# fc_mac_sequencer

## src/rtl/fc_mac_sequencer.sv

```systemverilog
// Fully-connected neuron sequencer: streams N activation/weight pairs through a Q-format
// multiply, accumulates in a guard-extended register, adds bias, saturates and hands off.
module fc_mac_sequencer #(
  parameter int SIZE      = 16,
  parameter int PRECISION = 11,
  parameter int ADDR_W    = 8,
  parameter int GUARD     = 8
) (
  input  logic              clk,
  input  logic              rst,
  input  logic              start,
  input  logic [ADDR_W-1:0] num_inputs,
  input  logic [SIZE-1:0]   bias,
  output logic              busy,
  output logic              rd_en,
  output logic [ADDR_W-1:0] rd_addr,
  input  logic [SIZE-1:0]   act_data,
  input  logic [SIZE-1:0]   wgt_data,
  output logic              out_valid,
  input  logic              out_ready,
  output logic [SIZE-1:0]   result,
  output logic              sat
);

  localparam int ACC_W = SIZE + GUARD;

  typedef enum logic [2:0] {
    IDLE  = 3'd0,
    RUN   = 3'd1,
    DRAIN = 3'd2,
    BIAS  = 3'd3,
    OUT   = 3'd4
  } state_t;

  // Signed fixed-point multiply; keeps bits [PRECISION+SIZE-1:PRECISION] of the full product.
  function automatic logic [SIZE-1:0] fp_mul(input logic [SIZE-1:0] a, input logic [SIZE-1:0] b);
    logic signed [2*SIZE-1:0] a_x;
    logic signed [2*SIZE-1:0] b_x;
    logic signed [2*SIZE-1:0] prod_s;
    a_x    = {{SIZE{a[SIZE-1]}}, a};
    b_x    = {{SIZE{b[SIZE-1]}}, b};
    prod_s = a_x * b_x;
    return SIZE'(prod_s >>> PRECISION);
  endfunction

  function automatic logic [ACC_W-1:0] sext(input logic [SIZE-1:0] v);
    return {{GUARD{v[SIZE-1]}}, v};
  endfunction

  // Returns {sat, clamped word}; in range when all bits above the sign position agree.
  function automatic logic [SIZE:0] clamp(input logic [ACC_W-1:0] a);
    if (a[ACC_W-1:SIZE-1] == {(GUARD+1){a[ACC_W-1]}}) begin
      return {1'b0, a[SIZE-1:0]};
    end else if (a[ACC_W-1]) begin
      return {1'b1, 1'b1, {(SIZE-1){1'b0}}};
    end else begin
      return {1'b1, 1'b0, {(SIZE-1){1'b1}}};
    end
  endfunction

  state_t            state_q, state_d;
  logic [ADDR_W-1:0] n_q, n_d;
  logic [SIZE-1:0]   bias_q, bias_d;
  logic [ACC_W-1:0]  acc_q, acc_d;
  logic [ADDR_W-1:0] index_q, index_d;
  logic              rd_en_q, rd_en_d;
  logic              pipe_valid_q;
  logic              busy_q, busy_d;
  logic              out_valid_q, out_valid_d;
  logic [SIZE-1:0]   result_q, result_d;
  logic              sat_q, sat_d;
  logic [ACC_W-1:0]  mac_sum_s;
  logic [ACC_W-1:0]  bias_sum_s;
  logic [SIZE:0]     clamp_s;

  assign mac_sum_s  = acc_q + sext(fp_mul(act_data, wgt_data));
  assign bias_sum_s = acc_q + sext(bias_q);
  assign clamp_s    = clamp(bias_sum_s);

  always_comb begin
    state_d     = state_q;
    n_d         = n_q;
    bias_d      = bias_q;
    acc_d       = acc_q;
    index_d     = index_q;
    out_valid_d = out_valid_q;
    result_d    = result_q;
    sat_d       = sat_q;
    case (state_q)
      IDLE: begin
        if (start) begin
          n_d     = num_inputs;
          bias_d  = bias;
          acc_d   = '0;
          index_d = '0;
          if (num_inputs == '0) begin
            state_d = BIAS;
          end else begin
            state_d = RUN;
          end
        end else begin
          state_d = IDLE;
        end
      end
      RUN: begin
        // The read issued one cycle earlier returns its data now.
        if (pipe_valid_q) begin
          acc_d = mac_sum_s;
        end else begin
          acc_d = acc_q;
        end
        index_d = index_q + ADDR_W'(1);
        if (index_q == n_q - ADDR_W'(1)) begin
          state_d = DRAIN;
        end else begin
          state_d = RUN;
        end
      end
      DRAIN: begin
        if (pipe_valid_q) begin
          acc_d = mac_sum_s;
        end else begin
          acc_d = acc_q;
        end
        index_d = '0;
        state_d = BIAS;
      end
      BIAS: begin
        acc_d       = bias_sum_s;
        sat_d       = clamp_s[SIZE];
        result_d    = clamp_s[SIZE-1:0];
        out_valid_d = 1'b1;
        state_d     = OUT;
      end
      OUT: begin
        if (out_ready) begin
          out_valid_d = 1'b0;
          state_d     = IDLE;
        end else begin
          state_d = OUT;
        end
      end
      default: begin
        state_d = IDLE;
      end
    endcase
    rd_en_d = (state_d == RUN);
    busy_d  = (state_d != IDLE);
  end

  always_ff @(posedge clk) begin
    if (rst) begin
      state_q      <= IDLE;
      n_q          <= '0;
      bias_q       <= '0;
      acc_q        <= '0;
      index_q      <= '0;
      rd_en_q      <= 1'b0;
      pipe_valid_q <= 1'b0;
      busy_q       <= 1'b0;
      out_valid_q  <= 1'b0;
      result_q     <= '0;
      sat_q        <= 1'b0;
    end else begin
      state_q      <= state_d;
      n_q          <= n_d;
      bias_q       <= bias_d;
      acc_q        <= acc_d;
      index_q      <= index_d;
      rd_en_q      <= rd_en_d;
      pipe_valid_q <= rd_en_q;
      busy_q       <= busy_d;
      out_valid_q  <= out_valid_d;
      result_q     <= result_d;
      sat_q        <= sat_d;
    end
  end

  assign busy      = busy_q;
  assign rd_en     = rd_en_q;
  assign rd_addr   = index_q;
  assign out_valid = out_valid_q;
  assign result    = result_q;
  assign sat       = sat_q;

endmodule

```

## config.mk

```make
export PLATFORM = sky130hd
export DESIGN_NAME = fc_mac_sequencer
export DESIGN_NICKNAME = d
export VERILOG_FILES = /design/src/rtl/fc_mac_sequencer.sv
export SDC_FILE = /design/constraint.sdc
export NUM_CORES = 1
export LEC_CHECK = 0
export ABC_CLOCK_PERIOD_IN_PS = 10980
export CAP_MARGIN = 0
export CORE_MARGIN = 4
export CORE_UTILIZATION = 56
export CTS_CLUSTER_SIZE = 16
export DETAILED_ROUTE_END_ITERATION = 6
export PLACE_DENSITY = 0.86
export SETUP_SLACK_MARGIN = 0.5
export SYNTH_ARGS = -nofsm -noshare
export SYNTH_HDL_FRONTEND = slang
export SYNTH_SLANG_ARGS = --single-unit
```

## constraint.sdc

```tcl
create_clock -name clk -period 10.98 [get_ports clk]
set_clock_uncertainty 0.2 [all_clocks]
set_input_delay 2.745 -clock clk [delete_from_list [all_inputs] [get_ports clk]]
set_output_delay 2.745 -clock clk [all_outputs]
set_load 0.01 [all_outputs]
```

==> run summary <==
outcome -> finished clean
nets@finish -> 2,170
Clock Tree Buf Depth -> 2
nonclk buf count -> 167
max-cap violations -> 0
Layout clock buffers -> 10
Post-synth ARST share -> 0%
Reg2Reg Depth -> 13
Worst-path clk slew -> 0.06 ns
Logic family by area -> adder cells
final worst slack -> 0.711 ns
Tightest Pin Transition -> 1.34 ns
total wire length -> 35.3 mm
global route overflow -> 0
mux share -> 0.377%
ys cells -> 1,657
RSZ-0062 raised after global routing -> no
Post-Synth AOI/OAI Area -> 11.9%
slowest cell on the critical path -> fa_1
Worst EP arrival -> 10.32 ns
Top Usage Layer GRT -> met2
first-pass GRT wire length -> 58.9 mm
CP max stage delay -> 0.52 ns
fill count -> 1,890
Signal inverters -> 281
tapcell count -> 324
-- worst max-delay path, delay by kind of cell --
family                     cells  cell delay, ns
xor gates and xnor gates       2            0.34
and+or+nand+nor                8            1.21
adders and majority gates      8            3.48
AOI/OAI and AO/OA              7            1.40
buffers and inverters          8            1.16
-- what timing repair did --
action,CTS,global route
cloned,0,1
pin swaps,15,26
resized,44,86
hold buffers,0,0
buffers inserted,7,12
endpoints found under the setup margin,9,11
-- layer usage --
layer / vias to the layer above / part of all wire (%)
li1: 5493 / -
met1: 5855 / 40
met2: 435 / 51
met3: 116 / 5.4
met4: 0 / 3.9
met5: - / 0
Fig. 1: fc_mac_sequencer, floorplan with the power grid
The bar under the picture is 50 um long. Pins as bars on the die edge. Tap cells in grey.
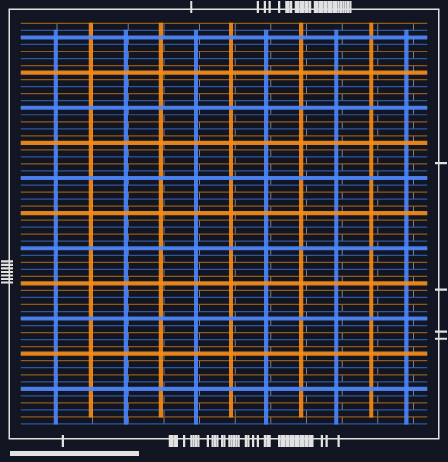
- blue: VSS
- orange: VDD
- rows: 57
- signal pins: 88
- met1 rails: 58
Core ar.: 24,400 um2
Die X: 166 um


# ro_puf_eval_ctrl_flat

Fig. 2: ro_puf_eval_ctrl_flat, floorplan with the power grid
The bar under the picture is 20 um long. Pins as bars on the die edge. Tap cells in grey.
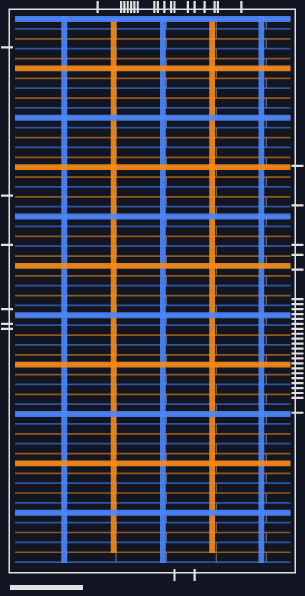
Fig. 3: ro_puf_eval_ctrl_flat, cell classes on the final placement
The bar under the picture is 20 um long.
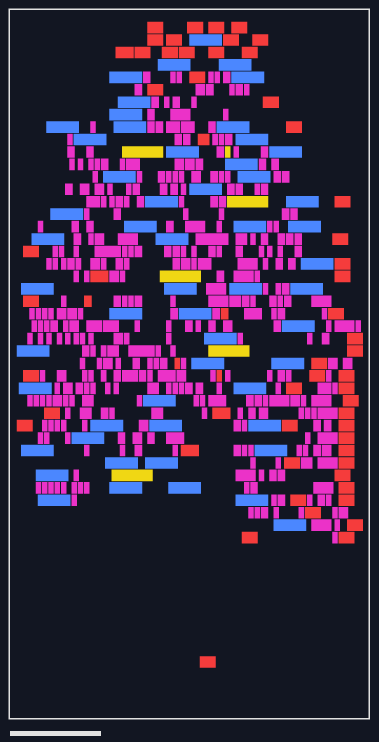
**config.mk**
```make
export PLATFORM = sky130hd
export DESIGN_NAME = ro_puf_eval_ctrl_flat
export DESIGN_NICKNAME = d
export VERILOG_FILES = /design/src/rtl/ro_puf_eval_ctrl_if.sv /design/src/rtl/ro_puf_eval_ctrl.sv /design/src/flat_wrapper.sv
export SDC_FILE = /design/constraint.sdc
export NUM_CORES = 1
export LEC_CHECK = 0
export ABC_AREA = 1
export CORE_ASPECT_RATIO = 2
export CORE_UTILIZATION = 26
export DETAILED_ROUTE_END_ITERATION = 12
export GPL_TIMING_DRIVEN = 0
export RECOVER_POWER = 100
export SYNTH_ARGS = -nofsm -noshare
export SYNTH_HDL_FRONTEND = slang
export SYNTH_SLANG_ARGS = --single-unit
```
**constraint.sdc**
```tcl
create_clock -name clk -period 2.1 [get_ports clk]
set_input_delay 0.315 -clock clk [delete_from_list [all_inputs] [get_ports clk]]
set_output_delay 0.315 -clock clk [all_outputs]
set_load 0.02 [all_outputs]
```
**src/rtl/ro_puf_eval_ctrl_if.sv**
```systemverilog
// rtl/ro_puf_eval_ctrl_if.sv - signal bundle between the RO-PUF sequencer and its surroundings
// master: the sequencer (drives oscillator controls, selects and results).
// slave : challenge/response logic plus oscillator/mux/counter arrays.
//   start, abort, challenge : evaluation request, cancel, base oscillator index
//   ro_en, cnt_clr          : oscillator enable, ripple counter clear strobe
//   sel_a, sel_b            : oscillator pair mux selects
//   count_a, count_b        : ripple counter values
//   busy, done              : evaluation in progress, one-cycle completion pulse
//   response, tie_cnt       : response word, equal-count comparisons (saturating)
//   sat_flag                : a counter reached all-ones during the evaluation
interface ro_puf_eval_ctrl_if #(
    parameter int CNT_W    = 8,
    parameter int NUM_BITS = 8
);
    logic                start;
    logic                abort;
    logic [4:0]          challenge;
    logic                ro_en;
    logic                cnt_clr;
    logic [4:0]          sel_a;
    logic [4:0]          sel_b;
    logic [CNT_W-1:0]    count_a;
    logic [CNT_W-1:0]    count_b;
    logic                busy;
    logic                done;
    logic [NUM_BITS-1:0] response;
    logic [4:0]          tie_cnt;
    logic                sat_flag;

    modport master (
        input  start, abort, challenge, count_a, count_b,
        output ro_en, cnt_clr, sel_a, sel_b, busy, done, response, tie_cnt, sat_flag
    );

    modport slave (
        output start, abort, challenge, count_a, count_b,
        input  ro_en, cnt_clr, sel_a, sel_b, busy, done, response, tie_cnt, sat_flag
    );
endinterface

```
**src/rtl/ro_puf_eval_ctrl.sv**
```systemverilog
// rtl/ro_puf_eval_ctrl.sv - ring-oscillator PUF evaluation sequencer
// Ports:
//   clk   : system clock
//   reset : synchronous active-high reset
//   bus   : ro_puf_eval_ctrl_if.master (request, oscillator control, counts, results)
// Per response bit: CLEAR (1) -> RUN (WINDOW) -> SETTLE (SETTLE) -> SAMPLE (1).
module ro_puf_eval_ctrl #(
    parameter int WINDOW   = 16,
    parameter int SETTLE   = 4,
    parameter int CNT_W    = 8,
    parameter int NUM_BITS = 8
) (
    input  logic               clk,
    input  logic               reset,
    ro_puf_eval_ctrl_if.master bus
);
    localparam int KW = (NUM_BITS > 1) ? $clog2(NUM_BITS) : 1;

    typedef enum logic [2:0] {
        ST_IDLE,
        ST_CLEAR,
        ST_RUN,
        ST_SETTLE,
        ST_SAMPLE,
        ST_DONE
    } state_t;

    state_t              state;
    logic [15:0]         tmr;
    logic [KW-1:0]       k;
    logic [4:0]          base;
    logic                ro_en_q;
    logic                cnt_clr_q;
    logic [4:0]          sel_a_q;
    logic [4:0]          sel_b_q;
    logic                busy_q;
    logic                done_q;
    logic [NUM_BITS-1:0] response_q;
    logic [4:0]          tie_cnt_q;
    logic                sat_flag_q;

    logic [KW-1:0]       k_nxt;
    logic [4:0]          nxt_off;
    logic                cnt_tie;
    logic                cnt_sat;

    assign k_nxt   = k + KW'(1);
    // Pair for the next bit starts at base + 2*(k+1); 5-bit arithmetic wraps mod 32.
    assign nxt_off = 5'({k_nxt, 1'b0});
    assign cnt_tie = (bus.count_a == bus.count_b);
    assign cnt_sat = (bus.count_a == '1) || (bus.count_b == '1);

    always_ff @(posedge clk) begin
        if (reset) begin
            state      <= ST_IDLE;
            tmr        <= '0;
            k          <= '0;
            base       <= '0;
            ro_en_q    <= 1'b0;
            cnt_clr_q  <= 1'b0;
            sel_a_q    <= '0;
            sel_b_q    <= '0;
            busy_q     <= 1'b0;
            done_q     <= 1'b0;
            response_q <= '0;
            tie_cnt_q  <= '0;
            sat_flag_q <= 1'b0;
        end else if (state != ST_IDLE && bus.abort) begin
            // Abort wins over every normal transition; partial response is kept.
            state     <= ST_IDLE;
            ro_en_q   <= 1'b0;
            cnt_clr_q <= 1'b0;
            busy_q    <= 1'b0;
            done_q    <= 1'b0;
        end else begin
            done_q <= 1'b0;
            case (state)
                ST_IDLE: begin
                    if (bus.start) begin
                        base       <= bus.challenge;
                        k          <= '0;
                        response_q <= '0;
                        tie_cnt_q  <= '0;
                        sat_flag_q <= 1'b0;
                        sel_a_q    <= bus.challenge;
                        sel_b_q    <= bus.challenge + 5'd1;
                        cnt_clr_q  <= 1'b1;
                        busy_q     <= 1'b1;
                        state      <= ST_CLEAR;
                    end
                end
                ST_CLEAR: begin
                    cnt_clr_q <= 1'b0;
                    ro_en_q   <= 1'b1;
                    tmr       <= 16'(WINDOW - 1);
                    state     <= ST_RUN;
                end
                ST_RUN: begin
                    if (tmr == '0) begin
                        ro_en_q <= 1'b0;
                        tmr     <= 16'(SETTLE - 1);
                        state   <= ST_SETTLE;
                    end else begin
                        tmr <= tmr - 16'd1;
                    end
                end
                ST_SETTLE: begin
                    if (tmr == '0) begin
                        state <= ST_SAMPLE;
                    end else begin
                        tmr <= tmr - 16'd1;
                    end
                end
                ST_SAMPLE: begin
                    response_q[k] <= (bus.count_a > bus.count_b);
                    if (cnt_tie && tie_cnt_q != 5'd31) begin
                        tie_cnt_q <= tie_cnt_q + 5'd1;
                    end
                    if (cnt_sat) begin
                        sat_flag_q <= 1'b1;
                    end
                    if (k == KW'(NUM_BITS - 1)) begin
                        busy_q <= 1'b0;
                        done_q <= 1'b1;
                        state  <= ST_DONE;
                    end else begin
                        k         <= k_nxt;
                        sel_a_q   <= base + nxt_off;
                        sel_b_q   <= base + nxt_off + 5'd1;
                        cnt_clr_q <= 1'b1;
                        state     <= ST_CLEAR;
                    end
                end
                ST_DONE: begin
                    state <= ST_IDLE;
                end
                default: begin
                    state <= ST_IDLE;
                end
            endcase
        end
    end

    assign bus.ro_en    = ro_en_q;
    assign bus.cnt_clr  = cnt_clr_q;
    assign bus.sel_a    = sel_a_q;
    assign bus.sel_b    = sel_b_q;
    assign bus.busy     = busy_q;
    assign bus.done     = done_q;
    assign bus.response = response_q;
    assign bus.tie_cnt  = tie_cnt_q;
    assign bus.sat_flag = sat_flag_q;
endmodule

```
**src/flat_wrapper.sv**
```systemverilog
// flat-port wrapper written by rule: the top's interface ports become plain ports
module ro_puf_eval_ctrl_flat 
#(
    parameter int WINDOW   = 16,
    parameter int SETTLE   = 4,
    parameter int CNT_W    = 8,
    parameter int NUM_BITS = 8
)
  (clk, reset, bus_start, bus_abort, bus_challenge, bus_count_a, bus_count_b, bus_ro_en, bus_cnt_clr, bus_sel_a, bus_sel_b, bus_busy, bus_done, bus_response, bus_tie_cnt, bus_sat_flag);
  ro_puf_eval_ctrl_if #(.CNT_W(CNT_W), .NUM_BITS(NUM_BITS)) bus_i ();
  input  logic clk;
  input  logic reset;
  input wire logic [$bits(bus_i.start)-1:0] bus_start;
  input wire logic [$bits(bus_i.abort)-1:0] bus_abort;
  input wire logic [$bits(bus_i.challenge)-1:0] bus_challenge;
  input wire logic [$bits(bus_i.count_a)-1:0] bus_count_a;
  input wire logic [$bits(bus_i.count_b)-1:0] bus_count_b;
  output wire logic [$bits(bus_i.ro_en)-1:0] bus_ro_en;
  output wire logic [$bits(bus_i.cnt_clr)-1:0] bus_cnt_clr;
  output wire logic [$bits(bus_i.sel_a)-1:0] bus_sel_a;
  output wire logic [$bits(bus_i.sel_b)-1:0] bus_sel_b;
  output wire logic [$bits(bus_i.busy)-1:0] bus_busy;
  output wire logic [$bits(bus_i.done)-1:0] bus_done;
  output wire logic [$bits(bus_i.response)-1:0] bus_response;
  output wire logic [$bits(bus_i.tie_cnt)-1:0] bus_tie_cnt;
  output wire logic [$bits(bus_i.sat_flag)-1:0] bus_sat_flag;
  assign bus_i.start = bus_start;
  assign bus_i.abort = bus_abort;
  assign bus_i.challenge = bus_challenge;
  assign bus_i.count_a = bus_count_a;
  assign bus_i.count_b = bus_count_b;
  assign bus_ro_en = bus_i.ro_en;
  assign bus_cnt_clr = bus_i.cnt_clr;
  assign bus_sel_a = bus_i.sel_a;
  assign bus_sel_b = bus_i.sel_b;
  assign bus_busy = bus_i.busy;
  assign bus_done = bus_i.done;
  assign bus_response = bus_i.response;
  assign bus_tie_cnt = bus_i.tie_cnt;
  assign bus_sat_flag = bus_i.sat_flag;
  ro_puf_eval_ctrl #(.WINDOW(WINDOW), .SETTLE(SETTLE), .CNT_W(CNT_W), .NUM_BITS(NUM_BITS)) u_core (.clk(clk), .reset(reset), .bus(bus_i));
endmodule
```
==> run summary <==
TritonCTS clock tree -> yes
met2 routed WL -> 4.48 mm
met3 wire len -> 318 um
RSZ-0062 raised after global routing -> no
Clock Power Share -> 17.2%
count of library flops with an enable pin -> 0
sw power -> 2.06 mW
Signal inverters -> 50
Hold Crit Start -> reset
non-clk buf share -> 15.1%
sequential area share after synthesis -> 36.3%
combinational share of power -> 50.2%
Crit path required time -> 2.28 ns
P&R area growth vs syn -> 26.6%
root buf cell -> clkbuf_16
Seq pwr share -> 32.6%
outcome -> finished clean
Cell Chain, Critical Path -> ha_1 -> ha_1 -> ha_1 -> xor2_1 -> nand2_1 -> nand2_2 -> nand3_1 -> inv_1 -> nand3_1 -> nand2_1 -> a21oi_1
CP max stage delay -> 0.34 ns
Power Total -> 4.61 mW
DP Worst Slack -> -0.200 ns
fin crit period -> 1.95 ns
P_comb -> 2.32 mW
simple logic cell fraction of the synthesized area -> 30.7%
Notes on Fig. 2 above:
- orange: VDD
- blue: VSS
- met1 rails: 56
- tap cells: 142
- signal pins: 53

Notes on Fig. 3 above:
- red: other buffers and delay cells (cells 60; share of their area 16%)
- blue: flops (cells 55; share of their area 30%)
- yellow: clock drivers and dummy loads (cells 6; share of their area 3.5%)
- magenta: combinational and other logic (cells 362; share of their area 51%)
row count: 55
Core ar.: 11,400 um2
final core utilization: 33.8%
post-route design area: 3840 um2
flop share of the area: 28.7%

## routing by layer
layer	global-route usage (%)	vias up
met4	6.08	0
met1	12.7	1360
li1	-	1520
met5	0	-
met3	2.42	13
met2	27.6	62
## registers in the layout (all words and copies together) (netlist names), 3 cells and up
register / count
u_core.tmr: 16
u_core.bus.sel_b: 5
u_core.state: 3
u_core.k: 3
u_core.base: 5
u_core.bus.sel_a: 5
u_core.bus.tie_cnt: 5
u_core.bus.response: 8
## repair_timing
| item | in CTS | in global routing |
|---|---|---|
| buffers inserted | 0 | 0 |
| endpoints found under the setup margin | 0 | 6 |
| gates resized | 0 | 4 |

# mdac_seq_ctrl

Fig. 4: mdac_seq_ctrl, floorplan with the power grid
The bar under the picture is 20 um long. Pins as bars on the die edge. Tap cells in grey.
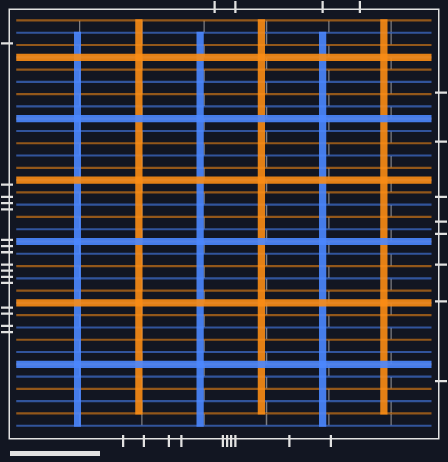
Fig. 5: mdac_seq_ctrl, cell classes on the final placement
The bar under the picture is 20 um long.
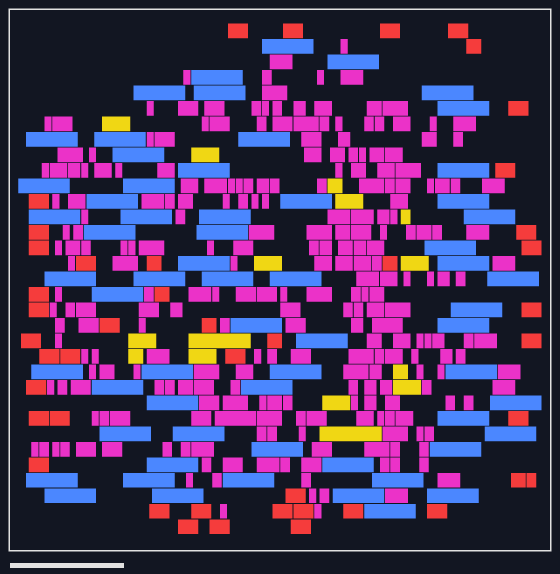
--- src/rtl/mdac_pkg.sv ---
// Shared types and limits for the mdac shift-add multiply-accumulate sequencer.
package mdac_pkg;

  localparam int MDAC_WIDTH_MIN = 2;
  localparam int MDAC_WIDTH_MAX = 16;

  // The unused code 2'b11 is treated as IDLE by the controller.
  typedef enum logic [1:0] {
    IDLE = 2'b00,
    RUN  = 2'b01,
    DONE = 2'b10
  } state_t;

endpackage

--- src/rtl/mdac_datapath.sv ---
// Shift-add register bank (mcand, mplier, p): load seeds it, each step does one add/shift iteration.
// No handshake of its own; it advances only when the controller strobes it.
module mdac_datapath #(
  parameter int WIDTH = 8
) (
  input  logic               clk,
  input  logic               reset,
  input  logic               load,
  input  logic               step,
  input  logic [WIDTH-1:0]   a,
  input  logic [WIDTH-1:0]   b,
  input  logic [2*WIDTH-1:0] p_init,
  output logic [2*WIDTH-1:0] p
);

  logic [2*WIDTH-1:0] mcand;
  logic [WIDTH-1:0]   mplier;

  // Sum is truncated to 2*WIDTH bits, so accumulate overflow wraps.
  always_ff @(posedge clk or negedge reset) begin
    if (!reset) begin
      mcand  <= '0;
      mplier <= '0;
      p      <= '0;
    end else if (load) begin
      mcand  <= {{WIDTH{1'b0}}, a};
      mplier <= b;
      p      <= p_init;
    end else if (step) begin
      if (mplier[0]) p <= p + mcand;
      mcand  <= mcand << 1;
      mplier <= mplier >> 1;
    end
  end

endmodule

--- src/rtl/mdac_seq_ctrl.sv ---
// Multiply/MAC sequencer: done pulses WIDTH+1 cycles after the start edge, product updates one edge later.
// start is honoured only in IDLE; requests while busy are dropped, not queued.
module mdac_seq_ctrl
  import mdac_pkg::*;
#(
  parameter int WIDTH = 8
) (
  input  logic               clk,
  input  logic               reset,
  input  logic               start,
  input  logic               acc,
  input  logic [WIDTH-1:0]   a,
  input  logic [WIDTH-1:0]   b,
  output logic               busy,
  output logic               done,
  output logic [2*WIDTH-1:0] product
);

  localparam int CW = $clog2(WIDTH + 1);
  localparam logic [CW-1:0] LAST = CW'(WIDTH - 1);

  state_t             state;
  state_t             state_nxt;
  logic [CW-1:0]      cnt;
  logic               load;
  logic               step;
  logic               commit;
  logic [2*WIDTH-1:0] p;
  logic [2*WIDTH-1:0] p_init;

  assign p_init = acc ? product : '0;

  always_ff @(posedge clk or negedge reset) begin
    if (!reset) state <= IDLE;
    else        state <= state_nxt;
  end

  always_comb begin
    state_nxt = IDLE;
    load      = 1'b0;
    step      = 1'b0;
    commit    = 1'b0;
    case (state)
      RUN: begin
        step      = 1'b1;
        state_nxt = (cnt == LAST) ? DONE : RUN;
      end
      DONE: begin
        commit    = 1'b1;
        state_nxt = IDLE;
      end
      default: begin
        if (start) begin
          load      = 1'b1;
          state_nxt = RUN;
        end
      end
    endcase
  end

  always_ff @(posedge clk or negedge reset) begin
    if (!reset) begin
      cnt     <= '0;
      product <= '0;
    end else begin
      if (load)      cnt <= '0;
      else if (step) cnt <= cnt + 1'b1;
      if (commit) product <= p;
    end
  end

  assign busy = (state == RUN) || (state == DONE);
  assign done = (state == DONE);

  mdac_datapath #(.WIDTH(WIDTH)) u_datapath (
    .clk    (clk),
    .reset  (reset),
    .load   (load),
    .step   (step),
    .a      (a),
    .b      (b),
    .p_init (p_init),
    .p      (p)
  );

endmodule

--- config.mk ---
export PLATFORM = sky130hd
export DESIGN_NAME = mdac_seq_ctrl
export DESIGN_NICKNAME = d
export VERILOG_FILES = /design/src/rtl/mdac_pkg.sv /design/src/rtl/mdac_datapath.sv /design/src/rtl/mdac_seq_ctrl.sv
export SDC_FILE = /design/constraint.sdc
export NUM_CORES = 1
export LEC_CHECK = 0
export CORE_UTILIZATION = 40
export CTS_BUF_LIST = sky130_fd_sc_hd__clkbuf_4 sky130_fd_sc_hd__clkbuf_8
export DETAILED_ROUTE_END_ITERATION = 16
export SLEW_MARGIN = 20
export SYNTH_ARGS = -nofsm -noshare
export SYNTH_HDL_FRONTEND = slang
export SYNTH_SLANG_ARGS = --single-unit
export TNS_END_PERCENT = 30
--- constraint.sdc ---
create_clock -name clk -period 2.8 [get_ports clk]
set_clock_uncertainty 0.05 [all_clocks]
set_input_delay 0.42 -clock clk [delete_from_list [all_inputs] [get_ports clk]]
set_output_delay 0.42 -clock clk [all_outputs]
set_load 0.02 [all_outputs]
==> run summary <==
WS Path Type -> reg -> reg
FP Util -> 41.7%
outcome -> finished clean
count of library flops with an enable pin -> 0
first-pass GRT wire length -> 12.2 mm
Clock Sinks -> 62
Placed Instances -> 465
Final setup violation count -> 0
final core utilization -> 49.4%
Pwr top -> combinational logic
most common cell in the netlist -> dfrtp_1
global router's overall resource usage -> 18.2%
syn_area_per_cell -> 10.2 um2
final worst slack -> 0.236 ns
P_comb -> 2.02 mW
largest net degree at the start of global routing -> 63
reg2reg end -> u_datapath.p[12]$_DFFE_PN0P_
P&R area growth vs syn -> 18.5%
Core ar. -> 8260 um2
Sw Ratio -> 40.1%
vias in the first global route -> 2,494
XOR/XNOR Area Share -> 3.81%
max-cap violations -> 0
Detailed Place HPWL -> 5.09 mm
top cells, area -> dfrtp_1, mux2i_1, ha_1
GP Congestion -> 0.852
Critical Path Source Type -> register
Crit path required time -> 3.02 ns
## Picture notes: Fig. 4
- blue: VSS
- orange: VDD
- met5 straps: 6
- met1 rails: 34
- signal pins: 38
- rows: 33

## Picture notes: Fig. 5
- blue: flops (cells 62; share of their area 39%)
- yellow: clock drivers and dummy loads (cells 15; share of their area 5.4%)
- magenta: combinational and other logic (cells 254; share of their area 45%)
- red: other buffers and delay cells (cells 44; share of their area 11%)

-- critical path, delay by kind of cell (launching register included) --
kind                       cells  cell delay, ns
adders and majority gates      2            0.65
DFF                            1            0.40
AOI/OAI and AO/OA              5            1.03
muxes                          1            0.35
-- area by class of cell --
| class | instances | area (um2) |
|---|---|---|
| Fill cell | 790 | 4180 |
| Multi-Input combinational cell | 251 | 1760 |
| Sequential cell | 62 | 1550 |
| Timing Repair Buffer | 44 | 418 |
| Clock buffer | 11 | 139 |
| Tap cell | 105 | 131 |
| Clock inverter | 4 | 72.6 |
| Inverter | 3 | 11.3 |

# timer_rdy_gen

Fig. 6: timer_rdy_gen, clock network drawn from the DEF
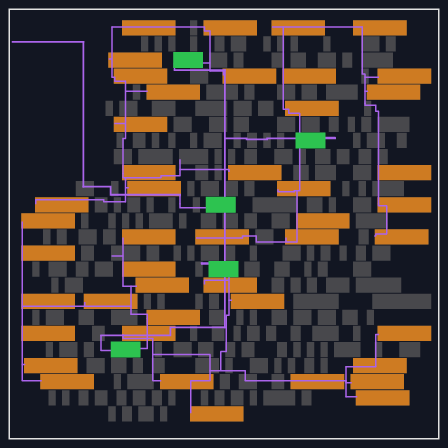
Fig. 7: timer_rdy_gen, placed standard cells
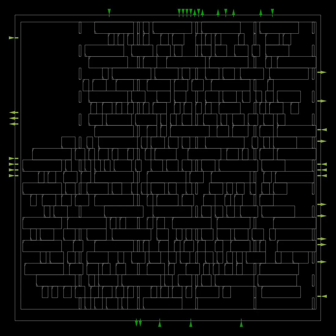
## src/rtl/timer_rdy_gen.sv

```systemverilog
// Programmable countdown timer producing a one-cycle RDY strobe every P*PRESCALE clocks (one-shot or periodic).
// Latency: START at edge E0 -> RDY high in the cycle after edge E0 + P*PRESCALE.
// Backpressure: none; STOP overrides START, and START overrides a pending tick.
module timer_rdy_gen #(
    parameter int WIDTH    = 16,
    parameter int PRESCALE = 1000
) (
    input  logic             clk,
    input  logic             reset,
    input  logic             START,
    input  logic             STOP,
    input  logic [WIDTH-1:0] PERIOD,
    input  logic             MODE,
    output logic             RDY,
    output logic             BUSY,
    output logic [WIDTH-1:0] COUNT
);

    localparam int PW = (PRESCALE > 1) ? $clog2(PRESCALE) : 1;
    localparam logic [PW-1:0] PS_MAX = PW'(PRESCALE - 1);

    localparam logic [0:0] S_IDLE = 1'b0;
    localparam logic [0:0] S_RUN  = 1'b1;

    logic [0:0]       state;
    logic [PW-1:0]    presc;
    logic [WIDTH-1:0] count;
    logic [WIDTH-1:0] per_q;
    logic             mode_q;
    logic             rdy;
    logic             tick;
    logic [WIDTH-1:0] start_per;

    assign tick      = (state == S_RUN) && (presc == PS_MAX);
    // A zero period would never expire; treat it as the shortest legal period.
    assign start_per = (PERIOD == '0) ? WIDTH'(1) : PERIOD;

    always_ff @(posedge clk or negedge reset) begin
        if (!reset) begin
            state  <= S_IDLE;
            presc  <= '0;
            count  <= '0;
            per_q  <= '0;
            mode_q <= 1'b0;
            rdy    <= 1'b0;
        end else begin
            rdy <= 1'b0;
            if (STOP) begin
                state <= S_IDLE;
                count <= '0;
                presc <= '0;
            end else if (START) begin
                per_q  <= start_per;
                mode_q <= MODE;
                count  <= start_per;
                presc  <= '0;
                state  <= S_RUN;
            end else if (tick) begin
                presc <= '0;
                if (count > WIDTH'(1)) begin
                    count <= count - WIDTH'(1);
                end else begin
                    rdy <= 1'b1;
                    if (mode_q) begin
                        count <= per_q;
                    end else begin
                        count <= '0;
                        state <= S_IDLE;
                    end
                end
            end else if (state == S_RUN) begin
                presc <= presc + PW'(1);
            end
        end
    end

    assign RDY   = rdy;
    assign BUSY  = (state == S_RUN);
    assign COUNT = count;

endmodule

```

## config.mk

```make
export PLATFORM = sky130hd
export DESIGN_NAME = timer_rdy_gen
export DESIGN_NICKNAME = d
export VERILOG_FILES = /design/src/rtl/timer_rdy_gen.sv
export SDC_FILE = /design/constraint.sdc
export NUM_CORES = 1
export LEC_CHECK = 0
export CAP_MARGIN = 20
export CELL_PAD_IN_SITES_DETAIL_PLACEMENT = 1
export CELL_PAD_IN_SITES_GLOBAL_PLACEMENT = 1
export CORE_UTILIZATION = 52
export CTS_CLUSTER_DIAMETER = 200
export CTS_CLUSTER_SIZE = 40
export DETAILED_ROUTE_END_ITERATION = 16
export DONT_BUFFER_PORTS = 1
export PLACE_DENSITY = 0.95
export SLEW_MARGIN = 0
export SYNTH_ARGS = -nofsm -noshare
export SYNTH_HDL_FRONTEND = slang
export SYNTH_SLANG_ARGS = --single-unit
```

## constraint.sdc

```tcl
create_clock -name clk -period 4.2 [get_ports clk]
set_input_delay 0.42 -clock clk [delete_from_list [all_inputs] [get_ports clk]]
set_output_delay 0.42 -clock clk [all_outputs]
set_load 0.005 [all_outputs]
```

==> run summary <==
outcome -> finished clean
antenna violations before repair -> 0
total wire length -> 6.96 mm
worst clock skew -> 0.0123 ns
Tightest Pin Transition -> 0.952 ns
XOR/XNOR Area Share -> 6.80%
Post-synth ARST share -> 100%
post-route insts no fill -> 334
start point of the critical path -> COUNT[0]$_DFFE_PN0P_
logic share of the area -> 49.7%
met1 WL -> 2.96 mm
Logic family by area -> simple AND/OR/NAND/NOR gates
worst-path maximum fanout -> 7
most common cell in the netlist -> nand2_1
htree depth -> 2
P&R area growth vs syn -> 5.93%
R2R Path Start -> COUNT[0]$_DFFE_PN0P_
Hold Crit Start -> STOP
PortBufs -> 0
Notes on Fig. 6 above:
- orange: flip-flops (count 45)
- purple: clock wires (length 586 um)
- green: clock drivers (count 5)
- flops lie: all over the die
- routed clock nets: 6

Notes on Fig. 7 above:
tapcell count: 67
flip-flops: 45

==> cell usage in the layout, fill, tap and decap left out, types with 3 or more instances in the layout <==
cell and n:
a21oi_1 11, a22o_1 6, a22oi_1 7, a31oi_1 7, clkbuf_8 7, dfrtp_1 45, ha_1 3, inv_1 4
mux2_4 7, nand2_1 55, nand2b_1 3, nand3_1 8, nand4_1 3, nor2_1 19, nor3_1 3, nor4_1 5
nor4_4 3, o21ai_0 4, o21ai_1 7, o2bb2ai_1 3, xnor2_1 7, xor2_1 13

# keypad_scan_interface

Fig. 8: keypad_scan_interface, floorplan with the power grid
The bar under the picture is 20 um long. Pins as bars on the die edge. Tap cells in grey.
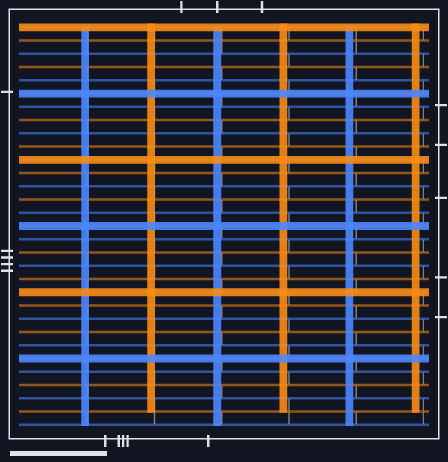
Fig. 9: keypad_scan_interface, cell classes on the final placement
The bar under the picture is 20 um long.
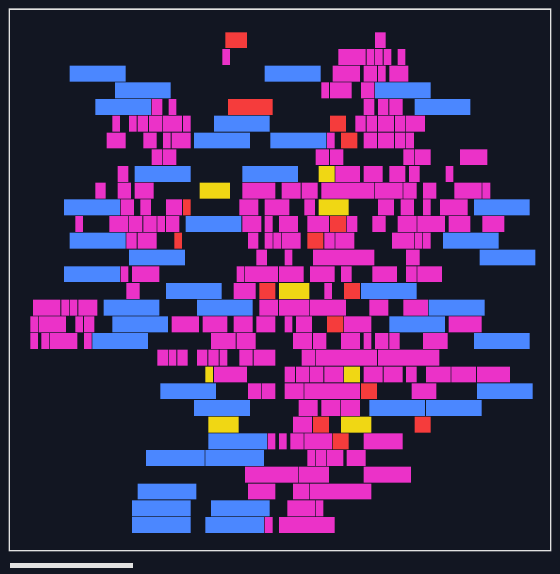
`src/rtl/keypad_scan_interface.sv`:
```
// 4x4 matrix keypad scanner: row drive, 2-flop column sync, per-frame debounce, one-cycle key strobe.
// Define KEYPAD_REPEAT_EN to add auto-repeat strobes while a key stays held.
module keypad_scan_interface #(
  parameter int SETTLE_CYCLES  = 1000,
  parameter int DEBOUNCE_SCANS = 4,
  parameter int REPEAT_DELAY   = 50,
  parameter int REPEAT_RATE    = 10
) (
  input  logic       clock,
  input  logic       reset,
  input  logic [3:0] col_n,
  output logic [3:0] row_n,
  output logic [3:0] key_code,
  output logic       key_valid,
  output logic       key_held,
  output logic [1:0] dbg_state
);

  // key_valid is a strobe without back-pressure: a consumer must take key_code in the cycle key_valid is high.

  localparam int DW = $clog2(SETTLE_CYCLES);
  localparam int CW = $clog2(DEBOUNCE_SCANS + 1);
  localparam logic [DW-1:0] DWELL_LAST = DW'(SETTLE_CYCLES - 1);
  localparam logic [CW-1:0] CNT_MAX    = CW'(DEBOUNCE_SCANS);
  localparam logic [CW-1:0] CNT_ONE    = CW'(1);

  localparam logic [1:0] ST_IDLE     = 2'd0;
  localparam logic [1:0] ST_DEBOUNCE = 2'd1;
  localparam logic [1:0] ST_PRESSED  = 2'd2;
  localparam logic [1:0] ST_RELEASE  = 2'd3;

  localparam logic [1:0] CLS_NONE  = 2'd0;
  localparam logic [1:0] CLS_ONE   = 2'd1;
  localparam logic [1:0] CLS_MULTI = 2'd2;

  if (SETTLE_CYCLES < 4 || DEBOUNCE_SCANS < 1 || REPEAT_DELAY < 1 || REPEAT_RATE < 1) begin : g_bad_cfg
    $error("keypad_scan_interface: invalid parameter set");
  end

  logic [3:0]    col_s1_q, col_s2_q;
  logic [DW-1:0] dwell_q, dwell_d;
  logic [1:0]    row_q, row_d;
  logic [1:0]    acc_cls_q, acc_cls_d;
  logic [3:0]    acc_code_q, acc_code_d;
  logic [1:0]    state_q, state_d;
  logic [CW-1:0] cnt_q, cnt_d, cnt_inc;
  logic [3:0]    cand_q, cand_d;
  logic [3:0]    key_code_q, key_code_d;
  logic          key_valid_q, key_valid_d;
  logic          key_held_q, key_held_d;

  logic          sample, frame_end, accept, rep_pulse;
  logic [3:0]    col_low;
  logic [2:0]    row_ones;
  logic [1:0]    col_idx;
  logic [1:0]    merged_cls;
  logic [3:0]    merged_code;

  assign sample    = (dwell_q == DWELL_LAST);
  assign frame_end = sample && (row_q == 2'd3);
  assign col_low   = ~col_s2_q;

  always_comb begin
    dwell_d = sample ? '0 : dwell_q + DW'(1);
    row_d   = sample ? row_q + 2'd1 : row_q;
  end

  always_comb begin
    row_ones = 3'd0;
    col_idx  = 2'd0;
    for (int c = 3; c >= 0; c--) begin
      if (col_low[c]) begin
        row_ones = row_ones + 3'd1;
        col_idx  = 2'(c);
      end
    end
  end

  // Running classification of the frame so far, including the row being sampled now.
  always_comb begin
    merged_cls  = CLS_NONE;
    merged_code = acc_code_q;
    if (acc_cls_q == CLS_MULTI || row_ones > 3'd1 || (acc_cls_q == CLS_ONE && row_ones == 3'd1)) begin
      merged_cls = CLS_MULTI;
    end else if (acc_cls_q == CLS_ONE) begin
      merged_cls = CLS_ONE;
    end else if (row_ones == 3'd1) begin
      merged_cls  = CLS_ONE;
      merged_code = {row_q, col_idx};
    end
  end

  always_comb begin
    acc_cls_d  = acc_cls_q;
    acc_code_d = acc_code_q;
    if (sample) begin
      acc_cls_d  = frame_end ? CLS_NONE : merged_cls;
      acc_code_d = frame_end ? 4'h0 : merged_code;
    end
  end

  assign cnt_inc = (cnt_q == CNT_MAX) ? cnt_q : cnt_q + CW'(1);

  always_comb begin
    state_d    = state_q;
    cnt_d      = cnt_q;
    cand_d     = cand_q;
    key_code_d = key_code_q;
    key_held_d = key_held_q;
    accept     = 1'b0;
    if (frame_end) begin
      case (state_q)
        ST_IDLE: begin
          if (merged_cls == CLS_ONE) begin
            cand_d  = merged_code;
            cnt_d   = CNT_ONE;
            state_d = ST_DEBOUNCE;
            accept  = (CNT_ONE == CNT_MAX);
          end
        end
        ST_DEBOUNCE: begin
          if (merged_cls == CLS_ONE && merged_code == cand_q) begin
            cnt_d  = cnt_inc;
            accept = (cnt_inc == CNT_MAX);
          end else if (merged_cls == CLS_ONE) begin
            cand_d = merged_code;
            cnt_d  = CNT_ONE;
          end else begin
            state_d = ST_IDLE;
            cnt_d   = '0;
          end
        end
        ST_PRESSED: begin
          if (merged_cls == CLS_NONE) begin
            state_d = ST_RELEASE;
            cnt_d   = CNT_ONE;
          end
        end
        default: begin
          if (merged_cls == CLS_NONE && cnt_inc != CNT_MAX) begin
            cnt_d = cnt_inc;
          end else if (merged_cls == CLS_ONE && merged_code == key_code_q) begin
            state_d = ST_PRESSED;
            cnt_d   = '0;
          end else begin
            state_d    = ST_IDLE;
            cnt_d      = '0;
            key_held_d = 1'b0;
          end
        end
      endcase
      if (accept) begin
        state_d    = ST_PRESSED;
        cnt_d      = '0;
        key_code_d = cand_d;
        key_held_d = 1'b1;
      end
    end
  end

  assign key_valid_d = accept | rep_pulse;

`ifdef KEYPAD_REPEAT_EN
  localparam int RPMAX = (REPEAT_DELAY > REPEAT_RATE) ? REPEAT_DELAY : REPEAT_RATE;
  localparam int RW    = $clog2(RPMAX + 1);
  localparam logic [RW-1:0] REP_DELAY_L = RW'(REPEAT_DELAY);
  localparam logic [RW-1:0] REP_RATE_L  = RW'(REPEAT_RATE);

  logic [RW-1:0] rep_q, rep_d, rep_inc;
  logic          rep_armed_q, rep_armed_d;

  // rep_q restarts after every strobe, so it is bounded by the larger interval and never wraps.
  always_comb begin
    rep_d       = rep_q;
    rep_armed_d = rep_armed_q;
    rep_pulse   = 1'b0;
    rep_inc     = rep_q + RW'(1);
    if (accept) begin
      rep_d       = '0;
      rep_armed_d = 1'b0;
    end else if (frame_end && state_q == ST_PRESSED && merged_cls == CLS_ONE && merged_code == key_code_q) begin
      if (rep_inc >= (rep_armed_q ? REP_RATE_L : REP_DELAY_L)) begin
        rep_pulse   = 1'b1;
        rep_d       = '0;
        rep_armed_d = 1'b1;
      end else begin
        rep_d = rep_inc;
      end
    end
  end

  always_ff @(posedge clock or posedge reset) begin
    if (reset) begin
      rep_q       <= '0;
      rep_armed_q <= 1'b0;
    end else begin
      rep_q       <= rep_d;
      rep_armed_q <= rep_armed_d;
    end
  end
`else
  assign rep_pulse = 1'b0;
`endif

  always_ff @(posedge clock or posedge reset) begin
    if (reset) begin
      col_s1_q    <= 4'hF;
      col_s2_q    <= 4'hF;
      dwell_q     <= '0;
      row_q       <= 2'd0;
      acc_cls_q   <= CLS_NONE;
      acc_code_q  <= 4'h0;
      state_q     <= ST_IDLE;
      cnt_q       <= '0;
      cand_q      <= 4'h0;
      key_code_q  <= 4'h0;
      key_valid_q <= 1'b0;
      key_held_q  <= 1'b0;
    end else begin
      col_s1_q    <= col_n;
      col_s2_q    <= col_s1_q;
      dwell_q     <= dwell_d;
      row_q       <= row_d;
      acc_cls_q   <= acc_cls_d;
      acc_code_q  <= acc_code_d;
      state_q     <= state_d;
      cnt_q       <= cnt_d;
      cand_q      <= cand_d;
      key_code_q  <= key_code_d;
      key_valid_q <= key_valid_d;
      key_held_q  <= key_held_d;
    end
  end

  assign row_n     = ~(4'b0001 << row_q);
  assign key_code  = key_code_q;
  assign key_valid = key_valid_q;
  assign key_held  = key_held_q;
  assign dbg_state = state_q;

endmodule

```
`config.mk`:
```
export PLATFORM = sky130hd
export DESIGN_NAME = keypad_scan_interface
export DESIGN_NICKNAME = d
export VERILOG_FILES = /design/src/rtl/keypad_scan_interface.sv
export SDC_FILE = /design/constraint.sdc
export NUM_CORES = 1
export LEC_CHECK = 0
export CAP_MARGIN = 0
export CORE_MARGIN = 1.5
export CORE_UTILIZATION = 35
export CTS_CLUSTER_DIAMETER = 100
export DETAILED_ROUTE_END_ITERATION = 12
export DONT_BUFFER_PORTS = 1
export GPL_TIMING_DRIVEN = 0
export SLEW_MARGIN = 10
export SYNTH_ARGS = -nofsm -noshare
export SYNTH_HDL_FRONTEND = slang
export SYNTH_SLANG_ARGS = --single-unit
```
`constraint.sdc`:
```
create_clock -name clock -period 3 [get_ports clock]
set_input_delay 0.45 -clock clock [delete_from_list [all_inputs] [get_ports clock]]
set_output_delay 0.45 -clock clock [all_outputs]
set_load 0.005 [all_outputs]
```
==> run summary <==
failing checks -> setup timing
GP Congestion -> 0.789
Final setup violation count -> 7
outcome -> finished with violations
most common cell in the netlist -> dfrtp_1
reg2reg end -> dbg_state[1]$_DFFE_PP0P_
nonclk buf count -> 15
Hold Crit Start -> col_n[3]
top cells by count -> dfrtp_1, inv_1, nand2_1, ha_1
final tally of max-slew violations -> 0
post-CTS resize count -> 17
met3 track demand over resource -> 3.77%
syn nets -> 266
Crit path required time -> 3.23 ns
Seq group -> 568 uW
Clk. pwr -> 368 uW
Clock Tree Buf Depth -> 2
slowest cell on the critical path -> dfstp_2
max-cap violations -> 0
TritonCTS clock tree -> yes
start point of the critical path -> col_s2_q[2]$_DFF_PP1_
final worst slack -> -0.0783 ns
flip-flops -> 41
n_diodes -> 0
Core ar. -> 6870 um2
FP Util -> 36.7%
logic share of the area -> 52.7%
Clock Sinks -> 41
simple logic cell fraction of the synthesized area -> 19.5%
About Fig. 8:
- orange: VDD
- blue: VSS
- tap cells: 96
- met1 rails: 31

About Fig. 9:
- magenta: combinational and other logic (cells 202; share of their area 57%)
- blue: flops (cells 41; share of their area 36%)
- yellow: clock drivers and dummy loads (cells 8; share of their area 3.0%)
- red: other buffers and delay cells (cells 15; share of their area 4.1%)

-- flip-flops by register name, indices dropped and copies added, names as in the netlist --
name	flops
dwell_q	10
key_held	1
col_s2_q	4
cnt_q	3
acc_code_q	4
key_valid	1
row_q	2
acc_cls_q	2
col_s1_q	4
key_code	4
cand_q	4
dbg_state	2
-- layout by cell type (no fill, tap or decap), drive strengths merged, types with 10 or more instances in the layout --
cell and count:
buf 12, dfrtp 33, ha 15, inv 17, mux2 14, nand2 16, nor2 15, o21ai 12
xnor2 11, xor2 10

# booth_ctrl

## src/rtl/booth_ctrl.sv

```systemverilog
// booth_ctrl: control FSM for an 8-bit radix-2 Booth multiplier datapath.
// Optional BOOTH_SKIP_EN: shift inside EVAL on 00/11 pairs, skipping SHIFT.
module booth_ctrl #(
  parameter logic [3:0] CNT_INIT = 4'd8
) (
  input  logic clk,
  input  logic rst_n,
  input  logic in_valid,
  output logic in_ready,
  output logic out_valid,
  input  logic out_ready,
  output logic busy,
  input  logic eqz,
  input  logic q0,
  input  logic qm1,
  output logic ldA,
  output logic shiftA,
  output logic clrA,
  output logic ldQ,
  output logic shiftQ,
  output logic clrQ,
  output logic clrff,
  output logic ldM,
  output logic addsub,
  output logic ldcnt,
  output logic decr
);

  localparam logic [2:0] S_IDLE  = 3'd0;
  localparam logic [2:0] S_LDQ   = 3'd1;
  localparam logic [2:0] S_EVAL  = 3'd2;
  localparam logic [2:0] S_SHIFT = 3'd3;
  localparam logic [2:0] S_DONE  = 3'd4;

  logic [2:0] state_q;
  logic [2:0] state_d;

  logic st_idle;
  logic st_ldq;
  logic st_eval;
  logic st_shift;
  logic st_done;

  assign st_idle  = (state_q == S_IDLE);
  assign st_ldq   = (state_q == S_LDQ);
  assign st_eval  = (state_q == S_EVAL);
  assign st_shift = (state_q == S_SHIFT);
  assign st_done  = (state_q == S_DONE);

  assign in_ready  = st_idle | st_ldq;
  assign busy      = ~st_idle;
  assign out_valid = st_done;

  always_comb begin
    state_d = state_q;
    ldA     = 1'b0;
    shiftA  = 1'b0;
    clrA    = 1'b0;
    ldQ     = 1'b0;
    shiftQ  = 1'b0;
    clrQ    = 1'b0;
    clrff   = 1'b0;
    ldM     = 1'b0;
    addsub  = 1'b0;
    ldcnt   = 1'b0;
    decr    = 1'b0;
    unique case (1'b1)
      st_idle: begin
        if (in_valid) begin
          ldM     = 1'b1;
          clrA    = 1'b1;
          ldcnt   = 1'b1;
          clrQ    = 1'b1;
          state_d = S_LDQ;
        end
      end
      st_ldq: begin
        if (in_valid) begin
          ldQ     = 1'b1;
          clrff   = 1'b1;
          state_d = S_EVAL;
        end
      end
      st_eval: begin
        if (eqz) begin
          state_d = S_DONE;
        end else begin
          case ({q0, qm1})
            2'b01: begin
              ldA     = 1'b1;
              addsub  = 1'b1;
              state_d = S_SHIFT;
            end
            2'b10: begin
              ldA     = 1'b1;
              state_d = S_SHIFT;
            end
            default: begin
`ifdef BOOTH_SKIP_EN
              // nothing to add, so shift right here
              shiftA = 1'b1;
              shiftQ = 1'b1;
              decr   = 1'b1;
`else
              state_d = S_SHIFT;
`endif
            end
          endcase
        end
      end
      st_shift: begin
        shiftA  = 1'b1;
        shiftQ  = 1'b1;
        decr    = 1'b1;
        state_d = S_EVAL;
      end
      st_done: begin
        if (out_ready) begin
          state_d = S_IDLE;
        end
      end
      default: begin
        state_d = S_IDLE;
      end
    endcase
  end

  always_ff @(posedge clk or negedge rst_n) begin
    if (!rst_n) begin
      state_q <= S_IDLE;
    end else begin
      state_q <= state_d;
    end
  end

`ifndef SYNTHESIS
  // shift count since ldcnt; eqz must coincide with CNT_INIT shifts
  logic [3:0] iter_q;
  logic [3:0] iter_d;

  always_comb begin
    iter_d = iter_q;
    if (ldcnt) begin
      iter_d = 4'd0;
    end else if (decr) begin
      iter_d = iter_q + 4'd1;
    end
  end

  always_ff @(posedge clk or negedge rst_n) begin
    if (!rst_n) begin
      iter_q <= 4'd0;
    end else begin
      iter_q <= iter_d;
    end
  end

  a_iter: assert property (
    @(posedge clk) disable iff (!rst_n)
    (st_eval && eqz) |-> (iter_q == CNT_INIT)
  );

  a_excl: assert property (
    @(posedge clk) disable iff (!rst_n)
    $onehot0({ldA, shiftA, clrA})
  );
`endif

endmodule

```

## config.mk

```make
export PLATFORM = sky130hd
export DESIGN_NAME = booth_ctrl
export DESIGN_NICKNAME = d
export VERILOG_FILES = /design/src/rtl/booth_ctrl.sv
export SDC_FILE = /design/constraint.sdc
export NUM_CORES = 1
export LEC_CHECK = 0
export CAP_MARGIN = 20
export CELL_PAD_IN_SITES_DETAIL_PLACEMENT = 0
export CELL_PAD_IN_SITES_GLOBAL_PLACEMENT = 1
export CORE_AREA = 2 2 39 41
export CTS_BUF_LIST = sky130_fd_sc_hd__clkbuf_4 sky130_fd_sc_hd__clkbuf_8
export DETAILED_ROUTE_END_ITERATION = 8
export DIE_AREA = 0 0 41 43
export PLACE_DENSITY_LB_ADDON = 0.1
export SETUP_SLACK_MARGIN = 0.05
export SLEW_MARGIN = 10
export SYNTH_ARGS = -nofsm -noshare
export SYNTH_HDL_FRONTEND = slang
export SYNTH_SLANG_ARGS = --single-unit
```

## constraint.sdc

```tcl
create_clock -name clk -period 2.4 [get_ports clk]
set_input_delay 0.24 -clock clk [delete_from_list [all_inputs] [get_ports clk]]
set_output_delay 0.24 -clock clk [all_outputs]
set_load 0.01 [all_outputs]
```

Fig. 10: booth_ctrl, floorplan with the power grid
The bar under the picture is 10 um long. Pins as bars on the die edge. Tap cells in grey.
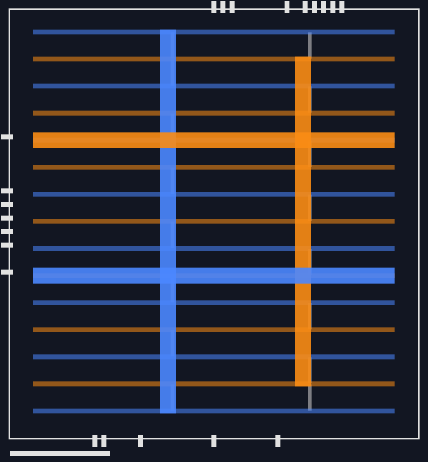
- orange: VDD
- blue: VSS
- met5 straps: 2
- tap cells: 16
- met1 rails: 15
- signal pins: 21
Max IR drop VDD: 361 uV
die height: 43 um
Core ar.: 1380 um2

Fig. 11: booth_ctrl, cell classes on the final placement
The bar under the picture is 10 um long.
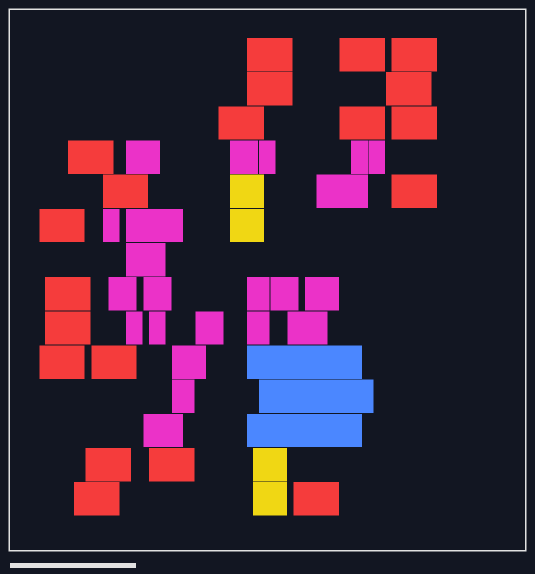
- red: other buffers and delay cells (cells 20; share of their area 45%)
- yellow: clock drivers and dummy loads (cells 4; share of their area 6.7%)
- magenta: combinational and other logic (cells 22; share of their area 32%)
- blue: flops (cells 3; share of their area 17%)
row count: 14
final core utilization: 33.7%
post-route design area: 467 um2

## cell families after synthesis
kind of cell,Yosys count,share of synthesized area (%)
AND/OR/NAND/NOR,13,30.4
buffers and inverters,11,27.8
AND-OR/OR-AND,5,11.0
flip-flops,3,26.4
adder cells (fa/ha/maj),1,4.40
## critical path: stages, from the launching register on
cell	delay (ns)
dfrtp_1	0.46
or3_4	0.42
nor2_1	0.20
clkdlybuf4s50_1	0.58
## metal layers
layer	global-route usage, %	vias to the layer above	part of all wire, %
li1	-	136	-
met1	10.6	124	41
met2	12.5	9	50
met3	3.66	2	4.8
met4	10.0	0	3.4
met5	0	-	0
==> run summary <==
Detailed Place HPWL -> 482 um
nets@finish -> 58
first-pass GRT wire length -> 1.05 mm
max-cap violations -> 0
total wire length -> 644 um
TritonCTS clock tree -> yes
outcome -> finished clean
syn nets -> 41
fin crit period -> 2.14 ns
worst hold path type -> in -> async
Most common reg cell -> dfrtp_1
tapcell count -> 16
Clock Sinks -> 3
Placed Instances -> 61
RSZ-0062 raised after global routing -> no
root buf cell -> clkbuf_4
P&R area growth vs syn -> 64.3%
Largest register FFs -> 3
Critical Path Source Type -> register
Tightest Pin Transition -> 0.280 ns
# hold bufs at CTS -> 0
Tcrit/Tclk final -> 89.2%
combinational share of power -> 58.4%
reg2reg end -> state_q[2]$_DFFE_PN0P_
start point of the critical path -> state_q[0]$_DFFE_PN0P_

# screen_mem_arbiter

[src/rtl/screen_mem_arbiter_pkg.sv]
// Shared definitions for the screen-memory arbiter: ownership states and
// the work-RAM map seen by the renderer.
package screen_mem_arbiter_pkg;

   // Ownership state encoding (legacy-compatible 2-bit constants).
   localparam logic [1:0] CPU_OWN  = 2'd0;
   localparam logic [1:0] DRAIN    = 2'd1;
   localparam logic [1:0] VID_OWN  = 2'd2;
   localparam logic [1:0] HANDBACK = 2'd3;

   // Work-RAM map: the screen buffer starts at 0x200 inside the 2 KiB RAM.
   localparam logic [10:0] SCREEN_BASE = 11'h200;
   localparam int          RAM_BYTES   = 2048;

   // True in the states where the CPU is stalled off the RAM.
   function automatic logic is_stall_state(input logic [1:0] st);
      return (st == VID_OWN) || (st == HANDBACK);
   endfunction

endpackage

[src/rtl/screen_mem_arbiter_sat.sv]
// Generic saturating up-counter with synchronous clear; used for the
// drain-wait count and the video miss counter.
module arb_sat_counter #(
   parameter int W = 8
) (
   input  logic         clk,
   input  logic         reset,
   input  logic         clr,
   input  logic         inc,
   output logic [W-1:0] count
);

   // Increment that sticks at all-ones instead of wrapping.
   function automatic logic [W-1:0] sat_inc(input logic [W-1:0] v);
      return (v == {W{1'b1}}) ? v : v + {{(W-1){1'b0}}, 1'b1};
   endfunction

   // Clear has priority over increment; reset behaves like a clear.
   always_ff @(posedge clk) begin
      if (reset || clr)
         count <= '0;
      else if (inc)
         count <= sat_inc(count);
   end

endmodule

[src/rtl/screen_mem_arbiter.sv]
// Arbitrates the single-port work RAM between the 6502 core and the video
// renderer. Video requests wait for an instruction boundary (or a bounded
// drain timeout that never cuts a write), stall the CPU via cpu_rdy, serve
// pixel reads, then hand the RAM back through a one-cycle HANDBACK state that
// re-presents the CPU address so its stalled read completes correctly.
module screen_mem_arbiter
   import screen_mem_arbiter_pkg::*;
#(
   parameter int ADDR_W    = 11,
   parameter int DRAIN_MAX = 8,
   parameter int MISS_W    = 8,
   parameter int DATA_W    = 8
) (
   input  logic              clk,
   input  logic              reset,
   input  logic [15:0]       cpu_addr,
   input  logic              cpu_we,
   input  logic [DATA_W-1:0] cpu_din,
   input  logic              cpu_sync,
   output logic [DATA_W-1:0] cpu_dout,
   output logic              cpu_rdy,
   input  logic              vid_read_en,
   input  logic [ADDR_W-1:0] vid_read_addr,
   output logic [DATA_W-1:0] vid_read_data,
   output logic [ADDR_W-1:0] mem_addr,
   output logic              mem_we,
   output logic [DATA_W-1:0] mem_din,
   input  logic [DATA_W-1:0] mem_dout,
   output logic              vid_granted,
   output logic [MISS_W-1:0] miss_cnt
);

   localparam int DRAIN_W = (DRAIN_MAX > 2) ? $clog2(DRAIN_MAX) : 2;
   localparam logic [DRAIN_W-1:0] DRAIN_LAST = DRAIN_W'(DRAIN_MAX - 1);

   logic [1:0]         state;
   logic [1:0]         next_state;
   logic [DRAIN_W-1:0] drain_cnt;
   logic               drain_done;
   logic               cpu_in_range;
   logic               vid_vld_p1;
   logic               cpu_vld_p1;
   logic [DATA_W-1:0]  cpu_hold_p1;

   assign drain_done   = (drain_cnt == DRAIN_LAST);
   assign cpu_in_range = (cpu_addr[15:ADDR_W] == '0);

   // Drain counter: counts cycles spent in DRAIN, parks at the deadline so a
   // long CPU write burst still sees the timeout once it ends.
   arb_sat_counter #(.W(DRAIN_W)) u_drain_cnt (
      .clk   (clk),
      .reset (reset),
      .clr   (state != DRAIN),
      .inc   ((state == DRAIN) && !drain_done),
      .count (drain_cnt)
   );

   // Miss counter: every cycle the renderer asks but does not own the RAM.
   arb_sat_counter #(.W(MISS_W)) u_miss_cnt (
      .clk   (clk),
      .reset (reset),
      .clr   (1'b0),
      .inc   (vid_read_en && (state != VID_OWN)),
      .count (miss_cnt)
   );

   // Ownership next-state: a dropped request always wins over a grant.
   always_comb begin
      next_state = state;
      case (state)
         CPU_OWN: begin
            if (vid_read_en)
               next_state = cpu_sync ? VID_OWN : DRAIN;
         end
         DRAIN: begin
            if (!vid_read_en)
               next_state = CPU_OWN;
            else if (cpu_sync)
               next_state = VID_OWN;
            else if (drain_done && !cpu_we)
               next_state = VID_OWN;
         end
         VID_OWN: begin
            if (!vid_read_en)
               next_state = HANDBACK;
         end
         default: next_state = CPU_OWN;
      endcase
   end

   // State and registered ready: ready reflects where we are heading so the
   // CPU access in the cycle that leaves DRAIN still completes.
   always_ff @(posedge clk) begin
      if (reset) begin
         state   <= CPU_OWN;
         cpu_rdy <= 1'b1;
      end else begin
         state   <= next_state;
         cpu_rdy <= !is_stall_state(next_state);
      end
   end

   // RAM has one cycle of read latency: remember who owned the address cycle.
   always_ff @(posedge clk) begin
      if (reset) begin
         vid_vld_p1 <= 1'b0;
         cpu_vld_p1 <= 1'b0;
      end else begin
         vid_vld_p1 <= (state == VID_OWN);
         cpu_vld_p1 <= (state != VID_OWN);
      end
   end

   // CPU read-data hold: keeps the last CPU byte stable while stalled.
   always_ff @(posedge clk) begin
      if (reset)
         cpu_hold_p1 <= '0;
      else if (cpu_vld_p1)
         cpu_hold_p1 <= mem_dout;
   end

   assign mem_addr      = (state == VID_OWN) ? vid_read_addr : cpu_addr[ADDR_W-1:0];
   assign mem_we        = cpu_we && cpu_rdy && cpu_in_range && !is_stall_state(state);
   assign mem_din       = cpu_din;
   assign vid_granted   = (state == VID_OWN);
   assign vid_read_data = vid_vld_p1 ? mem_dout : '0;
   assign cpu_dout      = cpu_vld_p1 ? mem_dout : cpu_hold_p1;

endmodule
[config.mk]
export PLATFORM = sky130hd
export DESIGN_NAME = screen_mem_arbiter
export DESIGN_NICKNAME = d
export VERILOG_FILES = /design/src/rtl/screen_mem_arbiter_pkg.sv /design/src/rtl/screen_mem_arbiter_sat.sv /design/src/rtl/screen_mem_arbiter.sv
export SDC_FILE = /design/constraint.sdc
export NUM_CORES = 1
export LEC_CHECK = 0
export CAP_MARGIN = 20
export CORE_ASPECT_RATIO = 1.5
export CORE_MARGIN = 2
export CORE_UTILIZATION = 40
export DETAILED_ROUTE_END_ITERATION = 8
export DONT_BUFFER_PORTS = 1
export RECOVER_POWER = 50
export SLEW_MARGIN = 20
export SYNTH_ARGS = -nofsm -noshare
export SYNTH_HDL_FRONTEND = slang
export SYNTH_SLANG_ARGS = --single-unit
[constraint.sdc]
create_clock -name clk -period 2.45 [get_ports clk]
set_input_delay 0.49 -clock clk [delete_from_list [all_inputs] [get_ports clk]]
set_output_delay 0.49 -clock clk [all_outputs]
set_load 0.01 [all_outputs]
Fig. 12: screen_mem_arbiter, floorplan with the power grid
The bar under the picture is 20 um long. Pins as bars on the die edge. Tap cells in grey.
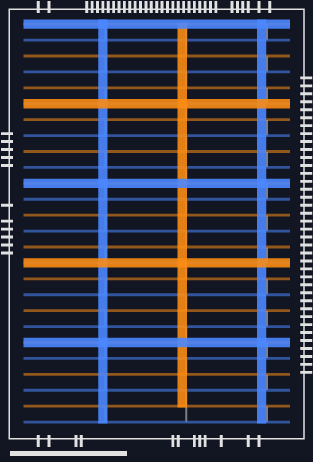
- blue: VSS
- orange: VDD
- met4 straps: 3
- rows: 25
- met5 straps: 5
- tap cells: 40
- met1 rails: 26

where the power goes:
part / internal (mW) / switching (mW) / total (mW)
registers: 0.409 / 0.0195 / 0.428
clock network: 0.143 / 0.121 / 0.264
logic: 0.0388 / 0.0619 / 0.101
total: 0.591 / 0.202 / 0.793
worst max-delay path, delay by kind of cell, from the launching register on:
kind,cells,cell delay [ns]
buffers and inverters,1,0.38
flip-flops,1,0.41
AND/OR/NAND/NOR,3,0.49
metal layers:
metal,share of wire (%),vias to the layer above
met1,35,456
met3,11,4
met5,0,-
met2,53,55
met4,1.1,0
li1,-,479
==> run summary <==
RSZ-0062 raised after global routing -> no
non-clk buf share -> 0%
Synth Cell Area -> 1270 um2
M2 GR Usage -> 28.2%
flop share of the area -> 37.6%
Max IR drop VDD -> 319 uV
placed inst area -> 1220 um2
Detailed Place HPWL -> 2.19 mm
Worst setup endpoint -> mem_addr[8]
start point of the critical path -> state[1]$_SDFF_PP0_
Worst path most repeated cell -> nand2_1
DP Worst Slack -> 0.698 ns
Pwr Density -> 621 nW/um2
outcome -> finished clean
Critical Path Source Type -> register
sequential area share after synthesis -> 37.7%
max-cap violations -> 0
tapcell count -> 40
Worst EP arrival -> 1.55 ns
root buf cell -> clkbuf_8
Lkg Pwr -> 0.538 nW
multi-input gates -> 113
Final setup violation count -> 0
yosys stat area -> 1270 um2

# muldiv_sequencer

`config.mk`:
```
export PLATFORM = sky130hd
export DESIGN_NAME = muldiv_sequencer
export DESIGN_NICKNAME = d
export VERILOG_FILES = /design/src/rtl/muldiv_sequencer.sv
export SDC_FILE = /design/constraint.sdc
export NUM_CORES = 1
export LEC_CHECK = 0
export ABC_AREA = 0
export CORE_UTILIZATION = 40
export CTS_BUF_LIST = sky130_fd_sc_hd__clkbuf_16
export DETAILED_ROUTE_END_ITERATION = 12
export PLACE_DENSITY = 0.64
export SYNTH_ARGS = -nofsm -noshare
export SYNTH_HDL_FRONTEND = slang
export SYNTH_SLANG_ARGS = --single-unit
```
`constraint.sdc`:
```
create_clock -name clock -period 7.56 [get_ports clock]
set_clock_uncertainty 0.05 [all_clocks]
set_input_delay 1.134 -clock clock [delete_from_list [all_inputs] [get_ports clock]]
set_output_delay 1.134 -clock clock [all_outputs]
set_load 0.02 [all_outputs]
```
`src/rtl/muldiv_sequencer.sv`:
```
// Iterative multiply/divide sequencer for the execution stage: shift-add multiply and
// restoring divide, one iteration per cycle, with stall/flush handshake to the pipeline.
module muldiv_sequencer #(
    parameter int WIDTH = 32
) (
    input  logic             clock,
    input  logic             reset,
    input  logic             req_valid,
    input  logic [1:0]       req_op,
    input  logic [WIDTH-1:0] operand1,
    input  logic [WIDTH-1:0] operand2,
    input  logic             flush,
    output logic             stall,
    output logic             resp_valid,
    output logic [WIDTH-1:0] result_lo,
    output logic [WIDTH-1:0] result_hi,
    output logic             busy
);
    localparam int CW = $clog2(WIDTH);
    localparam logic [WIDTH-1:0] MIN_NEG = {1'b1, {(WIDTH-1){1'b0}}};

    typedef enum logic [1:0] {IDLE, RUN, FIX, DONE} state_t;

    state_t             state_q, state_d;
    logic [1:0]         op_q, op_d;
    logic [WIDTH-1:0]   dvs_q, dvs_d;
    logic [2*WIDTH-1:0] acc_q, acc_d;
    logic               neg_q, neg_d;
    logic               rneg_q, rneg_d;
    logic [CW-1:0]      cnt_q, cnt_d;
    logic               resp_valid_q;
    logic               busy_q;
    logic [WIDTH-1:0]   result_lo_q, result_lo_d;
    logic [WIDTH-1:0]   result_hi_q, result_hi_d;

    logic               s1, s2;
    logic [WIDTH-1:0]   abs1, abs2;
    logic [WIDTH:0]     mul_sum;
    logic [2*WIDTH-1:0] mul_next;
    logic [WIDTH:0]     div_trial;
    logic [2*WIDTH-1:0] div_next;
    logic [2*WIDTH-1:0] prod_fixed;

    always_comb begin
        state_d     = state_q;
        op_d        = op_q;
        dvs_d       = dvs_q;
        acc_d       = acc_q;
        neg_d       = neg_q;
        rneg_d      = rneg_q;
        cnt_d       = cnt_q;
        result_lo_d = result_lo_q;
        result_hi_d = result_hi_q;

        s1   = req_op[0] & operand1[WIDTH-1];
        s2   = req_op[0] & operand2[WIDTH-1];
        abs1 = s1 ? -operand1 : operand1;
        abs2 = s2 ? -operand2 : operand2;

        // Multiply: accumulator is {partial product, remaining multiplier bits}.
        mul_sum  = {1'b0, acc_q[2*WIDTH-1:WIDTH]} + (acc_q[0] ? {1'b0, dvs_q} : '0);
        mul_next = {mul_sum, acc_q[WIDTH-1:1]};

        // Divide: accumulator is {partial remainder, dividend/quotient bits}.
        div_trial = acc_q[2*WIDTH-1:WIDTH-1] - {1'b0, dvs_q};
        div_next  = div_trial[WIDTH] ? {acc_q[2*WIDTH-2:0], 1'b0}
                                     : {div_trial[WIDTH-1:0], acc_q[WIDTH-2:0], 1'b1};

        prod_fixed = neg_q ? -acc_q : acc_q;

        case (state_q)
            IDLE: begin
                if (req_valid && !flush) begin
                    op_d   = req_op;
                    neg_d  = s1 ^ s2;
                    rneg_d = s1;
                    cnt_d  = '0;
                    if (req_op[1] && operand2 == '0) begin
                        state_d     = DONE;
                        result_lo_d = '1;
                        result_hi_d = operand1;
                    end else if (req_op == 2'b11 && operand1 == MIN_NEG && operand2 == '1) begin
                        state_d     = DONE;
                        result_lo_d = MIN_NEG;
                        result_hi_d = '0;
                    end else begin
                        state_d = RUN;
                        if (req_op[1]) begin
                            dvs_d = abs2;
                            acc_d = {{WIDTH{1'b0}}, abs1};
                        end else begin
                            dvs_d = abs1;
                            acc_d = {{WIDTH{1'b0}}, abs2};
                        end
                    end
                end
            end
            RUN: begin
                acc_d = op_q[1] ? div_next : mul_next;
                cnt_d = cnt_q + 1'b1;
                if (cnt_q == CW'(WIDTH - 1))
                    state_d = FIX;
            end
            FIX: begin
                state_d = DONE;
                if (op_q[1]) begin
                    result_lo_d = neg_q  ? -acc_q[WIDTH-1:0] : acc_q[WIDTH-1:0];
                    result_hi_d = rneg_q ? -acc_q[2*WIDTH-1:WIDTH] : acc_q[2*WIDTH-1:WIDTH];
                end else begin
                    result_lo_d = prod_fixed[WIDTH-1:0];
                    result_hi_d = prod_fixed[2*WIDTH-1:WIDTH];
                end
            end
            DONE: state_d = IDLE;
            default: state_d = IDLE;
        endcase

        // A bubble substituted mid-operation aborts exactly like a flush.
        if (flush || (!req_valid && (state_q == RUN || state_q == FIX))) begin
            state_d     = IDLE;
            result_lo_d = result_lo_q;
            result_hi_d = result_hi_q;
        end

        stall = req_valid & (state_q != DONE) & ~reset;
    end

    always_ff @(posedge clock) begin
        if (reset) begin
            state_q      <= IDLE;
            cnt_q        <= '0;
            resp_valid_q <= 1'b0;
            busy_q       <= 1'b0;
            result_lo_q  <= '0;
            result_hi_q  <= '0;
        end else begin
            state_q      <= state_d;
            cnt_q        <= cnt_d;
            resp_valid_q <= (state_d == DONE);
            busy_q       <= (state_d != IDLE);
            result_lo_q  <= result_lo_d;
            result_hi_q  <= result_hi_d;
        end
    end

    always_ff @(posedge clock) begin
        op_q   <= op_d;
        dvs_q  <= dvs_d;
        acc_q  <= acc_d;
        neg_q  <= neg_d;
        rneg_q <= rneg_d;
    end

    assign resp_valid = resp_valid_q;
    assign busy       = busy_q;
    assign result_lo  = result_lo_q;
    assign result_hi  = result_hi_q;
endmodule

```
Fig. 13: muldiv_sequencer, cell classes on the final placement
The bar under the picture is 50 um long.
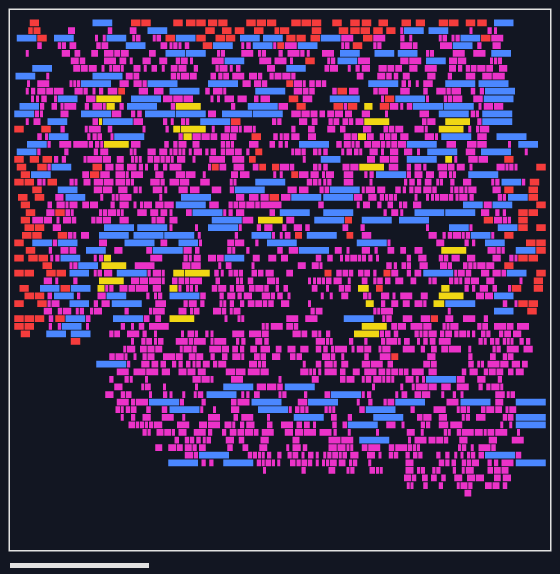
- blue: flops (cells 172; share of their area 27%)
- magenta: combinational and other logic (cells 1,518; share of their area 60%)
- red: other buffers and delay cells (cells 154; share of their area 9.1%)
- yellow: clock drivers and dummy loads (cells 32; share of their area 3.4%)

Fig. 14: muldiv_sequencer, clock network drawn from the DEF
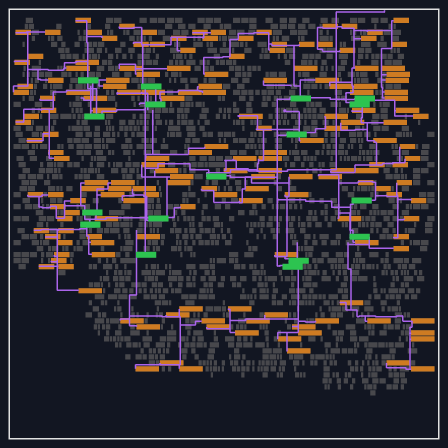
- purple: clock wires (length 2,630 um)
- orange: flip-flops (count 172)
- green: clock drivers (count 17)
- routed clock nets: 18
- flops lie: all over the die
Clk. pwr: 879 uW
Clock Power Share: 30.1%
Late-Pin Clk Latency: 0.45 ns

Fig. 15: muldiv_sequencer, placed standard cells
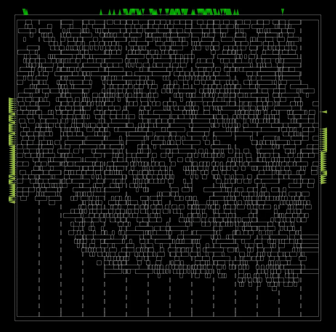
Core ar.: 35,800 um2
flip-flops: 172
tapcell count: 461
post-route insts no fill: 2,338

==> run summary <==
Most common reg cell -> edfxtp_1
DP Worst Slack -> 2.01 ns
Hold Crit Start -> result_hi[18]$_SDFFE_PP0P_
top cells by count -> nor2_1, a21oi_1, nand2_1, xor2_1, o21ai_0
Largest register FFs -> 64
Final setup violation count -> 0
Power Total -> 2.92 mW
Clock Sinks -> 172
slowest cell on the critical path -> or4_4
combinational share of power -> 31.0%
sequential area share after synthesis -> 30.2%
Seq group -> 1.13 mW
htree depth -> 4
Ports -> 137
outcome -> finished clean
number of cells on the critical path -> 10
vias in the first global route -> 13,309
Residual DRC -> 0
## metal layers
layer	track usage (%)	routed length, um	vias up
met2	40.7	22400	585
li1	-	-	6731
met1	36.5	22700	6897
met5	0	0	-
met3	5.51	3940	55
met4	5.78	830	0
## final cells by class
cell class                      count  area share [%]
Multi-Input combinational cell   1450            56.8
Clock buffer                       17            2.52
Tap cell                          461            3.41
Antenna cell                        1          0.0148
Sequential cell                   172            26.2
Inverter                           68            1.51
Clock inverter                     15           0.762
Timing Repair Buffer              154            8.79
## tightest hold or removal path, stage by stage, from the launching register on
cell and delay (ns):
dfxtp_1 0.31, nor2_1 0.10, nor3_1 0.05

# vga_timing_gen_flat

==> config.mk <==
export PLATFORM = sky130hd
export DESIGN_NAME = vga_timing_gen_flat
export DESIGN_NICKNAME = d
export VERILOG_FILES = /design/src/rtl/vga_pkg.sv /design/src/rtl/vga_timing_gen_if.sv /design/src/rtl/vga_axis_counter.sv /design/src/rtl/vga_timing_gen.sv /design/src/flat_wrapper.sv
export SDC_FILE = /design/constraint.sdc
export NUM_CORES = 1
export LEC_CHECK = 0
export ABC_AREA = 1
export CAP_MARGIN = 15
export CORE_ASPECT_RATIO = 0.9
export CORE_MARGIN = 2
export CORE_UTILIZATION = 25
export CTS_CLUSTER_SIZE = 28
export DETAILED_ROUTE_END_ITERATION = 6
export RECOVER_POWER = 25
export SLEW_MARGIN = 20
export SYNTH_ARGS = -nofsm -noshare
export SYNTH_HDL_FRONTEND = slang
export SYNTH_SLANG_ARGS = --single-unit
==> constraint.sdc <==
create_clock -name clk -period 3.3 [get_ports clk]
set_clock_uncertainty 0.2 [all_clocks]
set_input_delay 0.66 -clock clk [delete_from_list [all_inputs] [get_ports clk]]
set_output_delay 0.66 -clock clk [all_outputs]
set_load 0.01 [all_outputs]
==> src/rtl/vga_pkg.sv <==
// Shared types and default timing for the VGA pixel path.
// Contents:
//   VGA_640X480_*  default 640x480@60 timing (pixels / lines)
//   coord_t        signed 13-bit screen coordinate
//   seg_t          position of a counter within a line or frame
//   sync_t         undelayed sync/visible flags carried down the delay line
package vga_pkg;

  localparam int VGA_640X480_H_ACTIVE = 640;
  localparam int VGA_640X480_H_FP     = 16;
  localparam int VGA_640X480_H_SYNC   = 96;
  localparam int VGA_640X480_H_BP     = 48;
  localparam int VGA_640X480_V_ACTIVE = 480;
  localparam int VGA_640X480_V_FP     = 10;
  localparam int VGA_640X480_V_SYNC   = 2;
  localparam int VGA_640X480_V_BP     = 33;

  typedef logic signed [12:0] coord_t;

  typedef enum logic [1:0] {
    SYNC   = 2'd0,
    BACK   = 2'd1,
    ACTIVE = 2'd2,
    FRONT  = 2'd3
  } seg_t;

  typedef struct packed {
    logic hs;
    logic vs;
    logic vis;
  } sync_t;

  // Idle value of the delay line: no sync pulse, not visible.
  localparam sync_t SYNC_IDLE = '{hs: 1'b0, vs: 1'b0, vis: 1'b0};

endpackage

==> src/rtl/vga_timing_gen_if.sv <==
// Pixel-coordinate bus between the timing generator and the overlay chain.
//   H_cont, V_cont       signed coordinates from the generator
//   iRed, iGreen, iBlue  registered colour returned by the overlays
// master: timing generator side, slave: overlay side.
interface vga_timing_gen_if;
  import vga_pkg::*;

  coord_t     H_cont;
  coord_t     V_cont;
  logic [7:0] iRed;
  logic [7:0] iGreen;
  logic [7:0] iBlue;

  modport master (output H_cont, output V_cont, input iRed, input iGreen, input iBlue);
  modport slave  (input H_cont, input V_cont, output iRed, output iGreen, output iBlue);

endinterface

==> src/rtl/vga_axis_counter.sv <==
// One axis (horizontal or vertical) of the VGA raster.
//   clk, reset  clock, asynchronous active-high reset
//   ce          advance one position
//   wrap_out    high while ce is high on the last position of the axis
//   raw         unsigned position 0..TOT-1, sync pulse starts at 0
//   seg         SYNC / BACK / ACTIVE / FRONT segment of the current position
module vga_axis_counter #(
  parameter int ACTIVE = 640,
  parameter int FP     = 16,
  parameter int SYNC   = 96,
  parameter int BP     = 48
) (
  input  logic           clk,
  input  logic           reset,
  input  logic           ce,
  output logic           wrap_out,
  output logic [11:0]    raw,
  output vga_pkg::seg_t  seg
);

  localparam int TOT = ACTIVE + FP + SYNC + BP;
  localparam logic [11:0] LAST     = 12'(TOT - 1);
  localparam logic [11:0] SYNC_END = 12'(SYNC - 1);
  localparam logic [11:0] BACK_END = 12'(SYNC + BP - 1);
  localparam logic [11:0] ACT_END  = 12'(SYNC + BP + ACTIVE - 1);

  // The segment FSM needs every segment to be at least one position long.
  if (TOT >= 4096) begin : g_bad_tot
    $error("vga_axis_counter: total of %0d does not fit a 12-bit counter", TOT);
  end
  if (ACTIVE < 1 || FP < 1 || SYNC < 1 || BP < 1) begin : g_bad_seg
    $error("vga_axis_counter: every segment length must be at least 1");
  end

  logic [11:0]   raw_r;
  logic          at_last_s;
  vga_pkg::seg_t seg_r;
  vga_pkg::seg_t seg_nxt_s;

  assign at_last_s = (raw_r == LAST);
  assign wrap_out  = ce & at_last_s;
  assign raw       = raw_r;

  // Raw position counter, wraps to the start of the sync pulse.
  always_ff @(posedge clk or posedge reset) begin
    if (reset) begin
      raw_r <= 12'd0;
    end else if (ce) begin
      if (at_last_s) begin
        raw_r <= 12'd0;
      end else begin
        raw_r <= raw_r + 12'd1;
      end
    end
  end

  // Segment state register.
  always_ff @(posedge clk or posedge reset) begin
    if (reset) begin
      seg_r <= vga_pkg::SYNC;
    end else if (ce) begin
      seg_r <= seg_nxt_s;
    end
  end

  // Segment next state: leave a segment on its last position.
  always_comb begin
    seg_nxt_s = seg_r;
    case (seg_r)
      vga_pkg::SYNC:   seg_nxt_s = (raw_r == SYNC_END) ? vga_pkg::BACK   : vga_pkg::SYNC;
      vga_pkg::BACK:   seg_nxt_s = (raw_r == BACK_END) ? vga_pkg::ACTIVE : vga_pkg::BACK;
      vga_pkg::ACTIVE: seg_nxt_s = (raw_r == ACT_END)  ? vga_pkg::FRONT  : vga_pkg::ACTIVE;
      vga_pkg::FRONT:  seg_nxt_s = at_last_s           ? vga_pkg::SYNC   : vga_pkg::FRONT;
      default:         seg_nxt_s = vga_pkg::SYNC;
    endcase
  end

  // Segment output decode (Moore: the state is the output).
  always_comb begin
    seg = seg_r;
  end

endmodule

==> src/rtl/vga_timing_gen.sv <==
// VGA raster timing source and DAC output stage.
//   clk, reset         clock, asynchronous active-high reset
//   pix_ce             pixel tick; everything except frame_start holds when low
//   pix (master)       H_cont/V_cont out, iRed/iGreen/iBlue back from the
//                      overlays PIPE_DLY ticks later
//   oVGA_HS, oVGA_VS   active-low syncs, realigned with the returned colour
//   oVGA_BLANK_N       high on visible pixels
//   oVGA_SYNC_N        tied low
//   oVGA_R/G/B         colour to the DAC, zero while blanked
//   frame_start        one-clk pulse as the raster returns to its origin
//   frame_count        frames completed since reset (wraps)
module vga_timing_gen import vga_pkg::*; #(
  parameter int H_ACTIVE = VGA_640X480_H_ACTIVE,
  parameter int H_FP     = VGA_640X480_H_FP,
  parameter int H_SYNC   = VGA_640X480_H_SYNC,
  parameter int H_BP     = VGA_640X480_H_BP,
  parameter int V_ACTIVE = VGA_640X480_V_ACTIVE,
  parameter int V_FP     = VGA_640X480_V_FP,
  parameter int V_SYNC   = VGA_640X480_V_SYNC,
  parameter int V_BP     = VGA_640X480_V_BP,
  parameter int PIPE_DLY = 1
) (
  input  logic              clk,
  input  logic              reset,
  input  logic              pix_ce,
  vga_timing_gen_if.master  pix,
  output logic              oVGA_HS,
  output logic              oVGA_VS,
  output logic              oVGA_BLANK_N,
  output logic              oVGA_SYNC_N,
  output logic [7:0]        oVGA_R,
  output logic [7:0]        oVGA_G,
  output logic [7:0]        oVGA_B,
  output logic              frame_start,
  output logic [15:0]       frame_count
);

  localparam coord_t HB = coord_t'(H_SYNC + H_BP);
  localparam coord_t VB = coord_t'(V_SYNC + V_BP);

  if (PIPE_DLY < 1 || PIPE_DLY > 4) begin : g_bad_dly
    $error("vga_timing_gen: PIPE_DLY %0d outside 1..4", PIPE_DLY);
  end

  logic        h_wrap_s;
  logic        v_wrap_s;
  logic [11:0] raw_h_s;
  logic [11:0] raw_v_s;
  seg_t        h_seg_s;
  seg_t        v_seg_s;
  sync_t       stage_in_s;
  sync_t       dly_out_s;
  sync_t       dly_r [PIPE_DLY];
  logic        hs_r;
  logic        vs_r;
  logic        blank_n_r;
  logic [7:0]  red_r;
  logic [7:0]  green_r;
  logic [7:0]  blue_r;
  logic        frame_start_r;
  logic [15:0] frame_count_r;

  vga_axis_counter #(
    .ACTIVE (H_ACTIVE), .FP (H_FP), .SYNC (H_SYNC), .BP (H_BP)
  ) u_h_cnt (
    .clk (clk), .reset (reset), .ce (pix_ce),
    .wrap_out (h_wrap_s), .raw (raw_h_s), .seg (h_seg_s)
  );

  // The vertical axis steps once per completed line.
  vga_axis_counter #(
    .ACTIVE (V_ACTIVE), .FP (V_FP), .SYNC (V_SYNC), .BP (V_BP)
  ) u_v_cnt (
    .clk (clk), .reset (reset), .ce (h_wrap_s),
    .wrap_out (v_wrap_s), .raw (raw_v_s), .seg (v_seg_s)
  );

  // Coordinates are shifted so the first visible pixel is (0,0).
  assign pix.H_cont = coord_t'({1'b0, raw_h_s}) - HB;
  assign pix.V_cont = coord_t'({1'b0, raw_v_s}) - VB;

  // Undelayed sync and visibility for the current raster position.
  always_comb begin
    stage_in_s     = SYNC_IDLE;
    stage_in_s.hs  = (raw_h_s < 12'(H_SYNC));
    stage_in_s.vs  = (raw_v_s < 12'(V_SYNC));
    stage_in_s.vis = (h_seg_s == ACTIVE) && (v_seg_s == ACTIVE);
  end

  assign dly_out_s = dly_r[PIPE_DLY-1];

  // Delay line matching the overlay latency, so flags meet their own colour.
  always_ff @(posedge clk or posedge reset) begin
    if (reset) begin
      for (int i = 0; i < PIPE_DLY; i++) begin
        dly_r[i] <= SYNC_IDLE;
      end
    end else if (pix_ce) begin
      dly_r[0] <= stage_in_s;
      for (int i = 1; i < PIPE_DLY; i++) begin
        dly_r[i] <= dly_r[i-1];
      end
    end
  end

  // DAC output stage; colour is forced dark outside the visible window.
  always_ff @(posedge clk or posedge reset) begin
    if (reset) begin
      hs_r      <= 1'b1;
      vs_r      <= 1'b1;
      blank_n_r <= 1'b0;
      red_r     <= 8'd0;
      green_r   <= 8'd0;
      blue_r    <= 8'd0;
    end else if (pix_ce) begin
      hs_r      <= ~dly_out_s.hs;
      vs_r      <= ~dly_out_s.vs;
      blank_n_r <= dly_out_s.vis;
      red_r     <= dly_out_s.vis ? pix.iRed   : 8'd0;
      green_r   <= dly_out_s.vis ? pix.iGreen : 8'd0;
      blue_r    <= dly_out_s.vis ? pix.iBlue  : 8'd0;
    end
  end

  // Frame marker and counter; v wrap already implies pix_ce and h wrap.
  always_ff @(posedge clk or posedge reset) begin
    if (reset) begin
      frame_start_r <= 1'b0;
      frame_count_r <= 16'd0;
    end else begin
      frame_start_r <= v_wrap_s;
      if (v_wrap_s) begin
        frame_count_r <= frame_count_r + 16'd1;
      end
    end
  end

  assign oVGA_HS      = hs_r;
  assign oVGA_VS      = vs_r;
  assign oVGA_BLANK_N = blank_n_r;
  assign oVGA_SYNC_N  = 1'b0;
  assign oVGA_R       = red_r;
  assign oVGA_G       = green_r;
  assign oVGA_B       = blue_r;
  assign frame_start  = frame_start_r;
  assign frame_count  = frame_count_r;

endmodule
==> src/flat_wrapper.sv <==
// flat-port wrapper written by rule: the top's interface ports become plain ports
module vga_timing_gen_flat import vga_pkg::*;
#(
  parameter int H_ACTIVE = VGA_640X480_H_ACTIVE,
  parameter int H_FP     = VGA_640X480_H_FP,
  parameter int H_SYNC   = VGA_640X480_H_SYNC,
  parameter int H_BP     = VGA_640X480_H_BP,
  parameter int V_ACTIVE = VGA_640X480_V_ACTIVE,
  parameter int V_FP     = VGA_640X480_V_FP,
  parameter int V_SYNC   = VGA_640X480_V_SYNC,
  parameter int V_BP     = VGA_640X480_V_BP,
  parameter int PIPE_DLY = 1
)
  (clk, reset, pix_ce, oVGA_HS, oVGA_VS, oVGA_BLANK_N, oVGA_SYNC_N, oVGA_R, oVGA_G, oVGA_B, frame_start, frame_count, pix_H_cont, pix_V_cont, pix_iRed, pix_iGreen, pix_iBlue);
  vga_timing_gen_if pix_i ();
  input  logic clk;
  input  logic reset;
  input  logic pix_ce;
  output logic oVGA_HS;
  output logic oVGA_VS;
  output logic oVGA_BLANK_N;
  output logic oVGA_SYNC_N;
  output logic [7:0] oVGA_R;
  output logic [7:0] oVGA_G;
  output logic [7:0] oVGA_B;
  output logic frame_start;
  output logic [15:0] frame_count;
  output wire logic [$bits(pix_i.H_cont)-1:0] pix_H_cont;
  output wire logic [$bits(pix_i.V_cont)-1:0] pix_V_cont;
  input wire logic [$bits(pix_i.iRed)-1:0] pix_iRed;
  input wire logic [$bits(pix_i.iGreen)-1:0] pix_iGreen;
  input wire logic [$bits(pix_i.iBlue)-1:0] pix_iBlue;
  assign pix_H_cont = pix_i.H_cont;
  assign pix_V_cont = pix_i.V_cont;
  assign pix_i.iRed = pix_iRed;
  assign pix_i.iGreen = pix_iGreen;
  assign pix_i.iBlue = pix_iBlue;
  vga_timing_gen #(.H_ACTIVE(H_ACTIVE), .H_FP(H_FP), .H_SYNC(H_SYNC), .H_BP(H_BP), .V_ACTIVE(V_ACTIVE), .V_FP(V_FP), .V_SYNC(V_SYNC), .V_BP(V_BP), .PIPE_DLY(PIPE_DLY)) u_core (.clk(clk), .reset(reset), .pix_ce(pix_ce), .pix(pix_i), .oVGA_HS(oVGA_HS), .oVGA_VS(oVGA_VS), .oVGA_BLANK_N(oVGA_BLANK_N), .oVGA_SYNC_N(oVGA_SYNC_N), .oVGA_R(oVGA_R), .oVGA_G(oVGA_G), .oVGA_B(oVGA_B), .frame_start(frame_start), .frame_count(frame_count));
endmodule
Fig. 16: vga_timing_gen_flat, clock network drawn from the DEF
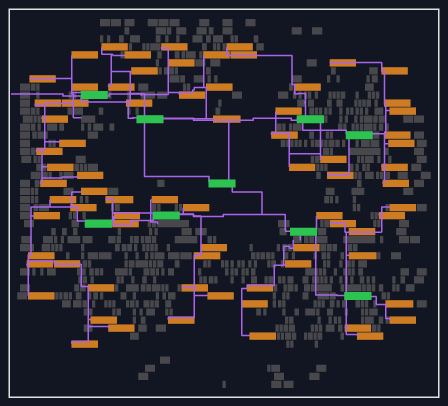
- green: clock drivers (count 9)
- orange: flip-flops (count 75)
- purple: clock wires (length 1,210 um)
- routed clock nets: 10

Fig. 17: vga_timing_gen_flat, placed standard cells
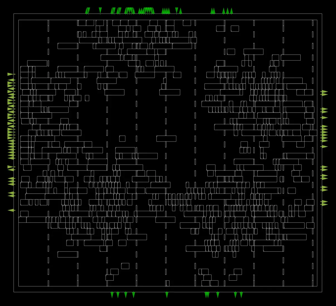
flip-flops: 75
final core utilization: 34.1%
row count: 46

registers in the layout, summed over array words and instances, names as in the netlist:
name                 flops
u_core.dly_out_s         3
u_core.frame_count      16
u_core.frame_start       1
u_core.oVGA_B            8
u_core.oVGA_BLANK_N      1
u_core.oVGA_G            8
u_core.oVGA_HS           1
u_core.oVGA_R            8
u_core.oVGA_VS           1
u_core.u_h_cnt.raw      12
u_core.u_h_cnt.seg       2
u_core.u_v_cnt.raw      12
u_core.u_v_cnt.seg       2
==> run summary <==
simple logic cell fraction of the synthesized area -> 36.1%
Detailed Place HPWL -> 8.52 mm
GP Congestion -> 0.840
Clock Sinks -> 75
P_comb -> 607 uW
Worst EP arrival -> 2.32 ns
Adders+Majority by Area -> 2.52%
PortBufs -> 96
TritonCTS clock tree -> yes
outcome -> finished clean
slowest cell on the critical path -> clkdlybuf4s50_1
Tcrit/Tclk final -> 96.2%
yosys stat area -> 4470 um2
Signal inverters -> 59
share of layout cells above drive strength 1 -> 8.27%

# md_issue_ctrl

Fig. 18: md_issue_ctrl, clock network drawn from the DEF
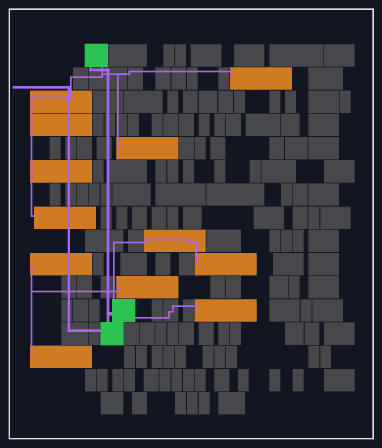
## src/rtl/md_issue_ctrl.sv

```systemverilog
// Issue controller for the multiply/divide unit: starts arithmetic ops, applies
// HI/LO writes, stalls HI/LO reads and watches for lost or hung operations.
module md_issue_ctrl #(
  parameter int TIMEOUT = 15
) (
  input  logic       clk,
  input  logic       reset,
  input  logic       ex_valid,
  input  logic [3:0] ex_md_op,
  input  logic       irq,
  input  logic       eret,
  input  logic       md_busy,
  output logic       md_start,
  output logic [3:0] md_op_out,
  output logic       stall,
  output logic       md_done,
  output logic       md_err
);

  typedef enum logic [1:0] {
    ST_IDLE,
    ST_ISSUED,
    ST_WAIT
  } state_t;

  localparam logic [7:0] WAIT_LAST = 8'(TIMEOUT - 1);

  state_t     state, state_next;
  logic [7:0] wait_cnt, wait_cnt_next;
  logic       issued_idle, issued_idle_next;
  logic       err_set;

  logic is_arith, is_write, is_read, is_md, is_illegal;
  logic kill, go;

  always_comb begin
    is_arith   = (ex_md_op >= 4'd1) && (ex_md_op <= 4'd8);
    is_write   = (ex_md_op == 4'd9) || (ex_md_op == 4'd10);
    is_read    = (ex_md_op == 4'd11) || (ex_md_op == 4'd12);
    is_md      = is_arith || is_write || is_read;
    is_illegal = (ex_md_op >= 4'd13);
  end

  // Outputs are forced low while reset is asserted so the pipeline never sees
  // a start or stall from a controller whose state is about to be discarded.
  always_comb begin
    kill      = irq | eret;
    go        = ~reset & ex_valid & ~kill & (state == ST_IDLE) & ~md_busy;
    md_start  = go & is_arith;
    md_op_out = (go & (is_arith | is_write)) ? ex_md_op : 4'd0;
    stall     = ~reset & ex_valid & ~kill & is_md & ((state != ST_IDLE) | md_busy);
    md_done   = ~reset & (state == ST_WAIT) & ~md_busy;
  end

  always_comb begin
    // NOTE: every variable gets a default before the case so no path leaves it
    // unassigned; a missing default here would infer a latch.
    state_next       = state;
    wait_cnt_next    = wait_cnt;
    issued_idle_next = issued_idle;
    err_set          = ex_valid & is_illegal;

    unique case (state)
      ST_IDLE: begin
        if (md_start) begin
          state_next       = ST_ISSUED;
          wait_cnt_next    = 8'd0;
          issued_idle_next = 1'b0;
        end
      end
      ST_ISSUED: begin
        // A unit that never raises busy has dropped the op; give it two cycles.
        if (md_busy) begin
          state_next = ST_WAIT;
        end else if (issued_idle) begin
          state_next = ST_IDLE;
          err_set    = 1'b1;
        end else begin
          issued_idle_next = 1'b1;
        end
      end
      ST_WAIT: begin
        if (!md_busy) begin
          state_next = ST_IDLE;
        end else if (wait_cnt == WAIT_LAST) begin
          state_next = ST_IDLE;
          err_set    = 1'b1;
        end else begin
          wait_cnt_next = wait_cnt + 8'd1;
        end
      end
      default: state_next = ST_IDLE;
    endcase
  end

  // NOTE: state registers use non-blocking assignments so every flop samples
  // the pre-edge values regardless of statement order.
  always_ff @(posedge clk) begin
    if (reset) begin
      state       <= ST_IDLE;
      wait_cnt    <= 8'd0;
      issued_idle <= 1'b0;
      md_err      <= 1'b0;
    end else begin
      state       <= state_next;
      wait_cnt    <= wait_cnt_next;
      issued_idle <= issued_idle_next;
      if (err_set) md_err <= 1'b1;
    end
  end

endmodule

```

## config.mk

```make
export PLATFORM = sky130hd
export DESIGN_NAME = md_issue_ctrl
export DESIGN_NICKNAME = d
export VERILOG_FILES = /design/src/rtl/md_issue_ctrl.sv
export SDC_FILE = /design/constraint.sdc
export NUM_CORES = 1
export LEC_CHECK = 0
export ABC_AREA = 1
export ABC_CLOCK_PERIOD_IN_PS = 3800
export CAP_MARGIN = 5
export CORE_ASPECT_RATIO = 1.2
export CORE_MARGIN = 2
export CORE_UTILIZATION = 55
export DETAILED_ROUTE_END_ITERATION = 7
export PLACE_DENSITY = 0.88
export SLEW_MARGIN = 5
export SYNTH_ARGS = -nofsm -noshare
export SYNTH_HDL_FRONTEND = slang
export SYNTH_SLANG_ARGS = --single-unit
export TNS_END_PERCENT = 5
```

## constraint.sdc

```tcl
create_clock -name clk -period 3.8 [get_ports clk]
set_clock_uncertainty 0.2 [all_clocks]
set_input_delay 0.38 -clock clk [delete_from_list [all_inputs] [get_ports clk]]
set_output_delay 0.38 -clock clk [all_outputs]
set_load 0.05 [all_outputs]
```

==> run summary <==
top cells by count -> nand2_1, nor2_1, inv_1, nand3_1, a21oi_1
Largest delay share family, worst path -> buffers and inverters
met1 usage -> 25.1%
Core ar. -> 1660 um2
met2 routed WL -> 1.13 mm
R2R Path Start -> state[0]$_SDFFE_PP0P_
final core utilization -> 70.9%
Largest Register -> wait_cnt
Post CTS Setup Buffer Count -> 0
Reg2Reg Depth -> 9
ClkCell Share -> 1.91%
setup TNS -> 0 ns
global router's overall resource usage -> 23.8%
final worst slack -> 0.654 ns
Power Total -> 383 uW
largest net degree at the start of global routing -> 15
Synth warnings -> 0
RSZ-0062 raised after global routing -> no
outcome -> finished clean
total wire length -> 2.29 mm
Reg2Reg Setup Slack -> 1.84 ns
About Fig. 18:
- purple: clock wires (length 181 um)
- green: clock drivers (count 3)
- orange: flip-flops (count 12)
- routed clock nets: 4

report_power, final:
group | internal [mW] | total, mW | switching, mW | leakage, nW
registers | 0.138 | 0.149 | 0.0108 | 0.0971
logic | 0.0555 | 0.155 | 0.0999 | 0.320
clock network | 0.0367 | 0.0791 | 0.0423 | 0.0138
total | 0.230 | 0.383 | 0.153 | 0.431
kinds of logic (layout without fill, tap and decap cells):
group,count (synthesis),in the layout
xor gates and xnor gates,3,3
DFF,12,12
AOI/OAI and AO/OA,21,21
and+or+nand+nor,85,85
buffers and inverters,23,41
adders and majority gates,6,6

# hps_image_loader

Fig. 19: hps_image_loader, floorplan with the power grid
The bar under the picture is 20 um long. Pins as bars on the die edge. Tap cells in grey.
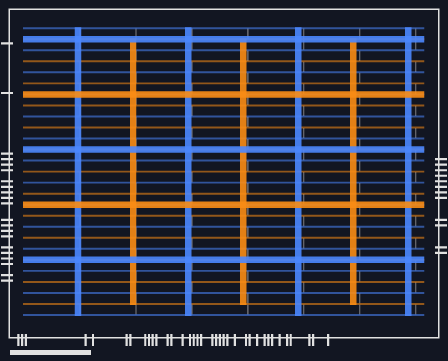
==> src/rtl/hps_image_loader.sv <==
// hps_image_loader
//   HPS-facing command front end for the image-processing controller.
//   Command words arrive from HPS PIO registers over a 4-phase valid/ack
//   handshake. Each command either writes one pixel into the image RAM,
//   kicks the processor with a single-cycle start pulse, clears the sticky
//   status flags, or does nothing. A busy tracker runs alongside the command
//   FSM, watching for proc_done or a timeout after each start.
//
// Ports
//   clk, reset          system clock, asynchronous active-high reset
//   cmd_data[31:0]      command: [31:28] opcode, [24:8] address, [7:0] pixel
//   cmd_valid           level from HPS, held until cmd_ack is seen
//   cmd_ack             command finished, held while cmd_valid stays high
//   mem_addr/mem_wdata  image RAM write address/data (hold when idle)
//   mem_wren            image RAM write strobe
//   hps_writing_image   mirrors mem_wren for the controller's RAM arbiter
//   start               single-cycle pulse to the processor
//   proc_done           processor-finished pulse
//   status[3:0]         {err_timeout, err_cmd, done_flag, busy}

module hps_image_loader #(
  parameter int ADDR_W      = 17,
  parameter int DATA_W      = 8,
  parameter int IMG_PIXELS  = 76800,
  parameter int TIMEOUT_CYC = 50000000
) (
  input  logic              clk,
  input  logic              reset,
  input  logic [31:0]       cmd_data,
  input  logic              cmd_valid,
  output logic              cmd_ack,
  output logic [ADDR_W-1:0] mem_addr,
  output logic [DATA_W-1:0] mem_wdata,
  output logic              mem_wren,
  output logic              hps_writing_image,
  output logic              start,
  input  logic              proc_done,
  output logic [3:0]        status
);

  localparam int CNT_W = (TIMEOUT_CYC > 1) ? $clog2(TIMEOUT_CYC) : 1;

  localparam logic [3:0] OP_NOP   = 4'd0;
  localparam logic [3:0] OP_WRITE = 4'd1;
  localparam logic [3:0] OP_START = 4'd2;
  localparam logic [3:0] OP_CLEAR = 4'd3;

  typedef enum logic [2:0] {
    S_IDLE,
    S_DECODE,
    S_WRITE,
    S_STRT,
    S_ACK
  } state_t;

  state_t state, state_next;

  logic [3:0]       cmd_op;
  logic [16:0]      cmd_addr;
  logic [7:0]       cmd_pix;
  logic             addr_ok;

  logic             busy;
  logic             done_flag;
  logic             err_cmd;
  logic             err_timeout;
  logic [CNT_W-1:0] counter;

  logic             cmd_err_set;
  logic             clear_status;
  logic             load_write;

  // Bits 27:25 of the command word carry no meaning.
  logic unused_cmd_bits;
  assign unused_cmd_bits = ^cmd_data[27:25];

  // The address field is range-checked at its full 17-bit width, before any
  // truncation to the RAM address width.
  assign addr_ok = {15'd0, cmd_addr} < 32'(IMG_PIXELS);

  always_ff @(posedge clk or posedge reset) begin
    if (reset) state <= S_IDLE;
    else       state <= state_next;
  end

  // Next-state and output decode. Every output is a function of the
  // registered state only, so none of them glitch with cmd_valid.
  always_comb begin
    state_next        = state;
    cmd_err_set       = 1'b0;
    clear_status      = 1'b0;
    load_write        = 1'b0;
    cmd_ack           = 1'b0;
    mem_wren          = 1'b0;
    hps_writing_image = 1'b0;
    start             = 1'b0;
    case (state)
      S_IDLE: begin
        if (cmd_valid) state_next = S_DECODE;
      end
      S_DECODE: begin
        case (cmd_op)
          OP_WRITE: begin
            if (!busy && addr_ok) begin
              load_write = 1'b1;
              state_next = S_WRITE;
            end else begin
              cmd_err_set = 1'b1;
              state_next  = S_ACK;
            end
          end
          OP_START: begin
            if (!busy) begin
              state_next = S_STRT;
            end else begin
              cmd_err_set = 1'b1;
              state_next  = S_ACK;
            end
          end
          OP_CLEAR: begin
            clear_status = 1'b1;
            state_next   = S_ACK;
          end
          OP_NOP: begin
            state_next = S_ACK;
          end
          default: begin
            cmd_err_set = 1'b1;
            state_next  = S_ACK;
          end
        endcase
      end
      S_WRITE: begin
        mem_wren          = 1'b1;
        hps_writing_image = 1'b1;
        state_next        = S_ACK;
      end
      S_STRT: begin
        start      = 1'b1;
        state_next = S_ACK;
      end
      S_ACK: begin
        cmd_ack = 1'b1;
        // Only return to IDLE once the HPS has dropped valid, so a word that
        // is still presented is never executed twice.
        if (!cmd_valid) state_next = S_IDLE;
      end
      default: state_next = S_IDLE;
    endcase
  end

  // Command register, loaded only in IDLE.
  always_ff @(posedge clk or posedge reset) begin
    if (reset) begin
      cmd_op   <= 4'd0;
      cmd_addr <= 17'd0;
      cmd_pix  <= 8'd0;
    end else if (state == S_IDLE && cmd_valid) begin
      cmd_op   <= cmd_data[31:28];
      cmd_addr <= cmd_data[24:8];
      cmd_pix  <= cmd_data[7:0];
    end
  end

  // RAM address/data are registered so they hold their last values between
  // writes instead of following whatever command is latched next.
  always_ff @(posedge clk or posedge reset) begin
    if (reset) begin
      mem_addr  <= '0;
      mem_wdata <= '0;
    end else if (load_write) begin
      mem_addr  <= ADDR_W'(cmd_addr);
      mem_wdata <= DATA_W'(cmd_pix);
    end
  end

  // Busy tracker and sticky flags. Clearing is applied first so that a flag
  // set on the same edge survives. The start pulse takes priority over
  // proc_done, so a done arriving with the pulse is ignored.
  always_ff @(posedge clk or posedge reset) begin
    if (reset) begin
      busy        <= 1'b0;
      done_flag   <= 1'b0;
      err_cmd     <= 1'b0;
      err_timeout <= 1'b0;
      counter     <= '0;
    end else begin
      if (clear_status) begin
        done_flag   <= 1'b0;
        err_cmd     <= 1'b0;
        err_timeout <= 1'b0;
      end
      if (cmd_err_set) err_cmd <= 1'b1;
      if (state == S_STRT) begin
        busy      <= 1'b1;
        done_flag <= 1'b0;
        counter   <= '0;
      end else if (busy) begin
        if (proc_done) begin
          busy      <= 1'b0;
          done_flag <= 1'b1;
        end else if (counter == CNT_W'(TIMEOUT_CYC - 1)) begin
          busy        <= 1'b0;
          err_timeout <= 1'b1;
        end else begin
          counter <= counter + CNT_W'(1);
        end
      end
    end
  end

  assign status = {err_timeout, err_cmd, done_flag, busy};

endmodule
==> config.mk <==
export PLATFORM = sky130hd
export DESIGN_NAME = hps_image_loader
export DESIGN_NICKNAME = d
export VERILOG_FILES = /design/src/rtl/hps_image_loader.sv
export SDC_FILE = /design/constraint.sdc
export NUM_CORES = 1
export LEC_CHECK = 0
export CORE_ASPECT_RATIO = 0.75
export CORE_MARGIN = 3
export CORE_UTILIZATION = 52
export CTS_CLUSTER_DIAMETER = 150
export DETAILED_ROUTE_END_ITERATION = 8
export PLACE_DENSITY = 0.79
export SYNTH_ARGS = -nofsm -noshare
export SYNTH_HDL_FRONTEND = slang
export SYNTH_SLANG_ARGS = --single-unit
==> constraint.sdc <==
create_clock -name clk -period 3.5 [get_ports clk]
set_input_delay 0.7 -clock clk [delete_from_list [all_inputs] [get_ports clk]]
set_output_delay 0.7 -clock clk [all_outputs]
set_load 0.005 [all_outputs]
==> run summary <==
slowest cell on the critical path -> clkdlybuf4s50_1
combinational share of power -> 26.4%
count of library flops with an enable pin -> 0
P_comb -> 791 uW
Worst-path clk slew -> 0.09 ns
final hold violation count -> 0
multi-input gates -> 201
Lkg Pwr -> 2.01 nW
Final setup violation count -> 0
Power Total -> 2.99 mW
ys cells -> 312
outcome -> finished clean
flip-flops -> 87
Sw Ratio -> 27.8%
Seq pwr share -> 50.1%
mux share -> 15.7%
post-route design area -> 4790 um2
antenna violations before repair -> 0
## Picture notes: Fig. 19
- orange: VDD
- blue: VSS
- met4 straps: 7
- signal pins: 69
- rows: 26
die height: 80.7 um
Core ar.: 6990 um2
Max IR drop VDD: 496 uV

-- sequential cells by signal (all words and copies together) (netlist names) --
register	cells
cmd_addr	17
cmd_pix	8
err_cmd	1
cmd_op	4
counter	26
mem_wdata	8
err_timeout	1
done_flag	1
busy	1
mem_addr	17
state	3
-- layout by cell type (no fill, tap or decap), types with 4 or more instances in the layout --
master	count
clkbuf_8	10
nand2b_1	4
dfrtp_1	87
or3_1	14
nand2_1	13
clkdlybuf4s50_1	65
o31ai_1	8
nand4_1	6
nand3_1	6
inv_1	5
buf_4	6
or4_1	10
a21oi_1	21
o21ai_1	14
mux2_2	53
nor2_1	10

# sample_stream_feeder

[src/rtl/sample_stream_feeder.sv]
// Feeds a processor input FIFO from a sample ROM: power-up wait, processor reset pulse,
// then rate-limited streaming with stall or drop-and-count backpressure handling.
module sample_stream_feeder #(
    parameter int    DATA_W    = 16,
    parameter int    DEPTH     = 640,
    parameter int    ADDR_W    = 10,
    parameter string MEM_FILE  = "sinal_harm_q.mif",
    parameter int    RST_WAIT  = 16383,
    parameter int    RST_LEN   = 1,
    parameter int    RATE_DIV  = 1,
    parameter int    DROP_MODE = 0,
    parameter int    CNT_W     = 16,
    // ROM contents; word i sits at bits [i*DATA_W +: DATA_W]
    parameter logic [DEPTH*DATA_W-1:0] INIT_DATA = '0
) (
    input  logic              clk,
    input  logic              rst_geral,
    input  logic              loop_en,
    input  logic              pause,
    input  logic              full,
    output logic              rst_proc,
    output logic [DATA_W-1:0] data,
    output logic              wrreq,
    output logic [ADDR_W-1:0] addr,
    output logic              busy,
    output logic              done,
    output logic [CNT_W-1:0]  sent_cnt,
    output logic [CNT_W-1:0]  drop_cnt
);

    localparam int WAIT_W = $clog2(RST_WAIT + RST_LEN + 1);
    localparam int RATE_W = $clog2(RATE_DIV) + 1;
    localparam logic [WAIT_W-1:0] WAIT_LAST = WAIT_W'(RST_WAIT - 1);
    localparam logic [WAIT_W-1:0] LEN_LAST  = WAIT_W'(RST_LEN - 1);
    localparam logic [RATE_W-1:0] RATE_LAST = RATE_W'(RATE_DIV - 1);
    localparam logic [ADDR_W-1:0] ADDR_LAST = ADDR_W'(DEPTH - 1);
    localparam logic [CNT_W-1:0]  CNT_MAX   = {CNT_W{1'b1}};
    localparam bit                DROP_EN   = (DROP_MODE != 0);

    typedef enum logic [1:0] {StWait, StPrst, StStream, StDone} state_e;

    state_e            state_q;
    logic [WAIT_W-1:0] wait_cnt_q;
    logic [RATE_W-1:0] rate_cnt_q;
    logic [DATA_W-1:0] rom_word;

    assign rom_word = INIT_DATA[int'(addr)*DATA_W +: DATA_W];

    always_ff @(posedge clk) begin
        if (rst_geral) begin
            state_q    <= StWait;
            wait_cnt_q <= '0;
            rate_cnt_q <= '0;
            addr       <= '0;
            data       <= '0;
            wrreq      <= 1'b0;
            rst_proc   <= 1'b0;
            busy       <= 1'b0;
            done       <= 1'b0;
            sent_cnt   <= '0;
            drop_cnt   <= '0;
        end else begin
            wrreq <= 1'b0;
            case (state_q)
                StWait: begin
                    if (wait_cnt_q == WAIT_LAST) begin
                        state_q    <= StPrst;
                        rst_proc   <= 1'b1;
                        wait_cnt_q <= '0;
                    end else begin
                        wait_cnt_q <= wait_cnt_q + WAIT_W'(1);
                    end
                end
                StPrst: begin
                    if (wait_cnt_q == LEN_LAST) begin
                        state_q    <= StStream;
                        rst_proc   <= 1'b0;
                        busy       <= 1'b1;
                        rate_cnt_q <= '0;
                        wait_cnt_q <= '0;
                    end else begin
                        wait_cnt_q <= wait_cnt_q + WAIT_W'(1);
                    end
                end
                StStream: begin
                    // In stall mode a full FIFO leaves rate_cnt at terminal so the slot stays pending
                    if (!pause) begin
                        if (rate_cnt_q != RATE_LAST) begin
                            rate_cnt_q <= rate_cnt_q + RATE_W'(1);
                        end else if (!full || DROP_EN) begin
                            rate_cnt_q <= '0;
                            if (!full) begin
                                data  <= rom_word;
                                wrreq <= 1'b1;
                                if (sent_cnt != CNT_MAX) sent_cnt <= sent_cnt + CNT_W'(1);
                            end else if (drop_cnt != CNT_MAX) begin
                                drop_cnt <= drop_cnt + CNT_W'(1);
                            end
                            if (addr == ADDR_LAST) begin
                                addr <= '0;
                                if (!loop_en) begin
                                    state_q <= StDone;
                                    busy    <= 1'b0;
                                    done    <= 1'b1;
                                end
                            end else begin
                                addr <= addr + ADDR_W'(1);
                            end
                        end
                    end
                end
                StDone: begin
                end
                default: state_q <= StWait;
            endcase
        end
    end

endmodule

[config.mk]
export PLATFORM = sky130hd
export DESIGN_NAME = sample_stream_feeder
export DESIGN_NICKNAME = d
export VERILOG_FILES = /design/src/rtl/sample_stream_feeder.sv
export SDC_FILE = /design/constraint.sdc
export NUM_CORES = 1
export LEC_CHECK = 0
export ABC_AREA = 0
export CORE_MARGIN = 2
export CORE_UTILIZATION = 49
export DETAILED_ROUTE_END_ITERATION = 10
export PLACE_DENSITY_LB_ADDON = 0.2
export SYNTH_ARGS = -nofsm -noshare
export SYNTH_HDL_FRONTEND = slang
export SYNTH_SLANG_ARGS = --single-unit
export TNS_END_PERCENT = 20
[constraint.sdc]
create_clock -name clk -period 2.4 [get_ports clk]
set_input_delay 0.48 -clock clk [delete_from_list [all_inputs] [get_ports clk]]
set_output_delay 0.48 -clock clk [all_outputs]
set_load 0.02 [all_outputs]
Fig. 20: sample_stream_feeder, placed standard cells
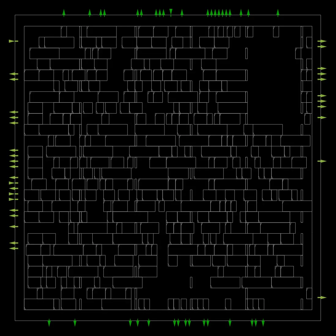
final core utilization: 58.1%
fill count: 495
flip-flops: 47
flop share of the area: 31.9%
row count: 26

==> run summary <==
outcome -> finished clean
n_diodes -> 0
Top cell area share -> 36.8%
post-route insts no fill -> 401
PortBufs -> 34
Placed Instances -> 393
Most common reg cell -> dfxtp_1
final hold slack -> 0.472 ns
Reg2Reg Depth -> 7
vias in the first global route -> 1,774
Top Usage Layer GRT -> met2
Adders+Majority by Area -> 4.89%
iteration-0 DRC count of the detailed router -> 53
yosys stat area -> 2560 um2
non-clk buf share -> 12.8%
worst max-delay path, cell delays in order, from the launching register on:
cell	delay, ns
dfxtp_1	0.37
inv_1	0.10
ha_1	0.16
nand4b_1	0.14
nor4_4	0.41
nor2b_2	0.11
nor4b_4	0.32
mux2_1	0.35
flip-flops by register name, summed over array words and instances, names as in the netlist:
register	flops
wrreq	1
sent_cnt	16
busy	1
state_q	2
addr	10
done	1
rst_proc	1
wait_cnt_q	15
cell families after synthesis:
logic type,after synthesis
other,1
muxes,5
and+or+nand+nor,124
DFF,47
buffers and inverters,49
xor gates and xnor gates,35
AOI/OAI and AO/OA,22
adders and majority gates,10

# gray_counter_n

==> src/rtl/gcounter_pkg.sv <==
// Shared constants and Gray/binary conversion helpers for the Gray counter family.
// Helpers operate on 64-bit values; callers zero-extend narrower operands.
package gcounter_pkg;

    localparam int GCNT_DEFAULT_WIDTH = 32;

    function automatic logic [63:0] bin2gray(input logic [63:0] b);
        return b ^ (b >> 1);
    endfunction

    // Zero-extended upper bits leave the lower result unchanged.
    function automatic logic [63:0] gray2bin(input logic [63:0] g);
        logic [63:0] b;
        b[63] = g[63];
        for (int i = 62; i >= 0; i--) begin
            b[i] = b[i + 1] ^ g[i];
        end
        return b;
    endfunction

endpackage

==> src/rtl/gray2bin.sv <==
// Purpose: Gray-to-binary decode, bin[i] = XOR of gray[WIDTH-1:i].
// Latency: purely combinational, no registers.
// Backpressure: none; output follows input continuously.
module gray2bin #(
    parameter int WIDTH = gcounter_pkg::GCNT_DEFAULT_WIDTH
) (
    input  logic [WIDTH-1:0] gray,
    output logic [WIDTH-1:0] bin
);

    always_comb begin
        bin = WIDTH'(gcounter_pkg::gray2bin(64'(gray)));
    end

endmodule

==> src/rtl/gray_counter_n.sv <==
// Purpose: loadable up/down Gray-code counter with registered wrap flag.
// Latency: q and wrap update 1 cycle after the sampling edge; bin is combinational from q.
// Backpressure: none; en=0 holds the count.
module gray_counter_n
    import gcounter_pkg::*;
#(
    parameter int WIDTH = GCNT_DEFAULT_WIDTH
) (
    input  logic             clk,
    input  logic             reset,
    input  logic             en,
    input  logic             up,
    input  logic             load,
    input  logic [WIDTH-1:0] load_val,
    output logic [WIDTH-1:0] q,
    output logic [WIDTH-1:0] bin,
    output logic             wrap
);

    // p tracks the parity of q so the step path never needs an XOR tree over q.
    logic             p;
    logic [WIDTH-1:0] scan_mask;
    logic             scan_hit;
    logic [WIDTH-1:0] step_mask;
    logic             step_wraps;

    // Select the bit left of the rightmost 1 in q[WIDTH-2:0]; with no hit, the MSB.
    always_comb begin
        scan_mask = '0;
        scan_hit  = 1'b0;
        for (int i = 0; i < WIDTH - 1; i++) begin
            if (!scan_hit && q[i]) begin
                scan_mask[i + 1] = 1'b1;
                scan_hit         = 1'b1;
            end
        end
        if (!scan_hit) begin
            scan_mask[WIDTH - 1] = 1'b1;
        end
    end

    // up!=p flips bit 0; otherwise the scan bit. A missed scan is max->0 or 0->max.
    always_comb begin
        step_mask  = (up != p) ? WIDTH'(1) : scan_mask;
        step_wraps = (up == p) && !scan_hit;
    end

    always_ff @(posedge clk or posedge reset) begin
        if (reset) begin
            q    <= '0;
            p    <= 1'b0;
            wrap <= 1'b0;
        end else if (load) begin
            q    <= WIDTH'(bin2gray(64'(load_val)));
            p    <= load_val[0];
            wrap <= 1'b0;
        end else if (en) begin
            q    <= q ^ step_mask;
            p    <= ~p;
            wrap <= step_wraps;
        end else begin
            wrap <= 1'b0;
        end
    end

    gray2bin #(
        .WIDTH(WIDTH)
    ) u_gray2bin (
        .gray(q),
        .bin (bin)
    );

endmodule

==> config.mk <==
export PLATFORM = sky130hd
export DESIGN_NAME = gray_counter_n
export DESIGN_NICKNAME = d
export VERILOG_FILES = /design/src/rtl/gcounter_pkg.sv /design/src/rtl/gray2bin.sv /design/src/rtl/gray_counter_n.sv
export SDC_FILE = /design/constraint.sdc
export NUM_CORES = 1
export LEC_CHECK = 0
export ABC_AREA = 0
export CORE_MARGIN = 2
export CORE_UTILIZATION = 30
export CTS_BUF_LIST = sky130_fd_sc_hd__clkbuf_4 sky130_fd_sc_hd__clkbuf_8 sky130_fd_sc_hd__clkbuf_16
export CTS_CLUSTER_SIZE = 16
export DETAILED_ROUTE_END_ITERATION = 10
export GPL_TIMING_DRIVEN = 0
export HOLD_SLACK_MARGIN = 0.05
export PLACE_DENSITY_LB_ADDON = 0.05
export RECOVER_POWER = 25
export SKIP_LAST_GASP = 1
export SYNTH_ARGS = -nofsm -noshare
export SYNTH_HDL_FRONTEND = slang
export SYNTH_SLANG_ARGS = --single-unit
==> constraint.sdc <==
create_clock -name clk -period 2.9 [get_ports clk]
set_input_delay 0.58 -clock clk [delete_from_list [all_inputs] [get_ports clk]]
set_output_delay 0.58 -clock clk [all_outputs]
set_load 0.02 [all_outputs]
Fig. 21: gray_counter_n, floorplan with the power grid
The bar under the picture is 20 um long. Pins as bars on the die edge. Tap cells in grey.
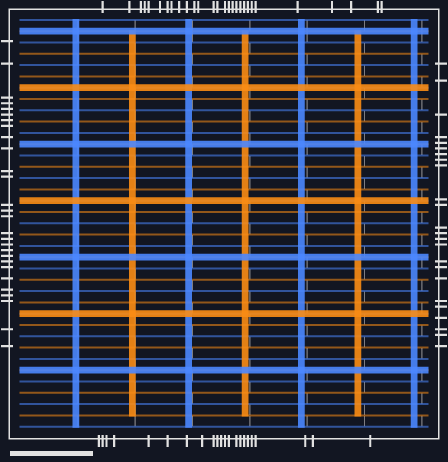
- orange: VDD
- blue: VSS
- met4 straps: 7
- rows: 36
- met1 rails: 37
Core ar.: 9640 um2
Die X: 103 um
die height: 103 um
Max IR drop VDD: 1210 uV

Fig. 22: gray_counter_n, cell classes on the final placement
The bar under the picture is 20 um long.
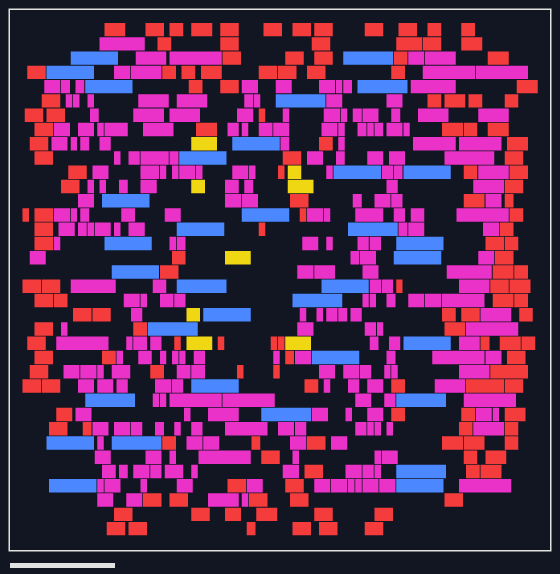
- yellow: clock drivers and dummy loads (cells 8; share of their area 1.9%)
- blue: flops (cells 34; share of their area 18%)
- magenta: combinational and other logic (cells 267; share of their area 50%)
- red: other buffers and delay cells (cells 156; share of their area 30%)
final core utilization: 50.6%
flop share of the area: 17.8%
row count: 36
post-route design area: 4870 um2

## layer usage
layer	vias to the layer above	track usage, %	routed length, um	part of all wire [%]
met5	-	0	0	0
met4	0	3.34	58	0.67
met3	5	2.85	455	5.2
met2	77	27.6	4220	48
met1	1321	23.1	3990	46
li1	1386	-	-	-
## state kept, by name, summed over array words and instances, names as in the netlist
register  cells
wrap          1
q            32
p             1
## worst reg2reg max path: stages (launching register included)
cell	delay, ns
dfrtp_1	0.39
clkbuf_1	0.20
nor3_1	0.35
nand4b_1	0.47
or4b_1	0.68
o21a_1	0.19
o31a_1	0.27
==> run summary <==
Ports -> 102
flip-flops -> 34
fin crit period -> 3.16 ns
FP Util -> 30.5%
Pwr top -> combinational logic
final hold violation count -> 0
reg2reg end -> q[26]$_DFFE_PP0P_
yosys stat area -> 2940 um2
Gate Area -> 2290 um2
final worst slack -> -0.264 ns
share of layout cells above drive strength 1 -> 28.8%
total wire length -> 8.72 mm
Pwr Density -> 1570 nW/um2
TritonCTS clock tree -> yes
hold depth -> 2
Hold Crit Start -> q[30]$_DFFE_PP0P_
Final setup violation count -> 20
final hold slack -> 0.607 ns
failing checks -> setup timing
outcome -> finished with violations


==> gallery <==
Clock network drawn from the DEF.
picture 1
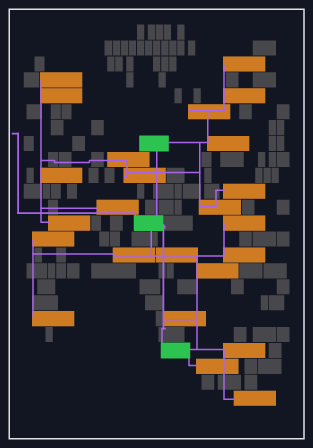
picture 2
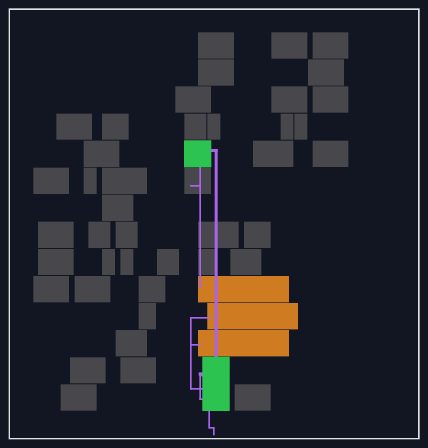
picture 3
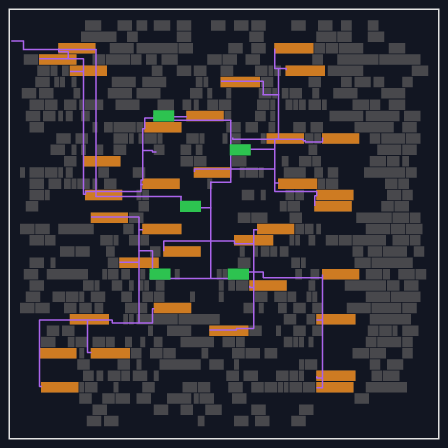
picture 4
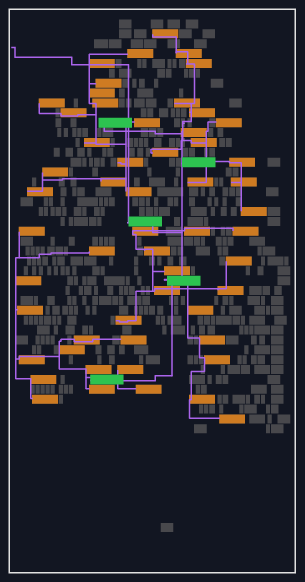
picture 5
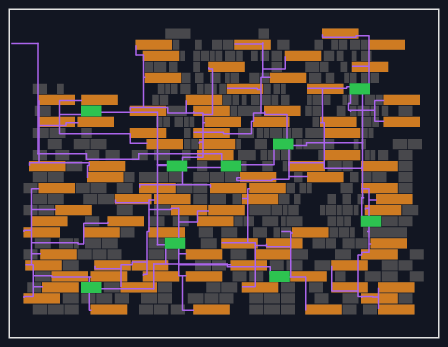
picture 6
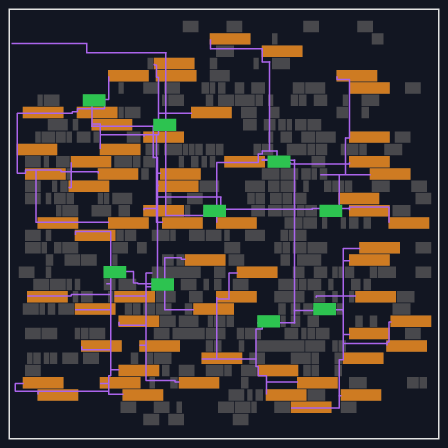
| from | picture |
|---|---|
| mdac_seq_ctrl | picture 6 |
| hps_image_loader | picture 5 |
| booth_ctrl | picture 2 |
| screen_mem_arbiter | picture 1 |
| gray_counter_n | picture 3 |
| ro_puf_eval_ctrl_flat | picture 4 |
Of these, most sequential cells: picture 5
Of these, fewest sequential cells: picture 2

Key to picture 6:
- orange: flip-flops (count 62)
- purple: clock wires (length 901 um)
- green: clock drivers (count 9)
- routed clock nets: 10


==> layout pictures side by side <==
Clock network drawn from the DEF.
panel A
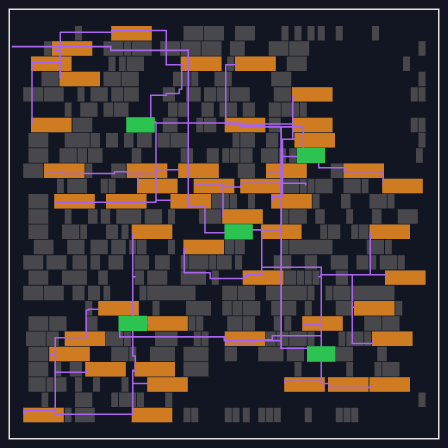
panel B
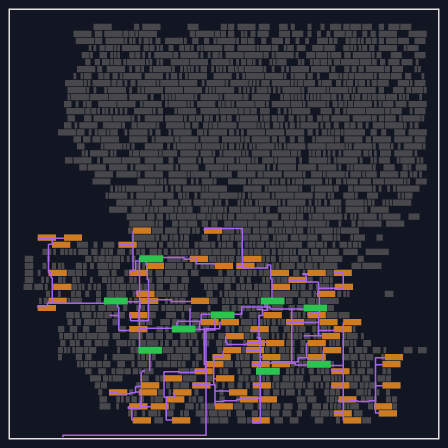
panel C
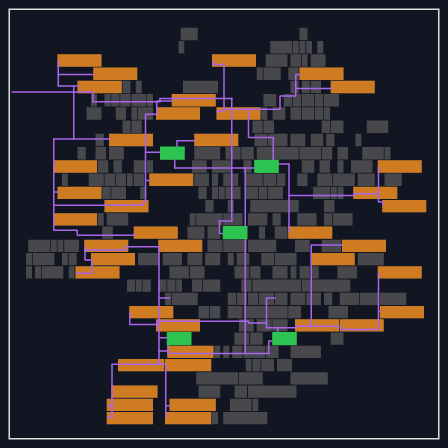
| from | picture |
|---|---|
| fc_mac_sequencer | panel B |
| keypad_scan_interface | panel C |
| sample_stream_feeder | panel A |
Of these, most sequential cells: panel B

No activity file was given, so power comes from the tool's default toggle rates.
